==================== design 1
==> design_1/cell_classes.png <==
(2 px per um) Fill, decap, tap and diode cells in gray.
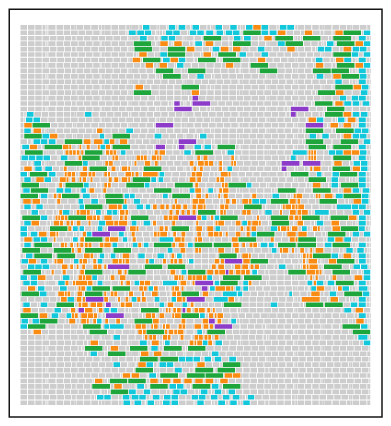

File: config.mk
export PLATFORM = sky130hd
export DESIGN_NAME = instr_fetch_unit
export DESIGN_NICKNAME = d
export VERILOG_FILES = /design/src/rtl/instr_fetch_unit.sv
export SDC_FILE = /design/constraint.sdc
export NUM_CORES = 1
export LEC_CHECK = 0
export CAP_MARGIN = 20
export CORE_ASPECT_RATIO = 1.1
export CORE_MARGIN = 5
export CORE_UTILIZATION = 25
export DETAILED_ROUTE_END_ITERATION = 7
export SLEW_MARGIN = 20
export SYNTH_ARGS = -nofsm -noshare
export SYNTH_HDL_FRONTEND = slang
export SYNTH_SLANG_ARGS = --single-unit
File: constraint.sdc
create_clock -name clock -period 2.35 [get_ports clock]
set_clock_uncertainty 0.15 [all_clocks]
set_input_delay 0.3525 -clock clock [delete_from_list [all_inputs] [get_ports clock]]
set_output_delay 0.3525 -clock clock [all_outputs]
set_load 0.01 [all_outputs]
File: src/rtl/instr_fetch_unit.sv
// Fetch stage: owns PC and instruction register, reads instruction memory over a
// variable-latency req/ack handshake, and latches a sticky fault on misalignment or timeout.
module instr_fetch_unit #(
    parameter int              XLEN     = 64,
    parameter logic [XLEN-1:0] RESET_PC = '0,
    parameter int              TIMEOUT  = 15
) (
    input  logic            clock,
    input  logic            reset,
    input  logic            fetch_req,
    input  logic            pc_write,
    input  logic            pc_src,
    input  logic [XLEN-1:0] branch_target,
    output logic            imem_rd,
    output logic [XLEN-1:0] imem_addr,
    input  logic            imem_ack,
    input  logic [31:0]     imem_rdata,
    output logic [31:0]     Instr31_0,
    output logic [6:0]      opcode,
    output logic            instr_valid,
    output logic            fetch_done,
    output logic            fetch_busy,
    output logic [XLEN-1:0] pc,
    output logic            fetch_fault
);

    typedef enum logic [1:0] {IDLE, REQ, DONE, FAULT} state_t;

    localparam logic [7:0] TIMEOUT_LAST = 8'(TIMEOUT - 1);

    state_t     state;
    state_t     state_nxt;
    logic [7:0] wait_cnt;
    logic       accept;
    logic       start;
    logic       load;
    logic       pc_en;

    always_ff @(posedge clock or negedge reset) begin
        if (!reset) begin
            state <= IDLE;
        end else begin
            state <= state_nxt;
        end
    end

    always_comb begin
        state_nxt   = state;
        imem_rd     = 1'b0;
        fetch_busy  = 1'b0;
        fetch_done  = 1'b0;
        fetch_fault = 1'b0;
        accept      = 1'b0;
        start       = 1'b0;
        load        = 1'b0;
        pc_en       = 1'b0;
        case (state)
            IDLE: begin
                pc_en = pc_write;
                if (fetch_req) begin
                    start = 1'b1;
                    // A misaligned PC faults without ever touching memory.
                    if (pc[1:0] == 2'b00) begin
                        accept    = 1'b1;
                        state_nxt = REQ;
                    end else begin
                        state_nxt = FAULT;
                    end
                end
            end
            REQ: begin
                imem_rd    = 1'b1;
                fetch_busy = 1'b1;
                if (imem_ack) begin
                    load      = 1'b1;
                    state_nxt = DONE;
                end else if (wait_cnt == TIMEOUT_LAST) begin
                    state_nxt = FAULT;
                end
            end
            DONE: begin
                fetch_done = 1'b1;
                pc_en      = pc_write;
                state_nxt  = IDLE;
            end
            FAULT: begin
                fetch_fault = 1'b1;
                pc_en       = pc_write;
            end
            default: state_nxt = IDLE;
        endcase
    end

    always_ff @(posedge clock or negedge reset) begin
        if (!reset) begin
            pc          <= RESET_PC;
            imem_addr   <= '0;
            Instr31_0   <= '0;
            instr_valid <= 1'b0;
            wait_cnt    <= '0;
        end else begin
            if (pc_en) begin
                pc <= pc_src ? branch_target : pc + XLEN'(4);
            end
            // Address is captured from the pre-update PC even when pc_write fires on the same edge.
            if (accept) begin
                imem_addr <= pc;
                wait_cnt  <= '0;
            end else if (state == REQ && !imem_ack) begin
                wait_cnt <= wait_cnt + 8'd1;
            end
            if (load) begin
                Instr31_0   <= imem_rdata;
                instr_valid <= 1'b1;
            end else if (start) begin
                instr_valid <= 1'b0;
            end
        end
    end

    assign opcode = Instr31_0[6:0];

endmodule
==================== design 2
==> config.mk <==
export PLATFORM = sky130hd
export DESIGN_NAME = tow_match
export DESIGN_NICKNAME = d
export VERILOG_FILES = /design/src/rtl/tow_pkg.sv /design/src/rtl/tow_lfsr.sv /design/src/rtl/tow_match.sv
export SDC_FILE = /design/constraint.sdc
export NUM_CORES = 1
export LEC_CHECK = 0
export ABC_CLOCK_PERIOD_IN_PS = 5550
export CORE_MARGIN = 3
export CORE_UTILIZATION = 34
export CTS_CLUSTER_SIZE = 25
export DETAILED_ROUTE_END_ITERATION = 10
export MAX_ROUTING_LAYER = met4
export PLACE_DENSITY_LB_ADDON = 0.05
export SYNTH_ARGS = -nofsm -noshare
export SYNTH_HDL_FRONTEND = slang
export SYNTH_SLANG_ARGS = --single-unit
==> constraint.sdc <==
create_clock -name clk -period 5.55 [get_ports clk]
set_clock_uncertainty 0.2 [all_clocks]
set_input_delay 1.11 -clock clk [delete_from_list [all_inputs] [get_ports clk]]
set_output_delay 1.11 -clock clk [all_outputs]
set_load 0.01 [all_outputs]
==> src/rtl/tow_pkg.sv <==
// Shared types and constants for the tug-of-war match controller.
package tow_pkg;

    // Round state machine encoding.
    typedef enum logic [2:0] {
        IDLE = 3'd0,
        WAIT = 3'd1,
        GO   = 3'd2,
        SHOW = 3'd3,
        DONE = 3'd4
    } tow_state_e;

    // Winner report codes.
    typedef enum logic [1:0] {
        WIN_NONE  = 2'b00,
        WIN_LEFT  = 2'b01,
        WIN_RIGHT = 2'b10
    } tow_winner_e;

    // 16-bit LFSR seed and feedback taps (bits 16,14,13,11 in 1-based numbering).
    localparam logic [15:0] LFSR_SEED = 16'hACE1;
    localparam logic [15:0] LFSR_TAPS = 16'hB400;

    // One Fibonacci step: shift left, feed back the XOR parity of the tapped bits.
    function automatic logic [15:0] lfsr_next(input logic [15:0] cur);
        lfsr_next = {cur[14:0], ^(cur & LFSR_TAPS)};
    endfunction

endpackage

==> src/rtl/tow_lfsr.sv <==
// Free-running 16-bit Fibonacci LFSR; exposes its low OUT_W bits.
module tow_lfsr
    import tow_pkg::*;
#(
    parameter int OUT_W = 16
)(
    input  logic             clk,
    input  logic             rst_n,
    output logic [OUT_W-1:0] value
);

    logic [15:0] value_r;

    // Advance every clock; an all-zero state (unreachable from the seed) is forced back to the seed.
    always_ff @(posedge clk or negedge rst_n) begin
        if (!rst_n) begin
            value_r <= LFSR_SEED;
        end else if (value_r == 16'h0000) begin
            value_r <= LFSR_SEED;
        end else begin
            value_r <= lfsr_next(value_r);
        end
    end

    assign value = value_r[OUT_W-1:0];

endmodule

==> src/rtl/tow_match.sv <==
// Tug-of-war match controller: round FSM, random delay, arbitration and marker position.
module tow_match
    import tow_pkg::*;
#(
    parameter int TRACK_LEN   = 7,
    parameter int WAIT_W      = 8,
    parameter int PRESCALE    = 256,
    parameter int GO_TIMEOUT  = 64,
    parameter int FLASH_TICKS = 16,
    parameter int PENALTY     = 1
)(
    input  logic                 clk,
    input  logic                 rst,
    input  logic                 start,
    input  logic                 pbl,
    input  logic                 pbr,
    output logic [TRACK_LEN-1:0] track,
    output logic                 go_led,
    output logic                 flash,
    output logic                 false_start,
    output logic [1:0]           winner,
    output logic                 match_over
);

    localparam int POS_W   = $clog2(TRACK_LEN);
    localparam int PS_W    = $clog2(PRESCALE);
    localparam int TMR_MAX = (GO_TIMEOUT > FLASH_TICKS) ? GO_TIMEOUT : FLASH_TICKS;
    localparam int TMR_W   = $clog2(TMR_MAX + 1);
    localparam int CNT_W   = (TMR_W > WAIT_W) ? TMR_W : WAIT_W;

    localparam logic [POS_W-1:0]     POS_C      = POS_W'((TRACK_LEN - 1) / 2);
    localparam logic [POS_W-1:0]     POS_MAX    = POS_W'(TRACK_LEN - 1);
    localparam logic [POS_W-1:0]     POS_ZERO   = {POS_W{1'b0}};
    localparam logic [POS_W-1:0]     POS_ONE    = POS_W'(1);
    localparam logic [PS_W-1:0]      PS_LAST    = PS_W'(PRESCALE - 1);
    localparam logic [PS_W-1:0]      PS_ONE     = PS_W'(1);
    localparam logic [CNT_W-1:0]     CNT_ONE    = CNT_W'(1);
    localparam logic [CNT_W-1:0]     GO_LOAD    = CNT_W'(GO_TIMEOUT);
    localparam logic [CNT_W-1:0]     FLASH_LOAD = CNT_W'(FLASH_TICKS);
    localparam logic [TRACK_LEN-1:0] TRACK_LSB  = {{(TRACK_LEN-1){1'b0}}, 1'b1};

    tow_state_e         state_r, state_s;
    tow_winner_e        winner_r, winner_s;
    logic [POS_W-1:0]   pos_r, pos_s, pos_up_s, pos_dn_s;
    logic [CNT_W-1:0]   cnt_r, cnt_s, delay_load_s;
    logic [PS_W-1:0]    ps_r;
    logic               tick_s;
    logic               pbl_q_r, pbr_q_r;
    logic               l_edge_s, r_edge_s;
    logic               fs_s;
    logic [WAIT_W-2:0]  lfsr_s;
    logic [TRACK_LEN-1:0] track_r;
    logic               go_led_r, flash_r, false_start_r, match_over_r;

    tow_lfsr #(
        .OUT_W (WAIT_W - 1)
    ) u_lfsr (
        .clk   (clk),
        .rst_n (rst),
        .value (lfsr_s)
    );

    assign tick_s       = (ps_r == PS_LAST);
    assign l_edge_s     = pbl & ~pbl_q_r;
    assign r_edge_s     = pbr & ~pbr_q_r;
    assign delay_load_s = CNT_W'({1'b1, lfsr_s});
    assign pos_up_s     = (pos_r == POS_MAX)  ? pos_r : pos_r + POS_ONE;
    assign pos_dn_s     = (pos_r == POS_ZERO) ? pos_r : pos_r - POS_ONE;

    // Free-running prescaler; tick_s marks the last clock of each period.
    always_ff @(posedge clk or negedge rst) begin
        if (!rst) begin
            ps_r <= {PS_W{1'b0}};
        end else if (tick_s) begin
            ps_r <= {PS_W{1'b0}};
        end else begin
            ps_r <= ps_r + PS_ONE;
        end
    end

    // Previous button levels, so a button held across a state change yields no new edge.
    always_ff @(posedge clk or negedge rst) begin
        if (!rst) begin
            pbl_q_r <= 1'b0;
            pbr_q_r <= 1'b0;
        end else begin
            pbl_q_r <= pbl;
            pbr_q_r <= pbr;
        end
    end

    // Next-state logic: counter loads take priority over a coincident tick decrement.
    always_comb begin
        state_s  = state_r;
        pos_s    = pos_r;
        cnt_s    = cnt_r;
        winner_s = winner_r;
        fs_s     = 1'b0;
        case (state_r)
            IDLE: begin
                pos_s    = POS_C;
                winner_s = WIN_NONE;
                if (start) begin
                    state_s = WAIT;
                    cnt_s   = delay_load_s;
                end else begin
                    state_s = IDLE;
                end
            end
            WAIT: begin
                if (l_edge_s || r_edge_s) begin
                    fs_s = 1'b1;
                    if (l_edge_s && r_edge_s) begin
                        cnt_s = delay_load_s;
                    end else if (PENALTY == 1) begin
                        // A single false start hands the point to the opponent and shows it.
                        state_s = SHOW;
                        cnt_s   = FLASH_LOAD;
                        pos_s   = l_edge_s ? pos_up_s : pos_dn_s;
                    end else begin
                        cnt_s = delay_load_s;
                    end
                end else if (tick_s) begin
                    if (cnt_r <= CNT_ONE) begin
                        state_s = GO;
                        cnt_s   = GO_LOAD;
                    end else begin
                        cnt_s = cnt_r - CNT_ONE;
                    end
                end else begin
                    cnt_s = cnt_r;
                end
            end
            GO: begin
                // A press beats a timeout tick arriving in the same cycle.
                if (l_edge_s || r_edge_s) begin
                    state_s = SHOW;
                    cnt_s   = FLASH_LOAD;
                    if (l_edge_s && r_edge_s) begin
                        pos_s = pos_r;
                    end else if (l_edge_s) begin
                        pos_s = pos_dn_s;
                    end else begin
                        pos_s = pos_up_s;
                    end
                end else if (tick_s) begin
                    if (cnt_r <= CNT_ONE) begin
                        state_s = SHOW;
                        cnt_s   = FLASH_LOAD;
                    end else begin
                        cnt_s = cnt_r - CNT_ONE;
                    end
                end else begin
                    cnt_s = cnt_r;
                end
            end
            SHOW: begin
                if (tick_s) begin
                    if (cnt_r <= CNT_ONE) begin
                        if (pos_r == POS_ZERO) begin
                            state_s  = DONE;
                            winner_s = WIN_LEFT;
                        end else if (pos_r == POS_MAX) begin
                            state_s  = DONE;
                            winner_s = WIN_RIGHT;
                        end else begin
                            state_s = WAIT;
                            cnt_s   = delay_load_s;
                        end
                    end else begin
                        cnt_s = cnt_r - CNT_ONE;
                    end
                end else begin
                    cnt_s = cnt_r;
                end
            end
            DONE: begin
                // Restart folds the IDLE actions into this transition.
                if (start) begin
                    state_s  = WAIT;
                    pos_s    = POS_C;
                    winner_s = WIN_NONE;
                    cnt_s    = delay_load_s;
                end else begin
                    state_s = DONE;
                end
            end
            default: begin
                state_s  = IDLE;
                pos_s    = POS_C;
                winner_s = WIN_NONE;
                cnt_s    = {CNT_W{1'b0}};
            end
        endcase
    end

    // Round state, marker position and shared delay/timeout/flash counter.
    always_ff @(posedge clk or negedge rst) begin
        if (!rst) begin
            state_r  <= IDLE;
            pos_r    <= POS_C;
            cnt_r    <= {CNT_W{1'b0}};
            winner_r <= WIN_NONE;
        end else begin
            state_r  <= state_s;
            pos_r    <= pos_s;
            cnt_r    <= cnt_s;
            winner_r <= winner_s;
        end
    end

    // Registered outputs decoded from the next state so they line up with the state register.
    always_ff @(posedge clk or negedge rst) begin
        if (!rst) begin
            track_r       <= TRACK_LSB << POS_C;
            go_led_r      <= 1'b0;
            flash_r       <= 1'b0;
            false_start_r <= 1'b0;
            match_over_r  <= 1'b0;
        end else begin
            track_r       <= TRACK_LSB << pos_s;
            go_led_r      <= (state_s == GO);
            flash_r       <= (state_s == SHOW);
            false_start_r <= fs_s;
            match_over_r  <= (state_s == DONE);
        end
    end

    assign track       = track_r;
    assign go_led      = go_led_r;
    assign flash       = flash_r;
    assign false_start = false_start_r;
    assign winner      = winner_r;
    assign match_over  = match_over_r;

endmodule

==> design_1/final_clocks.png <==
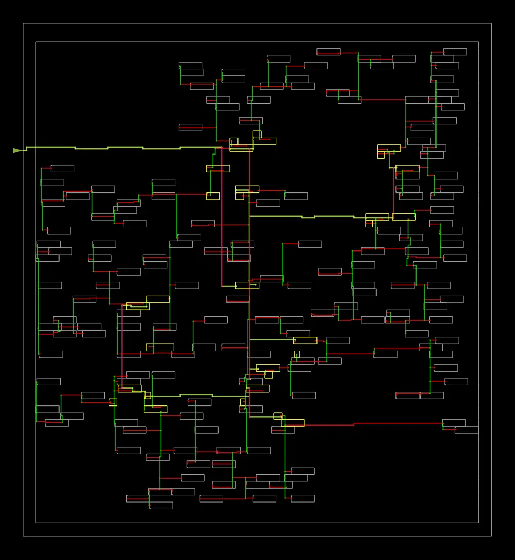
Clock Power: 2.76 mW
registers: 171
clock buffers: 18

About design_1/cell_classes.png:
Key: orange = all other logic [cells 568]; purple = clock drivers and dummy loads [cells 30]; green = flops [cells 171]; cyan = other buffers and delay cells [cells 367]
Core ar.: 0.0334 mm2
# rows: 70

==> changes_impl.md, design 1 <==
## Flow update

- Status: completed
- CP Capture Type: register
- Post-route cell area: 0.0129 mm2
- P_int: 5.36 mW
- DRC: 0
- Clk tree area frac: 0.0430
- Postcts setup bufs: 0
- Data arrival, critical path: roughly 2400 ps
- Via count: approximately 7800
- WS Path Type: reg -> reg
- Netlist cell types: ~60
- Initial DRC Count: 509
- Wirelength per Cell: ~19 um
- Non-Filler Instances: ~1600
- # diodes: 0
- Log Warnings: 31
- Clock transition at path regs: roughly 70 ps
- Register-to-register setup slack: roughly 120 ps
- Grt total ovfl: 0
- Post-Syn Area: between 0.008 and 0.009 mm2
- F_max: 448 MHz
- Combinational power share: 0.200
- Critical-path cell with the highest stage delay: dfrtp_1
- Flop share of the area: 0.332
- Die Ht: approximately 200 um
- Post-synth top area share: 0.505
- Hold buffer count at cts: 1
- R2R depth: 8
- Regs by FF count: imem_addr: 64 flops, pc: 64 flops, Instr31_0: 32 flops
- Setup WS post-layout: between 100 and 150 ps
[design 1: logic make-up (layout without fill, tap and decap cells)]
group                      Yosys count  count (layout)  share of synthesized area
AOI/OAI and AO/OA                  152             152                      0.120
xor gates and xnor gates             7               7                    0.00723
adders and majority gates            8               8                     0.0118
buffers and inverters               75             407                     0.0376
DFF                                171             171                      0.505
muxes                               99              99                      0.131
and+or+nand+nor                    292             292                      0.188
[design 1: per-layer routing]
metal / GRT usage / part of all wire
met5: 0 / 0.0031
met1: 0.195 / 0.41
met4: 0.0333 / 0.012
met2: 0.269 / 0.49
met3: 0.0478 / 0.082
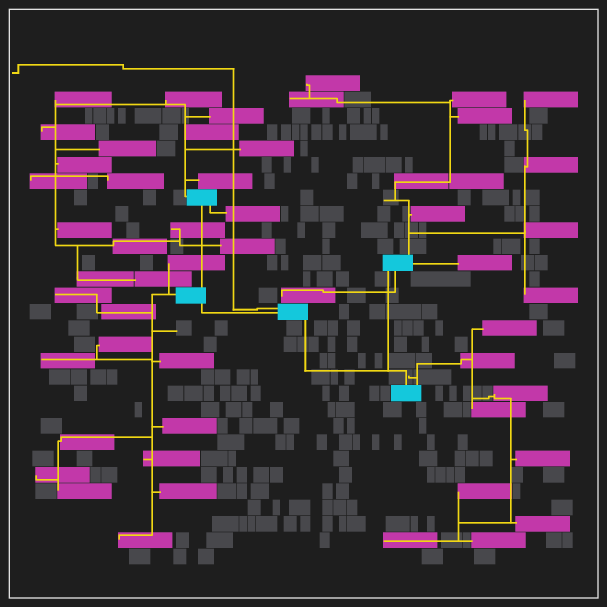
(design_2/clock_map.png)
(6 px per um)
Key: magenta = flip-flops [count 53]; cyan = cells driving clock nets [count 5]; yellow = clock wires [length 736 um]
There are 6 routed clock nets. Position of the flops: widely spread.

==> changes_impl.md, design 2 <==
## Flow update

- Met2 wire length: 2730 um
- GRT met2 Usage: 0.193
- # port buffers: 17
- Post-DP Area: approximately 0.0031 mm2
- Bufs on Longest Clock Path: 2
- Status: completed
- Log Warnings: 30
- CTS sink cnt: between 50 and 60
- CTS buffer count: 5
- Critical path fanouts, max: 10
- Most instantiated logic cell after routing: dfrtp_1
- Clock buffers: 5
- Postcts setup bufs: 0
- Post-synth EDFFs: 0
- CP top delay family: simple AND/OR/NAND/NOR gates
- Max stage delay on crit path: ~520 ps
- Critical-path cell with the highest stage delay: or4b_1
- Register Area: 0.00134 mm2
- Met1 global-route usage: 0.208
- F_max: around 280 MHz
- Yosys chip area: between 0.002 and 0.003 mm2
==> design 2: logic make-up after synthesis <==
logic type,after synthesis,synth area share
adder cells (fa/ha/maj),8,0.0349
AND-OR/OR-AND,69,0.169
multiplexers,4,0.0148
flip-flops,53,0.467
AND/OR/NAND/NOR,122,0.225
XOR/XNOR,13,0.0397
buffers and inverters,36,0.0497
==> design 2: where the power goes <==
group	switching, mW	leakage [nW]	internal, mW
Clock	0.141	0.0423	0.0921
Sequential	0.0774	0.625	0.455
Combinational	0.272	0.681	0.220

==================== design 3
==> design_3/clock_map.png <==
(1.5 px per um)
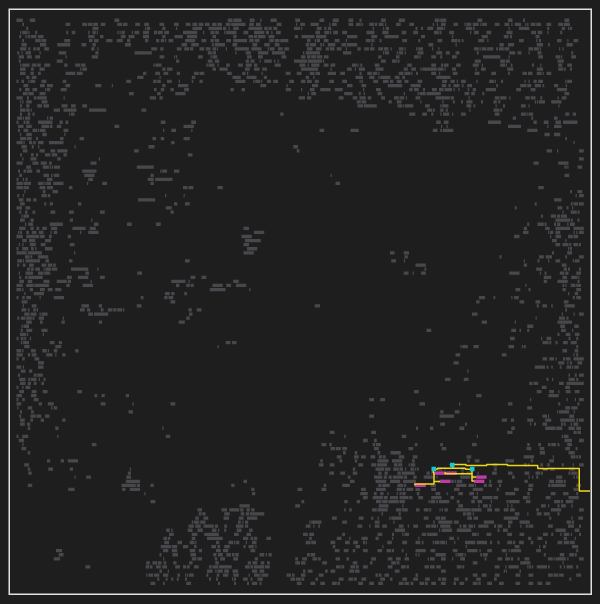

**src/rtl/mem_rw_arbiter.sv**
```systemverilog
// ---------------------------------------------------------------------------
// mem_rw_arbiter
//
// Round-robin arbiter that shares one memory port between NUM_REQ requesters.
// The memory port has one read channel and one write channel. Reads have a
// 1-cycle registered latency. At most one operation (read or write) is issued
// per cycle. Each response is routed back to the requester that issued it.
//
// Optional feature: define MEM_RW_ARB_PERF_EN to add saturating performance
// counters (perf_grant_cnt, perf_conflict_cnt). When it is undefined, those
// ports and counters do not exist.
//
// Ports:
//   clock, reset        system clock, synchronous active-high reset
//   req_valid/ready     per-requester handshake (ready is one-hot or zero)
//   req_wen             per-requester 1 = write, 0 = read
//   req_index/wdata/    packed payloads; requester i uses slice i
//     wmask
//   resp_valid          one-hot response strobe, one cycle after the grant
//   resp_is_write       response is a write ack
//   resp_data           read data (0 for write acks)
//   mem_stall           hold off new grants this cycle
//   mem_enable          memory port enable (low only during reset)
//   mem_r_*             read strobe/index, read data returns next cycle
//   mem_w_*             write strobe/index/data/bit mask
//   perf_grant_cnt      (MEM_RW_ARB_PERF_EN) per-requester grant counters
//   perf_conflict_cnt   (MEM_RW_ARB_PERF_EN) contended, unstalled cycles
// ---------------------------------------------------------------------------
module mem_rw_arbiter #(
    parameter int NUM_REQ = 3,
    parameter int IDX_W   = 64,
    parameter int DATA_W  = 64
) (
    input  logic                      clock,
    input  logic                      reset,
    input  logic [NUM_REQ-1:0]        req_valid,
    output logic [NUM_REQ-1:0]        req_ready,
    input  logic [NUM_REQ-1:0]        req_wen,
    input  logic [NUM_REQ*IDX_W-1:0]  req_index,
    input  logic [NUM_REQ*DATA_W-1:0] req_wdata,
    input  logic [NUM_REQ*DATA_W-1:0] req_wmask,
    output logic [NUM_REQ-1:0]        resp_valid,
    output logic                      resp_is_write,
    output logic [DATA_W-1:0]         resp_data,
    input  logic                      mem_stall,
    output logic                      mem_enable,
    output logic                      mem_r_enable,
    output logic [IDX_W-1:0]          mem_r_index,
    input  logic [DATA_W-1:0]         mem_r_data,
    output logic                      mem_w_enable,
    output logic [IDX_W-1:0]          mem_w_index,
    output logic [DATA_W-1:0]         mem_w_data,
    output logic [DATA_W-1:0]         mem_w_mask
`ifdef MEM_RW_ARB_PERF_EN
    ,
    output logic [NUM_REQ*32-1:0]     perf_grant_cnt,
    output logic [31:0]               perf_conflict_cnt
`endif
);

    localparam int ID_W = $clog2(NUM_REQ);

    logic [ID_W-1:0]   rr_ptr_q, rr_ptr_d;
    logic              pend_valid_q, pend_valid_d;
    logic [ID_W-1:0]   pend_id_q, pend_id_d;
    logic              pend_write_q, pend_write_d;

    logic              grant_vld;
    logic [ID_W-1:0]   grant_id;
    logic              sel_wen;
    logic [IDX_W-1:0]  sel_index;
    logic [DATA_W-1:0] sel_wdata;
    logic [DATA_W-1:0] sel_wmask;

    // Round-robin search starting at rr_ptr; the outer loop is the priority
    // order, so the first hit in k wins.
    always_comb begin
        grant_vld = 1'b0;
        grant_id  = '0;
        if (!reset && !mem_stall) begin
            for (int k = 0; k < NUM_REQ; k++) begin
                for (int c = 0; c < NUM_REQ; c++) begin
                    if (!grant_vld && req_valid[c] &&
                        (c == (int'(rr_ptr_q) + k) % NUM_REQ)) begin
                        grant_vld = 1'b1;
                        grant_id  = ID_W'(c);
                    end
                end
            end
        end
    end

    // Payload selection for the granted requester.
    always_comb begin
        req_ready = '0;
        sel_wen   = 1'b0;
        sel_index = '0;
        sel_wdata = '0;
        sel_wmask = '0;
        for (int c = 0; c < NUM_REQ; c++) begin
            if (grant_vld && (grant_id == ID_W'(c))) begin
                req_ready[c] = 1'b1;
                sel_wen      = req_wen[c];
                sel_index    = req_index[c*IDX_W +: IDX_W];
                sel_wdata    = req_wdata[c*DATA_W +: DATA_W];
                sel_wmask    = req_wmask[c*DATA_W +: DATA_W];
            end
        end
    end

    // Issue: read and write strobes are mutually exclusive by construction.
    always_comb begin
        mem_enable   = ~reset;
        mem_r_enable = grant_vld & ~sel_wen;
        mem_w_enable = grant_vld & sel_wen;
        mem_r_index  = mem_r_enable ? sel_index : '0;
        mem_w_index  = mem_w_enable ? sel_index : '0;
        mem_w_data   = mem_w_enable ? sel_wdata : '0;
        mem_w_mask   = mem_w_enable ? sel_wmask : '0;
    end

    // Next-state: pointer moves past the winner; pending slot tracks the
    // single in-flight operation.
    always_comb begin
        rr_ptr_d     = rr_ptr_q;
        if (grant_vld) begin
            rr_ptr_d = (grant_id == ID_W'(NUM_REQ - 1)) ? '0 : grant_id + 1'b1;
        end
        pend_valid_d = grant_vld;
        pend_id_d    = grant_id;
        pend_write_d = grant_vld & sel_wen;
    end

    always_ff @(posedge clock) begin
        if (reset) begin
            rr_ptr_q     <= '0;
            pend_valid_q <= 1'b0;
            pend_id_q    <= '0;
            pend_write_q <= 1'b0;
        end else begin
            rr_ptr_q     <= rr_ptr_d;
            pend_valid_q <= pend_valid_d;
            pend_id_q    <= pend_id_d;
            pend_write_q <= pend_write_d;
        end
    end

    // Responses are masked by reset so an in-flight operation is dropped in
    // the very cycle reset is seen.
    always_comb begin
        resp_valid = '0;
        for (int c = 0; c < NUM_REQ; c++) begin
            if (pend_valid_q && !reset && (pend_id_q == ID_W'(c))) begin
                resp_valid[c] = 1'b1;
            end
        end
        resp_is_write = pend_valid_q & pend_write_q & ~reset;
        resp_data     = (pend_valid_q && !pend_write_q && !reset) ? mem_r_data : '0;
    end

`ifdef MEM_RW_ARB_PERF_EN
    logic [31:0] grant_cnt_q [NUM_REQ];
    logic [31:0] grant_cnt_d [NUM_REQ];
    logic [31:0] conflict_cnt_q, conflict_cnt_d;

    always_comb begin
        for (int c = 0; c < NUM_REQ; c++) begin
            grant_cnt_d[c] = grant_cnt_q[c];
            if (grant_vld && (grant_id == ID_W'(c)) && (grant_cnt_q[c] != '1)) begin
                grant_cnt_d[c] = grant_cnt_q[c] + 32'd1;
            end
            perf_grant_cnt[c*32 +: 32] = grant_cnt_q[c];
        end
        conflict_cnt_d = conflict_cnt_q;
        if (($countones(req_valid) >= 2) && !mem_stall && !reset &&
            (conflict_cnt_q != '1)) begin
            conflict_cnt_d = conflict_cnt_q + 32'd1;
        end
        perf_conflict_cnt = conflict_cnt_q;
    end

    always_ff @(posedge clock) begin
        if (reset) begin
            for (int c = 0; c < NUM_REQ; c++) grant_cnt_q[c] <= '0;
            conflict_cnt_q <= '0;
        end else begin
            for (int c = 0; c < NUM_REQ; c++) grant_cnt_q[c] <= grant_cnt_d[c];
            conflict_cnt_q <= conflict_cnt_d;
        end
    end
`endif

endmodule
```
**config.mk**
```make
export PLATFORM = sky130hd
export DESIGN_NAME = mem_rw_arbiter
export DESIGN_NICKNAME = d
export VERILOG_FILES = /design/src/rtl/mem_rw_arbiter.sv
export SDC_FILE = /design/constraint.sdc
export NUM_CORES = 1
export LEC_CHECK = 0
export CORE_AREA = 4 4 383 385
export CTS_BUF_LIST = sky130_fd_sc_hd__clkbuf_4
export DETAILED_ROUTE_END_ITERATION = 8
export DIE_AREA = 0 0 387 389
export GPL_TIMING_DRIVEN = 0
export PLACE_DENSITY = 0.3
export REMOVE_ABC_BUFFERS = 1
export SYNTH_ARGS = -nofsm -noshare
export SYNTH_HDL_FRONTEND = slang
export SYNTH_SLANG_ARGS = --single-unit
```
**constraint.sdc**
```tcl
create_clock -name clock -period 3.7 [get_ports clock]
set_clock_uncertainty 0.1 [all_clocks]
set_input_delay 0.74 -clock clock [delete_from_list [all_inputs] [get_ports clock]]
set_output_delay 0.74 -clock clock [all_outputs]
set_load 0.005 [all_outputs]
```
==================== design 4
--- src/rtl/opfetch_stage.sv ---
// opfetch_stage: operand fetch with writeback forwarding and RAW/WAW scoreboard (optional forwarding via OPFETCH_BYPASS_EN)
module opfetch_stage #(
  parameter int DWIDTH = 16,
  parameter int AWIDTH = 3,
  parameter int CWIDTH = 8
) (
  input  logic              clk,
  input  logic              rst_n,
  input  logic              in_valid,
  output logic              in_ready,
  input  logic [AWIDTH-1:0] in_asel,
  input  logic [AWIDTH-1:0] in_bsel,
  input  logic [AWIDTH-1:0] in_wsel,
  input  logic              in_wen,
  input  logic [CWIDTH-1:0] in_ctl,
  output logic [AWIDTH-1:0] rf_asel,
  output logic [AWIDTH-1:0] rf_bsel,
  input  logic [DWIDTH-1:0] rf_adata,
  input  logic [DWIDTH-1:0] rf_bdata,
  input  logic              wb_we,
  input  logic [AWIDTH-1:0] wb_wsel,
  input  logic [DWIDTH-1:0] wb_wdata,
  input  logic              flush,
  output logic              out_valid,
  input  logic              out_ready,
  output logic [DWIDTH-1:0] out_a,
  output logic [DWIDTH-1:0] out_b,
  output logic [AWIDTH-1:0] out_wsel,
  output logic              out_wen,
  output logic [CWIDTH-1:0] out_ctl,
  output logic              sb_busy
);
  localparam int NREG = 1 << AWIDTH;

  logic [NREG-1:0] sb, sb_next, byp_vec, blocked, set_vec, clr_vec;
  logic hazard, accept, fire;

  assign rf_asel = in_asel;
  assign rf_bsel = in_bsel;

  for (genvar i = 0; i < NREG; i++) begin : g_reg
`ifdef OPFETCH_BYPASS_EN
    assign byp_vec[i] = wb_we & (wb_wsel == AWIDTH'(i));
`else
    assign byp_vec[i] = 1'b0;
`endif
    assign blocked[i] = (sb[i] & ~byp_vec[i]) | (out_valid & out_wen & (out_wsel == AWIDTH'(i)));
    assign set_vec[i] = fire & out_wen & (out_wsel == AWIDTH'(i));
    assign clr_vec[i] = wb_we & (wb_wsel == AWIDTH'(i));
  end

  assign hazard   = in_valid & (blocked[in_asel] | blocked[in_bsel] | (in_wen & blocked[in_wsel]));
  assign in_ready = ~hazard & ~flush & (~out_valid | out_ready);
  assign accept   = in_valid & in_ready;
  assign fire     = out_valid & out_ready;
  assign sb_next  = (sb & ~clr_vec) | set_vec;

  // output pipeline register: load on accept, drain on fire or flush, else hold
  always_ff @(posedge clk or negedge rst_n) begin
    if (!rst_n) begin
      out_valid <= 1'b0;
      out_a     <= '0;
      out_b     <= '0;
      out_wsel  <= '0;
      out_wen   <= 1'b0;
      out_ctl   <= '0;
    end else if (accept) begin
      out_valid <= 1'b1;
      out_a     <= byp_vec[in_asel] ? wb_wdata : rf_adata;
      out_b     <= byp_vec[in_bsel] ? wb_wdata : rf_bdata;
      out_wsel  <= in_wsel;
      out_wen   <= in_wen;
      out_ctl   <= in_ctl;
    end else if (fire || flush) begin
      out_valid <= 1'b0;
    end
  end

  // pending-write scoreboard; a set on issue beats a same-cycle writeback clear
  always_ff @(posedge clk or negedge rst_n) begin
    if (!rst_n) begin
      sb      <= '0;
      sb_busy <= 1'b0;
    end else begin
      sb      <= sb_next;
      sb_busy <= |sb_next;
    end
  end
endmodule

--- config.mk ---
export PLATFORM = sky130hd
export DESIGN_NAME = opfetch_stage
export DESIGN_NICKNAME = d
export VERILOG_FILES = /design/src/rtl/opfetch_stage.sv
export SDC_FILE = /design/constraint.sdc
export NUM_CORES = 1
export LEC_CHECK = 0
export ABC_AREA = 1
export CELL_PAD_IN_SITES_DETAIL_PLACEMENT = 0
export CELL_PAD_IN_SITES_GLOBAL_PLACEMENT = 1
export CORE_MARGIN = 2
export CORE_UTILIZATION = 32
export DETAILED_ROUTE_END_ITERATION = 10
export PLACE_DENSITY_LB_ADDON = 0.08
export SLEW_MARGIN = 25
export SYNTH_ARGS = -nofsm -noshare
export SYNTH_HDL_FRONTEND = slang
export SYNTH_SLANG_ARGS = --single-unit
--- constraint.sdc ---
create_clock -name clk -period 3.1 [get_ports clk]
set_input_delay 0.465 -clock clk [delete_from_list [all_inputs] [get_ports clk]]
set_output_delay 0.465 -clock clk [all_outputs]
set_load 0.05 [all_outputs]
==================== design 5
[config.mk]
export PLATFORM = sky130hd
export DESIGN_NAME = count_compare_irq
export DESIGN_NICKNAME = d
export VERILOG_FILES = /design/src/rtl/count_compare_irq.sv
export SDC_FILE = /design/constraint.sdc
export NUM_CORES = 1
export LEC_CHECK = 0
export ABC_AREA = 0
export CORE_MARGIN = 2
export CORE_UTILIZATION = 46
export DETAILED_ROUTE_END_ITERATION = 12
export GPL_ROUTABILITY_DRIVEN = 0
export PLACE_DENSITY = 0.8
export SYNTH_ARGS = -nofsm -noshare
export SYNTH_HDL_FRONTEND = slang
export SYNTH_SLANG_ARGS = --single-unit
[constraint.sdc]
create_clock -name clk -period 2.6 [get_ports clk]
set_clock_uncertainty 0.15 [all_clocks]
set_input_delay 0.52 -clock clk [delete_from_list [all_inputs] [get_ports clk]]
set_output_delay 0.52 -clock clk [all_outputs]
set_load 0.005 [all_outputs]
[src/rtl/count_compare_irq.sv]
// count_compare_irq
// Watches an upstream counter value and flags when it hits either of two
// Wishbone-programmable compare values, or wraps from all-ones to zero.
// Sticky status flags drive two maskable level interrupts; each compare also
// gives a one-cycle pulse for GPIO/LA observation.
//
// Ports:
//   clk, reset        clock and synchronous active-high reset (also the Wishbone side)
//   wbs_cyc_i/stb_i   Wishbone cycle/strobe
//   wbs_we_i          write enable
//   wbs_sel_i[3:0]    byte lane selects
//   wbs_adr_i[31:0]   byte address, [3:2] picks CMP0/CMP1/CTRL/STATUS
//   wbs_dat_i[31:0]   write data
//   wbs_ack_o         registered one-cycle acknowledge
//   wbs_dat_o[31:0]   registered read data, zero-extended above BITS
//   count[BITS-1:0]   current counter value
//   cmp_pulse[1:0]    one-cycle pulse per compare match
//   irq[1:0]          [0] compare irq, [1] wrap irq (level)
module count_compare_irq #(
  parameter int unsigned BITS      = 16,
  parameter logic [31:0] BASE_ADDR = 32'h3000_0100
) (
  input  logic            clk,
  input  logic            reset,
  input  logic            wbs_cyc_i,
  input  logic            wbs_stb_i,
  input  logic            wbs_we_i,
  input  logic [3:0]      wbs_sel_i,
  input  logic [31:0]     wbs_adr_i,
  input  logic [31:0]     wbs_dat_i,
  output logic            wbs_ack_o,
  output logic [31:0]     wbs_dat_o,
  input  logic [BITS-1:0] count,
  output logic [1:0]      cmp_pulse,
  output logic [1:0]      irq
);

  logic [BITS-1:0] cmp0_q, cmp0_d;
  logic [BITS-1:0] cmp1_q, cmp1_d;
  logic [BITS-1:0] count_prev_q;
  logic [4:0]      ctrl_q, ctrl_d;
  logic [2:0]      status_q, status_d;
  logic            ack_q;
  logic [31:0]     dat_q, dat_d;
  logic [1:0]      pulse_q;

  logic            sel;
  logic            access;
  logic            wr_en;
  logic            rd_en;
  logic [1:0]      reg_idx;
  logic [31:0]     byte_mask;
  logic [BITS-1:0] wmask;
  logic [2:0]      status_clr;
  logic [1:0]      match;
  logic            wrap_ev;
  logic [31:0]     rdata;

  assign sel     = wbs_cyc_i & wbs_stb_i & (wbs_adr_i[31:4] == BASE_ADDR[31:4]);
  // A transfer is taken only on the cycle ack rises; this gives ack every other
  // cycle for back-to-back requests and makes the write commit on that edge.
  assign access  = sel & ~ack_q;
  assign wr_en   = access & wbs_we_i;
  assign rd_en   = access & ~wbs_we_i;
  assign reg_idx = wbs_adr_i[3:2];

  assign byte_mask = {{8{wbs_sel_i[3]}}, {8{wbs_sel_i[2]}}, {8{wbs_sel_i[1]}}, {8{wbs_sel_i[0]}}};
  assign wmask     = byte_mask[BITS-1:0];

  // Event detection. Requiring a change in count keeps a held value from re-firing.
  assign match[0] = ctrl_q[0] & (count == cmp0_q) & (count != count_prev_q);
  assign match[1] = ctrl_q[1] & (count == cmp1_q) & (count != count_prev_q);
  assign wrap_ev  = (count_prev_q == {BITS{1'b1}}) & (count == '0);

  always_comb begin
    rdata = '0;
    unique case (reg_idx)
      2'd0:    rdata = 32'(cmp0_q);
      2'd1:    rdata = 32'(cmp1_q);
      2'd2:    rdata = {27'd0, ctrl_q};
      default: rdata = {29'd0, status_q};
    endcase
  end

  always_comb begin
    cmp0_d     = cmp0_q;
    cmp1_d     = cmp1_q;
    ctrl_d     = ctrl_q;
    status_clr = '0;
    dat_d      = dat_q;
    if (wr_en) begin
      unique case (reg_idx)
        2'd0:    cmp0_d = (cmp0_q & ~wmask) | (wbs_dat_i[BITS-1:0] & wmask);
        2'd1:    cmp1_d = (cmp1_q & ~wmask) | (wbs_dat_i[BITS-1:0] & wmask);
        2'd2:    if (wbs_sel_i[0]) ctrl_d = wbs_dat_i[4:0];
        default: if (wbs_sel_i[0]) status_clr = wbs_dat_i[2:0];
      endcase
    end
    if (rd_en) begin
      dat_d = rdata;
    end
    // Set after clear so a simultaneous event wins over W1C.
    status_d = (status_q & ~status_clr) | {wrap_ev, match};
  end

  always_ff @(posedge clk) begin
    if (reset) begin
      cmp0_q       <= '0;
      cmp1_q       <= '0;
      ctrl_q       <= '0;
      status_q     <= '0;
      count_prev_q <= '0;
      ack_q        <= 1'b0;
      dat_q        <= '0;
      pulse_q      <= '0;
    end else begin
      cmp0_q       <= cmp0_d;
      cmp1_q       <= cmp1_d;
      ctrl_q       <= ctrl_d;
      status_q     <= status_d;
      count_prev_q <= count;
      ack_q        <= access;
      dat_q        <= dat_d;
      pulse_q      <= match;
    end
  end

  assign wbs_ack_o = ack_q;
  assign wbs_dat_o = dat_q;
  assign cmp_pulse = pulse_q;
  assign irq[0]    = (status_q[0] & ctrl_q[2]) | (status_q[1] & ctrl_q[3]);
  assign irq[1]    = status_q[2] & ctrl_q[4];

  logic unused_bits;
  assign unused_bits = ^{wbs_adr_i[1:0], wbs_dat_i, byte_mask};

endmodule

==> gallery <==
The clock network.
image #1
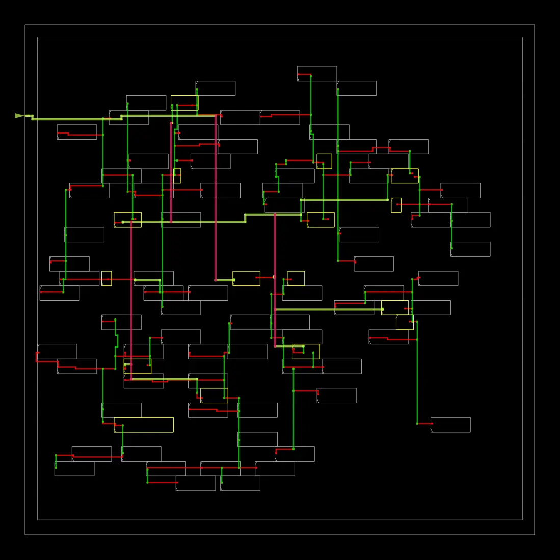
image #2
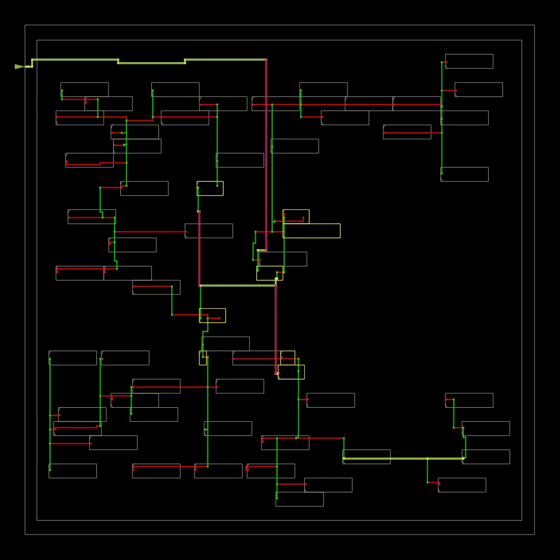
image #3
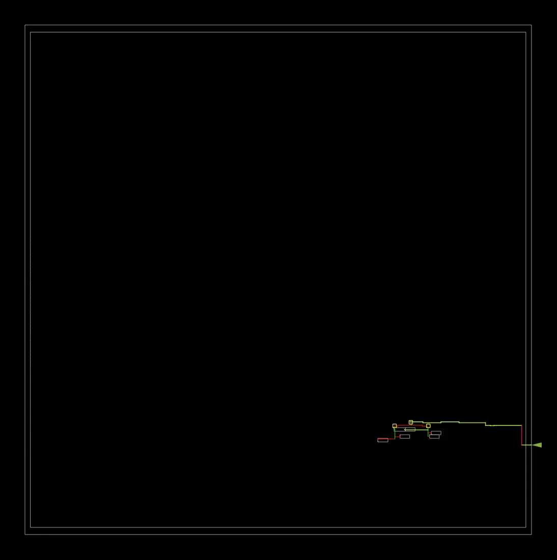
- design 4 = image #2
- design 3 = image #3
- design 5 = image #1

==> design_5/cell_classes.png <==
(4 px per um) Fill, decap, tap and diode cells in gray.
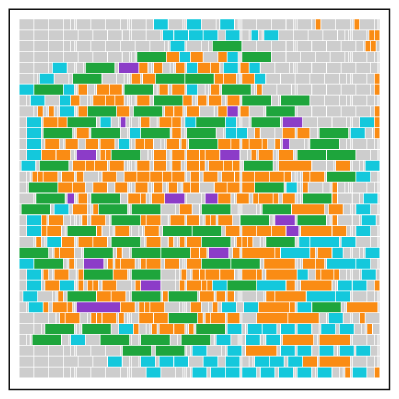
Key: cyan = other buffers and delay cells [cells 114]; purple = clock drivers and dummy loads [cells 16]; orange = all other logic [cells 283]; green = flops [cells 75]
post-route cell area: 0.00513 mm2
# rows: 33
Core ar.: 0.00809 mm2
flop share of the area: 0.293
Layout Utilization: 0.633

==> changes_impl.md, design 5 <==
## Flow update

- Status: completed
- Die W: around 95 um
- Mapped Cells: 373
- And+or+nand+nor area frac: 0.237
- Pins Over Slew Limit: 0
- Postcts setup bufs: 0
- Worst Hold Class: reg -> reg
- Post-synth EDFFs: 0
- Nets: 572
- Yosys warnings: 0
- Register-to-register setup slack: around 670 ps
- Root Buffer: clkbuf_8
- XOR Share, Synth: 0.111
- RSZ-0062 raised after global routing: no
- Final WL: around 9300 um
- Non-Filler Instances: between 500 and 600
- Register Area: around 0.0015 mm2
## design 5: worst min-delay path, cell delays in order (launching register included)
cell and delay [ps]:
dfxtp_1 330, nand2_1 60, nor3_1 60
## design 5: final cells by class
| cell class | count | share of cell area |
|---|---|---|
| multi-input cells | 282 | 0.422 |
| flip-flops and latches | 75 | 0.293 |
| repair buffers | 114 | 0.222 |
| well taps | 105 | 0.0256 |
| clock buffers | 10 | 0.0249 |
| clock inverters | 6 | 0.0127 |
| inverters | 1 | 0.000732 |
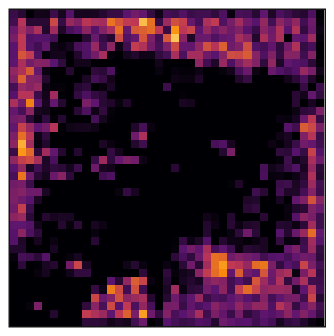
(design_3/density.png)
39 x 39 tiles, from black (low) to pale yellow (high), 0 to 100% covered.
The mean over all tiles is 14%. The densest ninth of the die: south-east. 43% of the tiles are nearly empty. The fullest tile reaches 87%. The emptiest ninth of the die: center. 0.50% of the tiles are over 75% full.

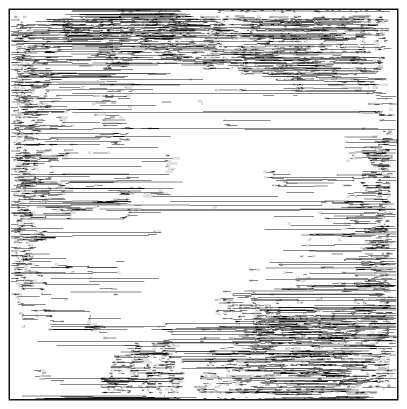
(design_3/met1.png)
(1 px per um)
2689 nets have wire on it. The wires run mostly horizontal. The layer carries 51.8 mm of wire. The longest straight run is 318 um.
via count: 14010
final WL: 124000 um
met1 global-route usage: 0.188

About design_3/clock_map.png:
Key: magenta = flip-flops [count 6]; yellow = clock wires [length 200 um]; cyan = cells driving clock nets [count 3]
Position of the flops: south-east.
clk ins delay skew pair: 250 ps
Clock Power: 0.0633 mW
Clock power frac: 0.024

==> changes_impl.md, design 3 <==
## Flow update

- Initial DRC Count: roughly 650
- Setup violators final: 254
- Post-route ant nets: 0
- Cell area leaders: a211oi_2 19%, nor2_1 15%, a211oi_1 10%
- DP Cell Count: between 3000 and 4000
- Status: finished, violations left
- Netlist cell types: 34
- Final Cycle Share: 1.16
- Die Ht: around 390 um
- TritonRoute pass-1 iters: 5
- Fin crit period: around 4300 ps
- Grt total ovfl: 0
- Setup WS post-layout: -580 ps
- Setup crit start: reset
- Sw Ratio: 0.426
- Largest net degree at the start of global routing: a little over 60
- RR Endpoint: pend_write_q
- Register share after synthesis: 0.0184
- Failing checks: setup timing
- R2R depth: 18
==> design 3: flip-flops by register name, summed over array words and instances, names as in the netlist <==
| signal | flops |
|---|---|
| pend_valid_q | 1 |
| rr_ptr_q | 2 |
| pend_id_q | 2 |
| pend_write_q | 1 |
==> design 3: cells by family (layout without fill, tap and decap cells) <==
family                     count (synthesis)  in the layout  synth area share
AOI/OAI and AO/OA                        392            395             0.471
adders and majority gates                  2              2           0.00384
buffers and inverters                    205           1346             0.129
DFF                                        6              6            0.0184
other                                      0             13                 0
and+or+nand+nor                          537            539             0.377
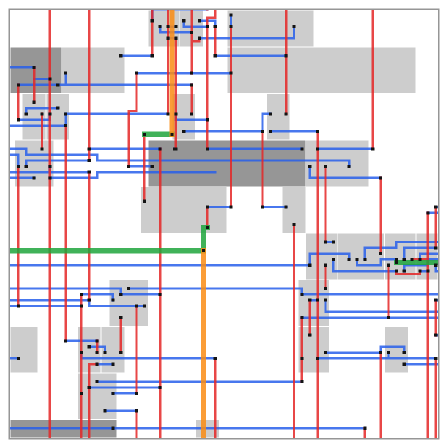
(design_4/zoom.png)
Window x 37 to 62, y 37 to 62 um. Cells in gray, sequential cells in the stronger gray; small squares are vias.
Key: green = met3; orange = met4; blue = met1; red = met2
25 logic cells have their middle in the window. Most frequent: nand2_1 (7), nand3_1 (5), nand4_1 (3). Sequential cells in the window: 1. Netlist names of flops here include out_valid (1).

==> changes_impl.md, design 4 <==
## Flow update

- Layout Utilization: 0.470
- Data arrival, critical path: 2230 ps
- Status: completed
- Regs by FF count: out_a: 16 flops, out_b: 16 flops
- Startpoint class of the critical path: register
- Max Cap Violations: 0
- Synth Flop Type: dfrtp_1
- Met3 usage: 0.0494
- Clk tree area frac: 0.0271
- Dominant kind of cell: registers
- Initial DRC Count: 107
- Syn Nets: between 400 and 500
- Setup crit end: in_ready
- Met2 wire length: ~3700 um
- Yosys chip area: about 0.0028 mm2
- Yosys warnings: 0
- Fin crit period: approximately 2700 ps
- Post-Syn Area: ~0.0028 mm2
- Combinational power share: 0.503
[design 4: power groups by stage]
stage	combinational, mW	sequential (mW)	clock (mW)
2_1_floorplan	0.359	1.62	0
3_3_place_gp	1.51	1.01	0
3_5_place_dp	1.50	1.02	0
4_1_cts	1.51	1.01	0.493
5_1_grt	1.59	1.03	0.521
6_report	1.50	1.00	0.474
[design 4: stage by stage]
stage / instances / hold WS (ps)
after global placement: 553 / 452
after detailed placement: 553 / 455
after global routing: 561 / 117
final: 561 / 100
after CTS: 561 / 112
after floorplan: 353 / 169

==================== design 6
==> design_6/density.png <==
(1.5 px per um) 18 x 18 tiles, from black (low) to pale yellow (high), 0 to 100% covered.
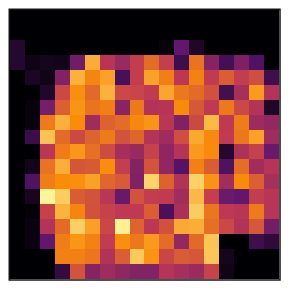

<file path="config.mk">
export PLATFORM = sky130hd
export DESIGN_NAME = bf_jump_table_builder_flat
export DESIGN_NICKNAME = d
export VERILOG_FILES = /design/src/rtl/bf_pkg.sv /design/src/rtl/bf_jump_table_builder_if.sv /design/src/rtl/bf_jump_table_builder_bracket_stack.sv /design/src/rtl/bf_jump_table_builder.sv /design/src/flat_wrapper.sv
export SDC_FILE = /design/constraint.sdc
export NUM_CORES = 1
export LEC_CHECK = 0
export CAP_MARGIN = 40
export CORE_MARGIN = 2
export CORE_UTILIZATION = 40
export CTS_BUF_LIST = sky130_fd_sc_hd__clkbuf_4
export DETAILED_ROUTE_END_ITERATION = 10
export PLACE_DENSITY = 0.61
export SLEW_MARGIN = 10
export SYNTH_ARGS = -nofsm -noshare
export SYNTH_HDL_FRONTEND = slang
export SYNTH_HIERARCHICAL = 1
export SYNTH_SLANG_ARGS = --single-unit
</file>
<file path="constraint.sdc">
create_clock -name clk -period 5.6 [get_ports clk]
set_clock_uncertainty 0.2 [all_clocks]
set_input_delay 0.56 -clock clk [delete_from_list [all_inputs] [get_ports clk]]
set_output_delay 0.56 -clock clk [all_outputs]
set_load 0.02 [all_outputs]
</file>
<file path="src/rtl/bf_pkg.sv">
`default_nettype none
// ============================================================================
//  Module      : bf_pkg
//  Description : Shared definitions for the BF jump-table builder and core:
//                opcode byte values, scan FSM state codes, error codes.
//  Revision    : 1.0  initial release
// ============================================================================
package bf_pkg;

    // BF opcode bytes
    localparam logic [7:0] OP_OPEN  = 8'h5B;   // [
    localparam logic [7:0] OP_CLOSE = 8'h5D;   // ]
    localparam logic [7:0] OP_INC   = 8'h2B;   // +
    localparam logic [7:0] OP_DEC   = 8'h2D;   // -
    localparam logic [7:0] OP_RIGHT = 8'h3E;   // >
    localparam logic [7:0] OP_LEFT  = 8'h3C;   // <
    localparam logic [7:0] OP_OUT   = 8'h2E;   // .
    localparam logic [7:0] OP_IN    = 8'h2C;   // ,

    // Scan FSM state codes
    localparam logic [2:0] ST_IDLE  = 3'd0;
    localparam logic [2:0] ST_FETCH = 3'd1;
    localparam logic [2:0] ST_SCAN  = 3'd2;
    localparam logic [2:0] ST_POPW  = 3'd3;
    localparam logic [2:0] ST_DONE  = 3'd4;
    localparam logic [2:0] ST_ERROR = 3'd5;

    typedef enum logic [1:0] {
        ERR_NONE      = 2'b00,
        ERR_UNDERFLOW = 2'b01,   // ']' with empty stack
        ERR_OVERFLOW  = 2'b10,   // '[' with full stack
        ERR_UNMATCHED = 2'b11    // '[' still open at end of program
    } err_code_e;

endpackage
`default_nettype wire

</file>
<file path="src/rtl/bf_jump_table_builder_if.sv">
`default_nettype none
// ============================================================================
//  Module      : bf_jump_table_builder_if
//  Description : Bundle of the builder's control, program-read, jump-table
//                write and status signals.
//                master : the builder (drives address, table write, status)
//                slave  : the environment (drives start and program data)
//  Revision    : 1.0  initial release
// ============================================================================
interface bf_jump_table_builder_if #(
    parameter int ADDR_W = 12
);
    logic              start;
    logic [ADDR_W-1:0] prog_rd_addr;
    logic [7:0]        prog_rd_data;
    logic              jt_we;
    logic [ADDR_W-1:0] jt_addr;
    logic [ADDR_W-1:0] jt_wr;
    logic              busy;
    logic              done;
    logic              err;
    logic [1:0]        err_code;
    logic [ADDR_W-1:0] err_addr;

    modport master (
        input  start, prog_rd_data,
        output prog_rd_addr, jt_we, jt_addr, jt_wr,
        output busy, done, err, err_code, err_addr
    );

    modport slave (
        output start, prog_rd_data,
        input  prog_rd_addr, jt_we, jt_addr, jt_wr,
        input  busy, done, err, err_code, err_addr
    );
endinterface
`default_nettype wire

</file>
<file path="src/rtl/bf_jump_table_builder_bracket_stack.sv">
`default_nettype none
// ============================================================================
//  Module      : bracket_stack
//  Description : Synchronous LIFO holding addresses of open brackets.
//                clk/resetn : clock, async active-low reset (clears sp)
//                clear      : synchronous empty
//                push/din   : push din (ignored when full)
//                pop        : drop top entry (ignored when empty)
//                top/second : topmost and next-below entries
//                sp/full/empty : occupancy
//  Revision    : 1.0  initial release
// ============================================================================
module bracket_stack #(
    parameter  int DEPTH  = 64,
    parameter  int DATA_W = 12,
    localparam int SP_W   = $clog2(DEPTH) + 1
) (
    input  wire logic              clk,
    input  wire logic              resetn,
    input  wire logic              clear,
    input  wire logic              push,
    input  wire logic              pop,
    input  wire logic [DATA_W-1:0] din,
    output logic      [DATA_W-1:0] top,
    output logic      [DATA_W-1:0] second,
    output logic      [SP_W-1:0]   sp,
    output logic                   full,
    output logic                   empty
);
    localparam int IDX_W = SP_W - 1;

    logic [DATA_W-1:0] mem [DEPTH];
    logic [SP_W-1:0]   sp_q;
    logic [IDX_W-1:0]  idx;

    // Low bits of sp address the next free slot; when sp==DEPTH they wrap
    // to 0, so idx-1 still lands on the last filled slot.
    assign idx    = sp_q[IDX_W-1:0];
    assign top    = mem[idx - IDX_W'(1)];
    assign second = mem[idx - IDX_W'(2)];
    assign sp     = sp_q;
    assign full   = (sp_q == SP_W'(DEPTH));
    assign empty  = (sp_q == '0);

    always_ff @(posedge clk or negedge resetn) begin
        if (!resetn) begin
            sp_q <= '0;
        end else if (clear) begin
            sp_q <= '0;
        end else if (push && !full) begin
            sp_q <= sp_q + SP_W'(1);
        end else if (pop && !empty) begin
            sp_q <= sp_q - SP_W'(1);
        end
    end

    always_ff @(posedge clk) begin
        if (push && !full && !clear) begin
            mem[idx] <= din;
        end
    end
endmodule
`default_nettype wire

</file>
<file path="src/rtl/bf_jump_table_builder.sv">
`default_nettype none
// ============================================================================
//  Module      : bf_jump_table_builder
//  Description : Scans program memory 0..PROG_LEN after start, pairs '[' and
//                ']' through a bracket stack and writes a symmetric jump
//                table (jt[open]=close, jt[close]=open). Unbalanced programs
//                and nesting overflow abort with err/err_code/err_addr.
//                clk, resetn : clock, async active-low reset
//                bus.start   : single-cycle scan request
//                bus.prog_*  : synchronous program memory read port
//                bus.jt_*    : jump-table write port
//                bus.busy/done/err/err_code/err_addr : status
//  Revision    : 1.0  initial release
// ============================================================================
module bf_jump_table_builder
    import bf_pkg::*;
#(
    parameter int PROG_ADDR_WIDTH = 12,
    parameter int PROG_LEN        = 4095,
    parameter int STACK_DEPTH     = 64
) (
    input  wire logic             clk,
    input  wire logic             resetn,
    bf_jump_table_builder_if.master bus
);
    localparam int                         AW       = PROG_ADDR_WIDTH;
    localparam int                         SP_W     = $clog2(STACK_DEPTH) + 1;
    localparam logic [PROG_ADDR_WIDTH-1:0] LAST_ADR = PROG_ADDR_WIDTH'(PROG_LEN);

    logic [2:0]    state;
    logic [AW-1:0] addr;
    logic          busy_q, done_q, err_q, jt_we_q;
    logic [AW-1:0] jt_addr_q, jt_wr_q, err_addr_q;
    err_code_e     err_code_q;

    logic          is_open, is_close, push, pop, clear, advance;
    logic          adv_empty;
    logic [AW-1:0] adv_top;
    logic [AW-1:0] top, second;
    logic [SP_W-1:0] sp;
    logic          full, empty;

    bracket_stack #(
        .DEPTH  (STACK_DEPTH),
        .DATA_W (AW)
    ) u_stack (
        .clk    (clk),
        .resetn (resetn),
        .clear  (clear),
        .push   (push),
        .pop    (pop),
        .din    (addr),
        .top    (top),
        .second (second),
        .sp     (sp),
        .full   (full),
        .empty  (empty)
    );

    assign is_open  = (bus.prog_rd_data == OP_OPEN);
    assign is_close = (bus.prog_rd_data == OP_CLOSE);
    assign clear    = bus.start && !busy_q;
    assign push     = (state == ST_SCAN) && is_open && !full;
    assign pop      = (state == ST_POPW);
    assign advance  = pop || ((state == ST_SCAN) && ((is_open && !full) || (!is_open && !is_close)));

    // Stack status as it will be after this cycle's push/pop, used by the
    // end-of-program check so it does not need an extra cycle.
    always_comb begin
        adv_empty = empty;
        adv_top   = top;
        if (pop) begin
            adv_empty = (sp == SP_W'(1));
            adv_top   = second;
        end else if (push) begin
            adv_empty = 1'b0;
            adv_top   = addr;
        end
    end

    always_ff @(posedge clk or negedge resetn) begin
        if (!resetn) begin
            state      <= ST_IDLE;
            addr       <= '0;
            busy_q     <= 1'b0;
            done_q     <= 1'b0;
            err_q      <= 1'b0;
            err_code_q <= ERR_NONE;
            err_addr_q <= '0;
            jt_we_q    <= 1'b0;
            jt_addr_q  <= '0;
            jt_wr_q    <= '0;
        end else begin
            jt_we_q <= 1'b0;
            case (state)
                ST_IDLE, ST_DONE, ST_ERROR: begin
                    if (bus.start) begin
                        addr       <= '0;
                        done_q     <= 1'b0;
                        err_q      <= 1'b0;
                        err_code_q <= ERR_NONE;
                        err_addr_q <= '0;
                        busy_q     <= 1'b1;
                        state      <= ST_FETCH;
                    end
                end
                ST_FETCH: state <= ST_SCAN;
                ST_SCAN: begin
                    if (is_open && full) begin
                        err_code_q <= ERR_OVERFLOW;
                        err_addr_q <= addr;
                        err_q      <= 1'b1;
                        busy_q     <= 1'b0;
                        state      <= ST_ERROR;
                    end else if (is_close && empty) begin
                        err_code_q <= ERR_UNDERFLOW;
                        err_addr_q <= addr;
                        err_q      <= 1'b1;
                        busy_q     <= 1'b0;
                        state      <= ST_ERROR;
                    end else if (is_close) begin
                        jt_we_q   <= 1'b1;
                        jt_addr_q <= addr;
                        jt_wr_q   <= top;
                        state     <= ST_POPW;
                    end
                end
                ST_POPW: begin
                    jt_we_q   <= 1'b1;
                    jt_addr_q <= top;
                    jt_wr_q   <= addr;
                end
                default: state <= ST_IDLE;
            endcase

            // Compare before increment so addr never wraps at the top of
            // the address space.
            if (advance) begin
                if (addr == LAST_ADR) begin
                    busy_q <= 1'b0;
                    if (adv_empty) begin
                        done_q <= 1'b1;
                        state  <= ST_DONE;
                    end else begin
                        err_q      <= 1'b1;
                        err_code_q <= ERR_UNMATCHED;
                        err_addr_q <= adv_top;
                        state      <= ST_ERROR;
                    end
                end else begin
                    addr  <= addr + AW'(1);
                    state <= ST_FETCH;
                end
            end
        end
    end

    assign bus.prog_rd_addr = addr;
    assign bus.jt_we        = jt_we_q;
    assign bus.jt_addr      = jt_addr_q;
    assign bus.jt_wr        = jt_wr_q;
    assign bus.busy         = busy_q;
    assign bus.done         = done_q;
    assign bus.err          = err_q;
    assign bus.err_code     = err_code_q;
    assign bus.err_addr     = err_addr_q;
endmodule
`default_nettype wire

</file>
<file path="src/flat_wrapper.sv">
// flat-port wrapper written by rule: the top's interface ports become plain ports
module bf_jump_table_builder_flat import bf_pkg::*;
#(
    parameter int PROG_ADDR_WIDTH = 12,
    parameter int PROG_LEN        = 4095,
    parameter int STACK_DEPTH     = 64
)
  (clk, resetn, bus_start, bus_prog_rd_data, bus_prog_rd_addr, bus_jt_we, bus_jt_addr, bus_jt_wr, bus_busy, bus_done, bus_err, bus_err_code, bus_err_addr);
  bf_jump_table_builder_if #(.ADDR_W(3)) bus_i ();
  input  wire logic clk;
  input  wire logic resetn;
  input wire logic [$bits(bus_i.start)-1:0] bus_start;
  input wire logic [$bits(bus_i.prog_rd_data)-1:0] bus_prog_rd_data;
  output wire logic [$bits(bus_i.prog_rd_addr)-1:0] bus_prog_rd_addr;
  output wire logic [$bits(bus_i.jt_we)-1:0] bus_jt_we;
  output wire logic [$bits(bus_i.jt_addr)-1:0] bus_jt_addr;
  output wire logic [$bits(bus_i.jt_wr)-1:0] bus_jt_wr;
  output wire logic [$bits(bus_i.busy)-1:0] bus_busy;
  output wire logic [$bits(bus_i.done)-1:0] bus_done;
  output wire logic [$bits(bus_i.err)-1:0] bus_err;
  output wire logic [$bits(bus_i.err_code)-1:0] bus_err_code;
  output wire logic [$bits(bus_i.err_addr)-1:0] bus_err_addr;
  assign bus_i.start = bus_start;
  assign bus_i.prog_rd_data = bus_prog_rd_data;
  assign bus_prog_rd_addr = bus_i.prog_rd_addr;
  assign bus_jt_we = bus_i.jt_we;
  assign bus_jt_addr = bus_i.jt_addr;
  assign bus_jt_wr = bus_i.jt_wr;
  assign bus_busy = bus_i.busy;
  assign bus_done = bus_i.done;
  assign bus_err = bus_i.err;
  assign bus_err_code = bus_i.err_code;
  assign bus_err_addr = bus_i.err_addr;
  bf_jump_table_builder #(.PROG_ADDR_WIDTH(PROG_ADDR_WIDTH), .PROG_LEN(PROG_LEN), .STACK_DEPTH(STACK_DEPTH)) u_core (.clk(clk), .resetn(resetn), .bus(bus_i));
endmodule
</file>
==================== design 7
## config.mk

```make
export PLATFORM = sky130hd
export DESIGN_NAME = mem_loader
export DESIGN_NICKNAME = d
export VERILOG_FILES = /design/src/rtl/mem_loader.sv
export SDC_FILE = /design/constraint.sdc
export NUM_CORES = 1
export LEC_CHECK = 0
export ABC_AREA = 1
export CORE_MARGIN = 3
export CORE_UTILIZATION = 28
export DETAILED_ROUTE_END_ITERATION = 16
export MAX_ROUTING_LAYER = met4
export SYNTH_ARGS = -nofsm -noshare
export SYNTH_HDL_FRONTEND = slang
export SYNTH_SLANG_ARGS = --single-unit
export TNS_END_PERCENT = 30
```

## constraint.sdc

```tcl
create_clock -name clk_i -period 2.5 [get_ports clk_i]
set_clock_uncertainty 0.2 [all_clocks]
set_input_delay 0.5 -clock clk_i [delete_from_list [all_inputs] [get_ports clk_i]]
set_output_delay 0.5 -clock clk_i [all_outputs]
set_load 0.005 [all_outputs]
```

## src/rtl/mem_loader.sv

```systemverilog
// mem_loader: byte-stream program loader that fills core memory, then releases core reset.
// Ports:
//   clk_i, rstn_i (sync, active-low)
//   s_valid_i, s_data_i[7:0], s_ready_o   byte stream in (transfer when valid & ready)
//   mem_we_o, mem_waddr_o, mem_wdata_o    one-cycle word write into core memory
//   core_rstn_o                           active-low reset to the core, released on DONE
//   done_o, err_o, err_code_o[1:0]        status: 0 none, 1 size, 2 checksum, 3 timeout
// Frame: 4-byte LE word count N, N LE words, 1 checksum byte (sum of payload bytes mod 256).
// Optional: define LOADER_TIMEOUT_EN to abort after TIMEOUT_CYCLES idle cycles mid-frame.
module mem_loader #(
  parameter int XLEN           = 32,
  parameter int MEM_DEPTH      = 1024,
  parameter int ADDR_W         = $clog2(MEM_DEPTH),
  parameter int TIMEOUT_CYCLES = 1024
) (
  input  logic              clk_i,
  input  logic              rstn_i,
  input  logic              s_valid_i,
  input  logic [7:0]        s_data_i,
  output logic              s_ready_o,
  output logic              mem_we_o,
  output logic [ADDR_W-1:0] mem_waddr_o,
  output logic [XLEN-1:0]   mem_wdata_o,
  output logic              core_rstn_o,
  output logic              done_o,
  output logic              err_o,
  output logic [1:0]        err_code_o
);
  typedef enum logic [2:0] {HDR, DATA, CSUM, DONE, ERR} state_t;
  state_t state, state_d;
  logic [1:0]        byte_cnt;
  logic [23:0]       hbuf;
  logic [23:0]       wbuf;
  logic [31:0]       cnt;
  logic [31:0]       n_hdr;
  logic [ADDR_W-1:0] word_idx;
  logic [7:0]        csum;
  logic [1:0]        code_d;
  logic              acc;
  logic              last_word;
  logic              timeout;
  assign acc       = s_valid_i && s_ready_o;
  // full count as it becomes known on the 4th header byte
  assign n_hdr     = {s_data_i, hbuf};
  assign last_word = {{(32-ADDR_W){1'b0}}, word_idx} == cnt - 32'd1;
`ifdef LOADER_TIMEOUT_EN
  localparam int IW = $clog2(TIMEOUT_CYCLES + 1);
  logic [IW-1:0] idle;
  logic          idle_en;
  // HDR only times out once a frame has actually started
  assign idle_en = state == DATA || state == CSUM || (state == HDR && byte_cnt != 2'd0);
  // the edge that completes TIMEOUT_CYCLES idle cycles moves to ERR
  assign timeout = idle_en && !acc && idle == IW'(TIMEOUT_CYCLES - 1);
  always_ff @(posedge clk_i)
    idle <= (!rstn_i || acc || !idle_en) ? '0 : idle + 1'b1;
`else
  assign timeout = TIMEOUT_CYCLES < 0;
`endif
  always_ff @(posedge clk_i)
    if (!rstn_i) state <= HDR;
    else         state <= state_d;
  always_comb begin
    state_d = state;
    code_d  = err_code_o;
    case (state)
      HDR:
        if (acc && byte_cnt == 2'd3) begin
          if (n_hdr > 32'(MEM_DEPTH)) begin
            state_d = ERR;
            code_d  = 2'd1;
          end else state_d = n_hdr == 32'd0 ? CSUM : DATA;
        end
      DATA:
        if (acc && byte_cnt == 2'd3 && last_word) state_d = CSUM;
      CSUM:
        if (acc) begin
          state_d = s_data_i == csum ? DONE : ERR;
          code_d  = s_data_i == csum ? 2'd0 : 2'd2;
        end
      default: state_d = state;
    endcase
    if (timeout) begin
      state_d = ERR;
      code_d  = 2'd3;
    end
  end
  always_comb begin
    s_ready_o   = state == HDR || state == DATA || state == CSUM;
    done_o      = state == DONE;
    err_o       = state == ERR;
    core_rstn_o = state == DONE;
  end
  always_ff @(posedge clk_i)
    if (!rstn_i) begin
      byte_cnt    <= '0;
      hbuf        <= '0;
      wbuf        <= '0;
      cnt         <= '0;
      word_idx    <= '0;
      csum        <= '0;
      mem_we_o    <= 1'b0;
      mem_waddr_o <= '0;
      mem_wdata_o <= '0;
      err_code_o  <= '0;
    end else begin
      mem_we_o   <= 1'b0;
      err_code_o <= code_d;
      if (acc) byte_cnt <= byte_cnt + 2'd1;
      if (acc && state == HDR) begin
        hbuf <= {s_data_i, hbuf[23:8]};
        if (byte_cnt == 2'd3) cnt <= n_hdr;
      end
      if (acc && state == DATA) begin
        csum <= csum + s_data_i;
        wbuf <= {s_data_i, wbuf[23:8]};
        if (byte_cnt == 2'd3) begin
          mem_we_o    <= 1'b1;
          mem_waddr_o <= word_idx;
          mem_wdata_o <= {s_data_i, wbuf};
          if (!last_word) word_idx <= word_idx + 1'b1;
        end
      end
    end
endmodule
```

==================== design 8
**config.mk**
```make
export PLATFORM = sky130hd
export DESIGN_NAME = spi_xfer_arbiter
export DESIGN_NICKNAME = d
export VERILOG_FILES = /design/src/rtl/spi_xfer_arbiter.sv
export SDC_FILE = /design/constraint.sdc
export NUM_CORES = 1
export LEC_CHECK = 0
export CAP_MARGIN = 20
export CORE_ASPECT_RATIO = 1.2
export CORE_UTILIZATION = 35
export CTS_CLUSTER_SIZE = 25
export DETAILED_ROUTE_END_ITERATION = 16
export SLEW_MARGIN = 15
export SYNTH_ARGS = -nofsm -noshare
export SYNTH_HDL_FRONTEND = slang
export SYNTH_SLANG_ARGS = --single-unit
export TNS_END_PERCENT = 50
```
**constraint.sdc**
```tcl
create_clock -name clk -period 2.65 [get_ports clk]
set_input_delay 0.3975 -clock clk [delete_from_list [all_inputs] [get_ports clk]]
set_output_delay 0.3975 -clock clk [all_outputs]
set_load 0.02 [all_outputs]
```
**src/rtl/spi_xfer_arbiter.sv**
```systemverilog
// Round-robin arbiter sharing one byte-serial SPI engine among NUM_REQ
// requesters. Grants whole bursts with chip-select held low.
// Ports: clk/reset; req/req_last/req_tx from requesters;
//   gnt/cs_n/byte_done/rx_data back to them; busy/err status;
//   eng_start/eng_tx/eng_rx/eng_done to/from the SPI engine.
module spi_xfer_arbiter #(
  parameter int NUM_REQ     = 4,
  parameter int GAP_CYCLES  = 2,
  parameter int TIMEOUT_CYC = 1024,
  parameter int TO_W        = 11
) (
  input  logic                 clk,
  input  logic                 reset,
  input  logic [NUM_REQ-1:0]   req,
  input  logic [NUM_REQ-1:0]   req_last,
  input  logic [NUM_REQ*8-1:0] req_tx,
  output logic [NUM_REQ-1:0]   gnt,
  output logic [NUM_REQ-1:0]   cs_n,
  output logic [NUM_REQ-1:0]   byte_done,
  output logic [7:0]           rx_data,
  output logic                 busy,
  output logic                 err,
  output logic                 eng_start,
  output logic [7:0]           eng_tx,
  input  logic [7:0]           eng_rx,
  input  logic                 eng_done
);

  localparam int IW = $clog2(NUM_REQ);
  localparam int GW = (GAP_CYCLES > 1) ? $clog2(GAP_CYCLES) : 1;

  typedef enum logic [2:0] {
    S_IDLE, S_SEL, S_XFER, S_NEXT, S_LOAD, S_GAP
  } state_t;

  state_t               r_state, w_state;
  logic [IW-1:0]        r_ptr, w_ptr;
  logic [IW-1:0]        r_g, w_g;
  logic                 r_last, w_last;
  logic [TO_W-1:0]      r_to, w_to;
  logic [GW-1:0]        r_gap, w_gap;
  logic [NUM_REQ-1:0]   r_gnt, w_gnt;
  logic [NUM_REQ-1:0]   r_cs_n, w_cs_n;
  logic [NUM_REQ-1:0]   r_bd, w_bd;
  logic [7:0]           r_rx, w_rx;
  logic                 r_busy, w_busy;
  logic                 r_err, w_err;
  logic                 r_start, w_start;
  logic [7:0]           r_tx, w_tx;

  logic [7:0]           w_tx_arr [NUM_REQ];
  logic [7:0]           w_sel_tx;
  logic [IW-1:0]        w_pick;
  logic [IW-1:0]        w_g_inc;
  logic [NUM_REQ-1:0]   w_g_oh;
  logic [NUM_REQ-1:0]   w_pick_oh;
  logic                 w_to_gap;

  // First set request at or above the pointer, wrapping.
  // Scanning offsets downward lets the nearest one win.
  function automatic logic [IW-1:0] f_pick(
    input logic [NUM_REQ-1:0] r,
    input logic [IW-1:0]      p
  );
    logic [IW-1:0] s;
    int            idx;
    s = '0;
    for (int k = NUM_REQ - 1; k >= 0; k--) begin
      idx = (int'(p) + k) % NUM_REQ;
      if (r[idx]) s = IW'(idx);
    end
    return s;
  endfunction

  always_comb begin
    for (int i = 0; i < NUM_REQ; i++)
      w_tx_arr[i] = req_tx[8*i +: 8];
  end

  assign w_sel_tx  = w_tx_arr[r_g];
  assign w_pick    = f_pick(req, r_ptr);
  assign w_pick_oh = NUM_REQ'(1) << w_pick;
  assign w_g_oh    = NUM_REQ'(1) << r_g;
  assign w_g_inc   = (r_g == IW'(NUM_REQ - 1)) ?
                     '0 : r_g + 1'b1;

  always_comb begin
    w_state  = r_state;
    w_ptr    = r_ptr;
    w_g      = r_g;
    w_last   = r_last;
    w_to     = r_to;
    w_gap    = r_gap;
    w_gnt    = r_gnt;
    w_cs_n   = r_cs_n;
    w_bd     = '0;
    w_rx     = r_rx;
    w_err    = 1'b0;
    w_start  = r_start;
    w_tx     = r_tx;
    w_to_gap = 1'b0;
    unique case (r_state)
      S_IDLE: begin
        if (|req) begin
          w_g     = w_pick;
          w_gnt   = w_pick_oh;
          w_cs_n  = ~w_pick_oh;
          w_state = S_SEL;
        end
      end
      S_SEL: begin
        w_tx    = w_sel_tx;
        w_last  = req_last[r_g];
        w_start = 1'b1;
        w_to    = '0;
        w_state = S_XFER;
      end
      S_XFER: begin
        // A done on the expiry cycle still counts as a good byte.
        if (eng_done) begin
          w_rx    = eng_rx;
          w_start = 1'b0;
          w_bd    = w_g_oh;
          if (r_last) w_to_gap = 1'b1;
          else        w_state  = S_NEXT;
        end else if (r_to == TO_W'(TIMEOUT_CYC - 1)) begin
          w_start  = 1'b0;
          w_err    = 1'b1;
          w_to_gap = 1'b1;
        end else begin
          w_to = r_to + 1'b1;
        end
      end
      S_NEXT: w_state = S_LOAD;
      S_LOAD: begin
        if (req[r_g]) begin
          w_tx    = w_sel_tx;
          w_last  = req_last[r_g];
          w_start = 1'b1;
          w_to    = '0;
          w_state = S_XFER;
        end else begin
          w_to_gap = 1'b1;
        end
      end
      S_GAP: begin
        if (r_gap == GW'(GAP_CYCLES - 1)) w_state = S_IDLE;
        else w_gap = r_gap + 1'b1;
      end
      default: w_state = S_IDLE;
    endcase
    if (w_to_gap) begin
      w_state = S_GAP;
      w_gnt   = '0;
      w_cs_n  = '1;
      w_ptr   = w_g_inc;
      w_gap   = '0;
    end
    w_busy = (w_state != S_IDLE);
  end

  always_ff @(posedge clk or posedge reset) begin
    if (reset) begin
      r_state <= S_IDLE;
      r_ptr   <= '0;
      r_g     <= '0;
      r_last  <= 1'b0;
      r_to    <= '0;
      r_gap   <= '0;
      r_gnt   <= '0;
      r_cs_n  <= '1;
      r_bd    <= '0;
      r_rx    <= '0;
      r_busy  <= 1'b0;
      r_err   <= 1'b0;
      r_start <= 1'b0;
      r_tx    <= '0;
    end else begin
      r_state <= w_state;
      r_ptr   <= w_ptr;
      r_g     <= w_g;
      r_last  <= w_last;
      r_to    <= w_to;
      r_gap   <= w_gap;
      r_gnt   <= w_gnt;
      r_cs_n  <= w_cs_n;
      r_bd    <= w_bd;
      r_rx    <= w_rx;
      r_busy  <= w_busy;
      r_err   <= w_err;
      r_start <= w_start;
      r_tx    <= w_tx;
    end
  end

  assign gnt       = r_gnt;
  assign cs_n      = r_cs_n;
  assign byte_done = r_bd;
  assign rx_data   = r_rx;
  assign busy      = r_busy;
  assign err       = r_err;
  assign eng_start = r_start;
  assign eng_tx    = r_tx;

endmodule

```
==================== design 9
## src/rtl/pipe_stage_buf.sv

```systemverilog
// pipe_stage_buf: valid/ready stage register with 2-entry skid and flush.
// Optional perf counters enabled by `PIPE_STAGE_BUF_PERF_EN.
module pipe_stage_buf #(
  parameter int INS_W = 16,
  parameter int DAT_W = 16,
  parameter int AUX_W = 8,
  parameter logic [INS_W-1:0] NOP_INS = '0,
  parameter int CNT_W = 16
) (
  input  logic             clk,
  input  logic             rst,
  input  logic             flush,
  input  logic             in_valid,
  output logic             in_ready,
  input  logic [INS_W-1:0] in_ins,
  input  logic [DAT_W-1:0] in_dat,
  input  logic [AUX_W-1:0] in_aux,
  output logic             out_valid,
  input  logic             out_ready,
  output logic [INS_W-1:0] out_ins,
  output logic [DAT_W-1:0] out_dat,
  output logic [AUX_W-1:0] out_aux,
  output logic [CNT_W-1:0] stall_cnt,
  output logic [CNT_W-1:0] flush_cnt
);

  typedef struct packed {
    logic [INS_W-1:0] ins;
    logic [DAT_W-1:0] dat;
    logic [AUX_W-1:0] aux;
  } ent_t;

  typedef enum logic [1:0] {
    EMPTY = 2'd0,
    BUSY  = 2'd1,
    FULL  = 2'd2
  } state_t;

  localparam ent_t NOP_E = {NOP_INS, {DAT_W{1'b0}}, {AUX_W{1'b0}}};

  state_t state, nxt;
  ent_t   main_q, skid_q, in_e;
  logic   rdy_q;
  logic   in_acc, out_acc;
  logic   ld_in, ld_skid, ld_s2m;

  assign in_e      = {in_ins, in_dat, in_aux};
  assign in_ready  = rdy_q;
  assign out_valid = (state != EMPTY);
  assign in_acc    = in_valid & rdy_q;
  assign out_acc   = out_valid & out_ready;
  assign out_ins   = main_q.ins;
  assign out_dat   = main_q.dat;
  assign out_aux   = main_q.aux;

  always_comb begin
    nxt     = state;
    ld_in   = 1'b0;
    ld_skid = 1'b0;
    ld_s2m  = 1'b0;
    if (flush) begin
      nxt = EMPTY;
    end else begin
      unique case (state)
        EMPTY: begin
          if (in_acc) begin
            ld_in = 1'b1;
            nxt   = BUSY;
          end
        end
        BUSY: begin
          if (in_acc && out_acc) begin
            ld_in = 1'b1;
          end else if (in_acc) begin
            ld_skid = 1'b1;
            nxt     = FULL;
          end else if (out_acc) begin
            nxt = EMPTY;
          end
        end
        FULL: begin
          if (out_acc) begin
            ld_s2m = 1'b1;
            nxt    = BUSY;
          end
        end
        default: nxt = EMPTY;
      endcase
    end
  end

  always_ff @(posedge clk or negedge rst) begin
    if (!rst) begin
      state  <= EMPTY;
      rdy_q  <= 1'b0;
      main_q <= NOP_E;
      skid_q <= '0;
    end else begin
      state <= nxt;
      rdy_q <= (nxt != FULL);
      if (flush) begin
        main_q <= NOP_E;
        skid_q <= '0;
      end else begin
        if (ld_in) main_q <= in_e;
        else if (ld_s2m) main_q <= skid_q;
        if (ld_skid) skid_q <= in_e;
      end
    end
  end

`ifdef PIPE_STAGE_BUF_PERF_EN
  logic [CNT_W-1:0] stall_q, flush_q;
  logic [1:0]       disc;
  logic [CNT_W:0]   fsum;

  // entries lost: unsent main, held skid, and any same-cycle accept
  assign disc = 2'(out_valid & ~out_ready)
              + 2'(state == FULL)
              + 2'(in_acc);
  assign fsum = {1'b0, flush_q} + (CNT_W+1)'(disc);

  always_ff @(posedge clk or negedge rst) begin
    if (!rst) begin
      stall_q <= '0;
      flush_q <= '0;
    end else begin
      if (out_valid && !out_ready && !(&stall_q))
        stall_q <= stall_q + CNT_W'(1);
      if (flush)
        flush_q <= fsum[CNT_W] ? '1 : fsum[CNT_W-1:0];
    end
  end

  assign stall_cnt = stall_q;
  assign flush_cnt = flush_q;
`else
  assign stall_cnt = '0;
  assign flush_cnt = '0;
`endif

endmodule

```

## config.mk

```make
export PLATFORM = sky130hd
export DESIGN_NAME = pipe_stage_buf
export DESIGN_NICKNAME = d
export VERILOG_FILES = /design/src/rtl/pipe_stage_buf.sv
export SDC_FILE = /design/constraint.sdc
export NUM_CORES = 1
export LEC_CHECK = 0
export CAP_MARGIN = 20
export CORE_MARGIN = 4
export CORE_UTILIZATION = 47
export DETAILED_ROUTE_END_ITERATION = 8
export GPL_ROUTABILITY_DRIVEN = 0
export PLACE_DENSITY = 0.8
export SLEW_MARGIN = 20
export SYNTH_ARGS = -nofsm -noshare
export SYNTH_HDL_FRONTEND = slang
export SYNTH_SLANG_ARGS = --single-unit
```

## constraint.sdc

```tcl
create_clock -name clk -period 1.8 [get_ports clk]
set_input_delay 0.36 -clock clk [delete_from_list [all_inputs] [get_ports clk]]
set_output_delay 0.36 -clock clk [all_outputs]
set_load 0.01 [all_outputs]
```

==> design_6/final_clocks.png <==
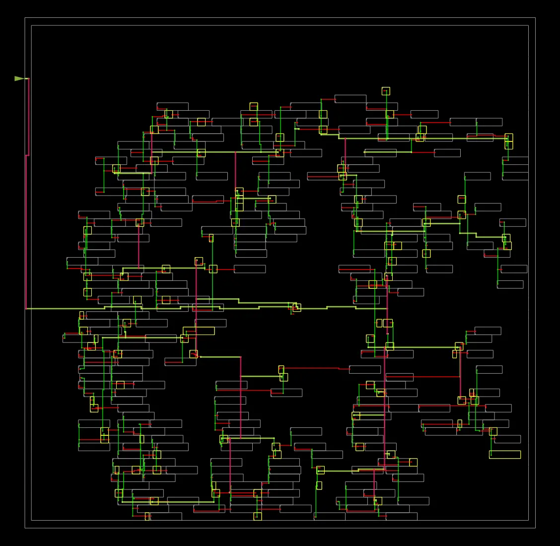
CTS buffer count: 58
clock buffers: 85

## Picture notes: design_6/density.png
26% of the tiles are nearly empty. 13% of the tiles are over 75% full. The mean over all tiles is 40%. The emptiest ninth of the die: north-west. The fullest tile reaches 98%.

==> changes_impl.md, design 6 <==
## Flow update

- Worst vdd ir: about 0.33 mV
- PwrDens: approximately 580 mW/mm2
- Initial antenna violation count: 1
- # diodes: 2
- Pins Over Slew Limit: 0
- Pre-CTS setup slack: ~810 ps
- Status: completed
- Slew HR: 0.395
- TritonRoute pass-1 iters: 6
- Tightest Pin Transition: approximately 900 ps
- Data arrival, critical path: 5000 ps
- Wirelength per Cell: roughly 22 um
- Max Cap Violations: 0
- CTS sink cnt: about 230
- Clk tree area frac: 0.0578
- Root Buffer: clkbuf_4
- Initial DRC Count: about 690
- Vias in the first global route: 7723
- Hold buffer count at cts: 1
- Most instantiated logic cell after routing: edfxtp_1
- Hold Slack: approximately 70 ps
- # rows: between 60 and 70
- CP required: roughly 5700 ps
==> design 6: flip-flops by register name, indices dropped and copies added (netlist names) <==
name                 count
u_core/bus.jt_we         1
u_core/bus.done          1
u_core/state             3
u_core/addr             12
u_core/bus.err           1
u_core/jt_wr_q           3
u_core/bus.busy          1
u_core/u_stack/mem     192
u_core/bus.err_code      2
u_core/u_stack/sp        7
u_core/jt_addr_q         3
u_core/err_addr_q        3
==> design 6: layer usage <==
layer,vias to the layer above,global-route usage
met2,310,0.282
li1,3355,-
met4,0,0.0589
met5,-,0
met1,3892,0.248
met3,64,0.0476
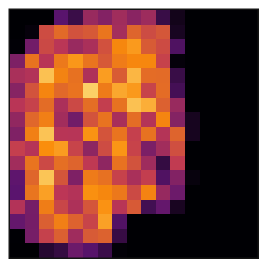
(design_7/density.png)
(1.5 px per um) 17 x 17 tiles, from black (low) to pale yellow (high), 0 to 100% covered.
The mean over all tiles is 33%. 36% of the tiles are nearly empty. The fullest tile reaches 90%. 6.9% of the tiles are over 75% full.

==> changes_impl.md, design 7 <==
## Flow update

- Post-synth regs: between 100 and 150
- Register share after synthesis: 0.418
- Cell area leaders: dfxtp_1 42%, nand2_1 12%, nor2_1 9.5%
- Worst Hold Class: reg -> reg
- Post-CTS resize count: 3
- CP required: between 2000 and 3000 ps
- Nets: roughly 1200
- Status: completed
- Final Cycle Share: 0.969
- Tightest Pin Transition: 534 ps
- CTS buffer count: 17
- Most instantiated logic cell after routing: nand2_1
- Data arrival, critical path: ~2600 ps
- Die W: about 170 um
- Setup violators final: 0
- Mapped Cells: a little over 1000
- Final WL: just over 20000 um
- WL met3: roughly 580 um
- Initial antenna violation count: 0
[design 7: flip-flops by register name (all words and copies together) (netlist names)]
register,cells
cnt,32
mem_wdata_o,32
hbuf,24
wbuf,24
mem_waddr_o,10
word_idx,10
csum,8
state,3
byte_cnt,2
err_code_o,2
mem_we_o,1
[design 7: cell families after synthesis]
family | after synthesis
AND/OR/NAND/NOR | 531
AND-OR/OR-AND | 190
flip-flops | 148
buffers and inverters | 123
XOR/XNOR | 24
adder cells (fa/ha/maj) | 11
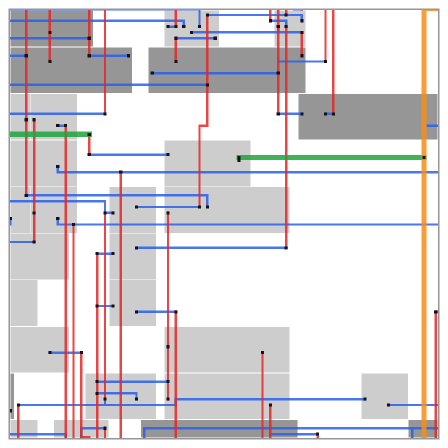
(design_9/zoom.png)
Window x 37 to 62, y 37 to 62 um. Cells in gray, sequential cells in the stronger gray; small squares are vias.
Key: green = met3; blue = met1; red = met2; orange = met4
Most frequent: buf_4 (6), dfrtp_1 (4), buf_12 (4). 18 logic cells have their middle in the window. Netlist names of flops here include out_ins (2), skid_q (2). Sequential cells in the window: 4.

==> changes_impl.md, design 9 <==
## Flow update

- Status: completed
- Initial antenna violation count: 0
- Most instantiated logic cell after routing: clkdlybuf4s50_1
- Pwr Total: roughly 4.5 mW
- Share of layout cells above drive strength 1: 0.204
- DRC: 0
- Critical path fanouts, max: 6
- Synth logic family: AND-OR/OR-AND gates
- Post-synth top area share: 0.527
- Adder Area Share: 0
- Log Warnings: 26
- WL met3: between 500 and 600 um
- Nets: ~460
- Critical-path cell with the highest stage delay: dfrtp_1
- Cell area leaders: dfrtp_1 53%, a2bb2oi_2 15%, a22o_1 8.9%
- Largest net degree at the start of global routing: 43
- Initial DRC Count: 100
- Die W: 99.5 um
-- design 9: sequential cells by signal, indices dropped and copies added, names as in the netlist --
signal    flops
skid_q       40
out_dat      16
out_ins      16
out_aux       8
state         2
in_ready      1
-- design 9: per-stage QoR --
stage / cell area (um2) / cells / setup TNS [ps] / setup slack [ps]
6_report: 5170 / 522 / 0 / 64.2
5_1_grt: 5170 / 522 / 0 / 14.6
4_1_cts: 5170 / 522 / 0 / 47.6
3_5_place_dp: 4930 / 506 / -5180 / -104
3_3_place_gp: 4930 / 506 / -1990 / -47.8
2_1_floorplan: 4050 / 350 / 0 / 428
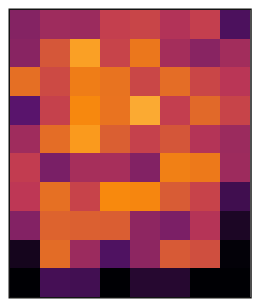
(design_8/density.png)
(3 px per um) 8 x 10 tiles, from black (low) to pale yellow (high), 0 to 100% covered.
6.2% of the tiles are nearly empty. The emptiest ninth of the die: south-east. The fullest tile reaches 82%. The mean over all tiles is 46%. 3.7% of the tiles are over 75% full.

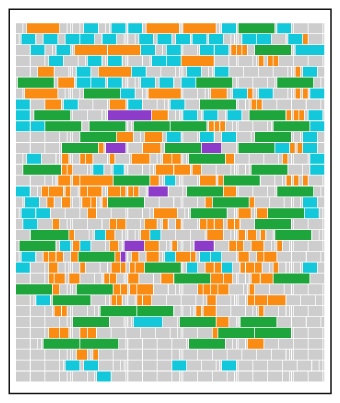
(design_8/cell_classes.png)
(4 px per um) Fill, decap, tap and diode cells in gray.
Key: cyan = other buffers and delay cells [cells 95]; purple = clock drivers and dummy loads [cells 7]; green = flops [cells 51]; orange = all other logic [cells 177]
flop share of the area: 0.350
post-route cell area: 0.00366 mm2
Core ar.: 0.00694 mm2

==> changes_impl.md, design 8 <==
## Flow update

- Status: completed
- Yosys chip area: roughly 0.0026 mm2
- CTS buffer count: 5
- Post-synth ARST share: 1.00
- Log Warnings: 29
- Synth Flop Type: dfrtp_1
- Final WL: between 6000 and 7000 um
- Netlist cell types: between 40 and 50
- Syn-to-layout area delta: 43.0%
- Met2 wire length: 3190 um
- Top pwr grp: combinational logic
- Largest net degree at the start of global routing: roughly 52
- Post-synth EDFFs: 0
- Most frequent logic cells in the routed design: 81 x clkdlybuf4s50_1, 47 x dfrtp_1, 39 x nand2_1, 19 x nor2_1
- Postcts setup bufs: 0
- Die ar.: 0.00766 mm2
- Final Wtd Congestion: around 0.8
- Tightest Pin Transition: 491 ps
- Met3 usage: 0.0297
[design 8: worst max-delay path: cells and delay by family]
kind	cells	cell delay, ps
simple gates	3	1360
buf+inv	1	450
compound gates	2	250
[design 8: layout make-up]
class,count,share of cell area
flip-flops and latches,51,0.350
multi-input cells,170,0.328
repair buffers,95,0.257
well taps,87,0.0297
clock buffers,6,0.0198
clock inverters,1,0.00820
inverters,7,0.00718
[design 8: flip-flops by register name (all words and copies together), names as in the netlist, 2 cells and up]
name / count
r_to: 11
eng_tx: 8
rx_data: 8
byte_done: 4
cs_n: 4
gnt: 4
r_state: 3
r_g: 2
r_ptr: 2


## Gallery

Clock network drawn from the DEF.
panel A
(6 px per um)
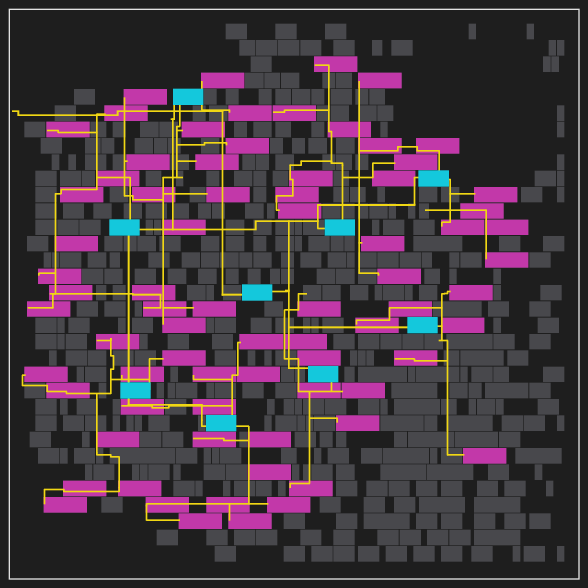
panel B
(6 px per um)
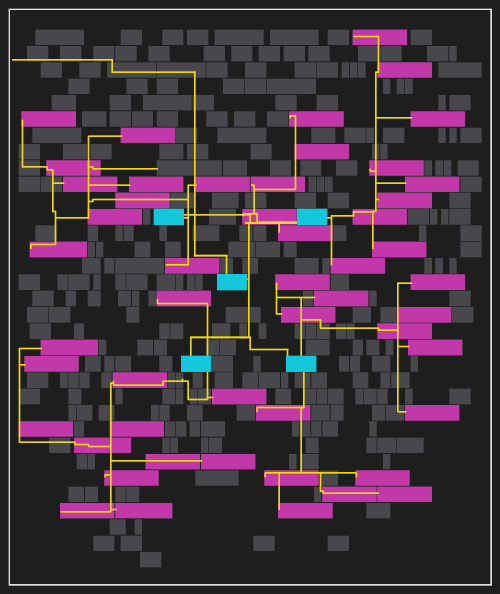
panel C
(3 px per um)
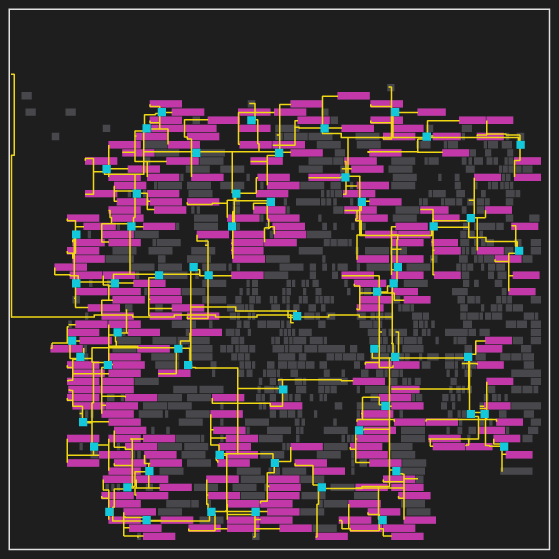
panel D
(6 px per um)
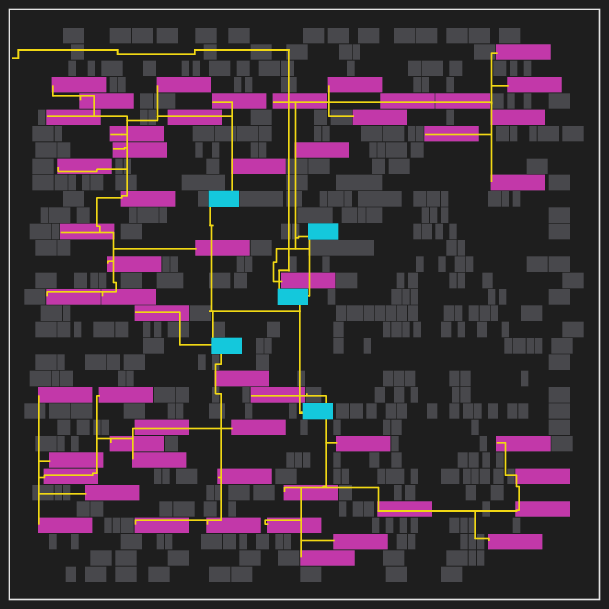
panel E
(6 px per um)
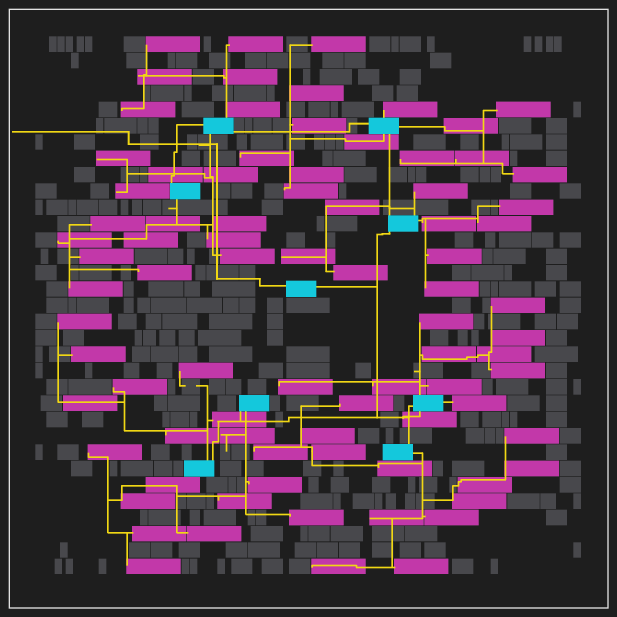
panel F
(3 px per um)
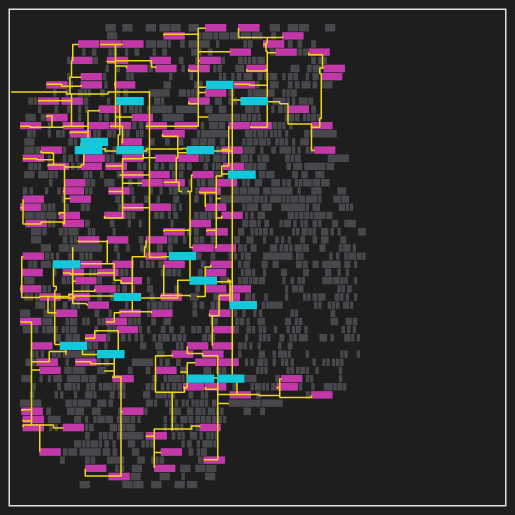
Design 7 is panel F.
Design 5 is panel A.
Design 9 is panel E.
Design 8 is panel B.
Design 6 is panel C.
Design 4 is panel D.
The one with the smallest die is panel B.
The one with the most sequential cells is panel C.


==> notes/layouts.md <==
Pictures saved along the way, in no particular order.

Placement density heat map.
shot_01.png
(3 px per um) 10 x 10 tiles, from black (low) to pale yellow (high), 0 to 100% covered.
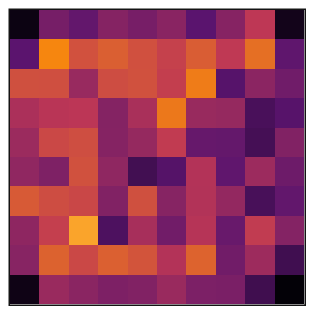
shot_02.png
(3 px per um) 10 x 10 tiles, from black (low) to pale yellow (high), 0 to 100% covered.
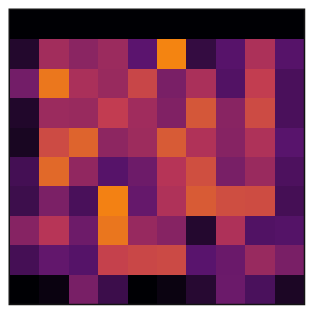
shot_03.png
(1.5 px per um) 19 x 20 tiles, from black (low) to pale yellow (high), 0 to 100% covered.
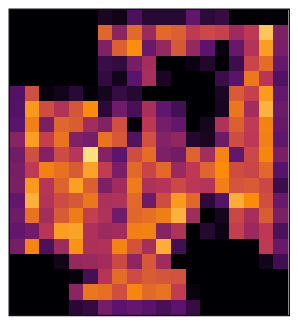
shot_04.png
(3 px per um) 9 x 9 tiles, from black (low) to pale yellow (high), 0 to 100% covered.
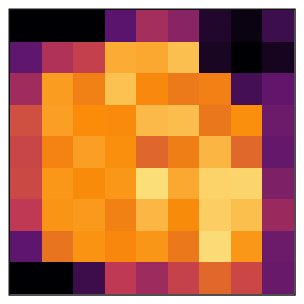
shot_05.png
(3 px per um) 10 x 10 tiles, from black (low) to pale yellow (high), 0 to 100% covered.
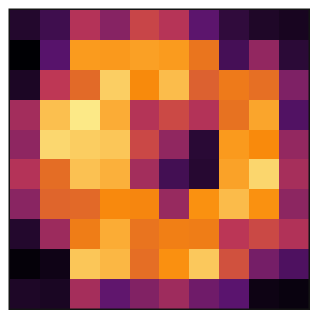
| from | picture |
|---|---|
| design 5 | shot_04.png |
| design 4 | shot_01.png |
| design 2 | shot_02.png |
| design 1 | shot_03.png |
| design 9 | shot_05.png |

Key to shot_02.png:
The densest ninth of the die: center. 12% of the tiles are nearly empty. The mean over all tiles is 32%. The emptiest ninth of the die: north-east.

Power and IR drop assume default switching activity.
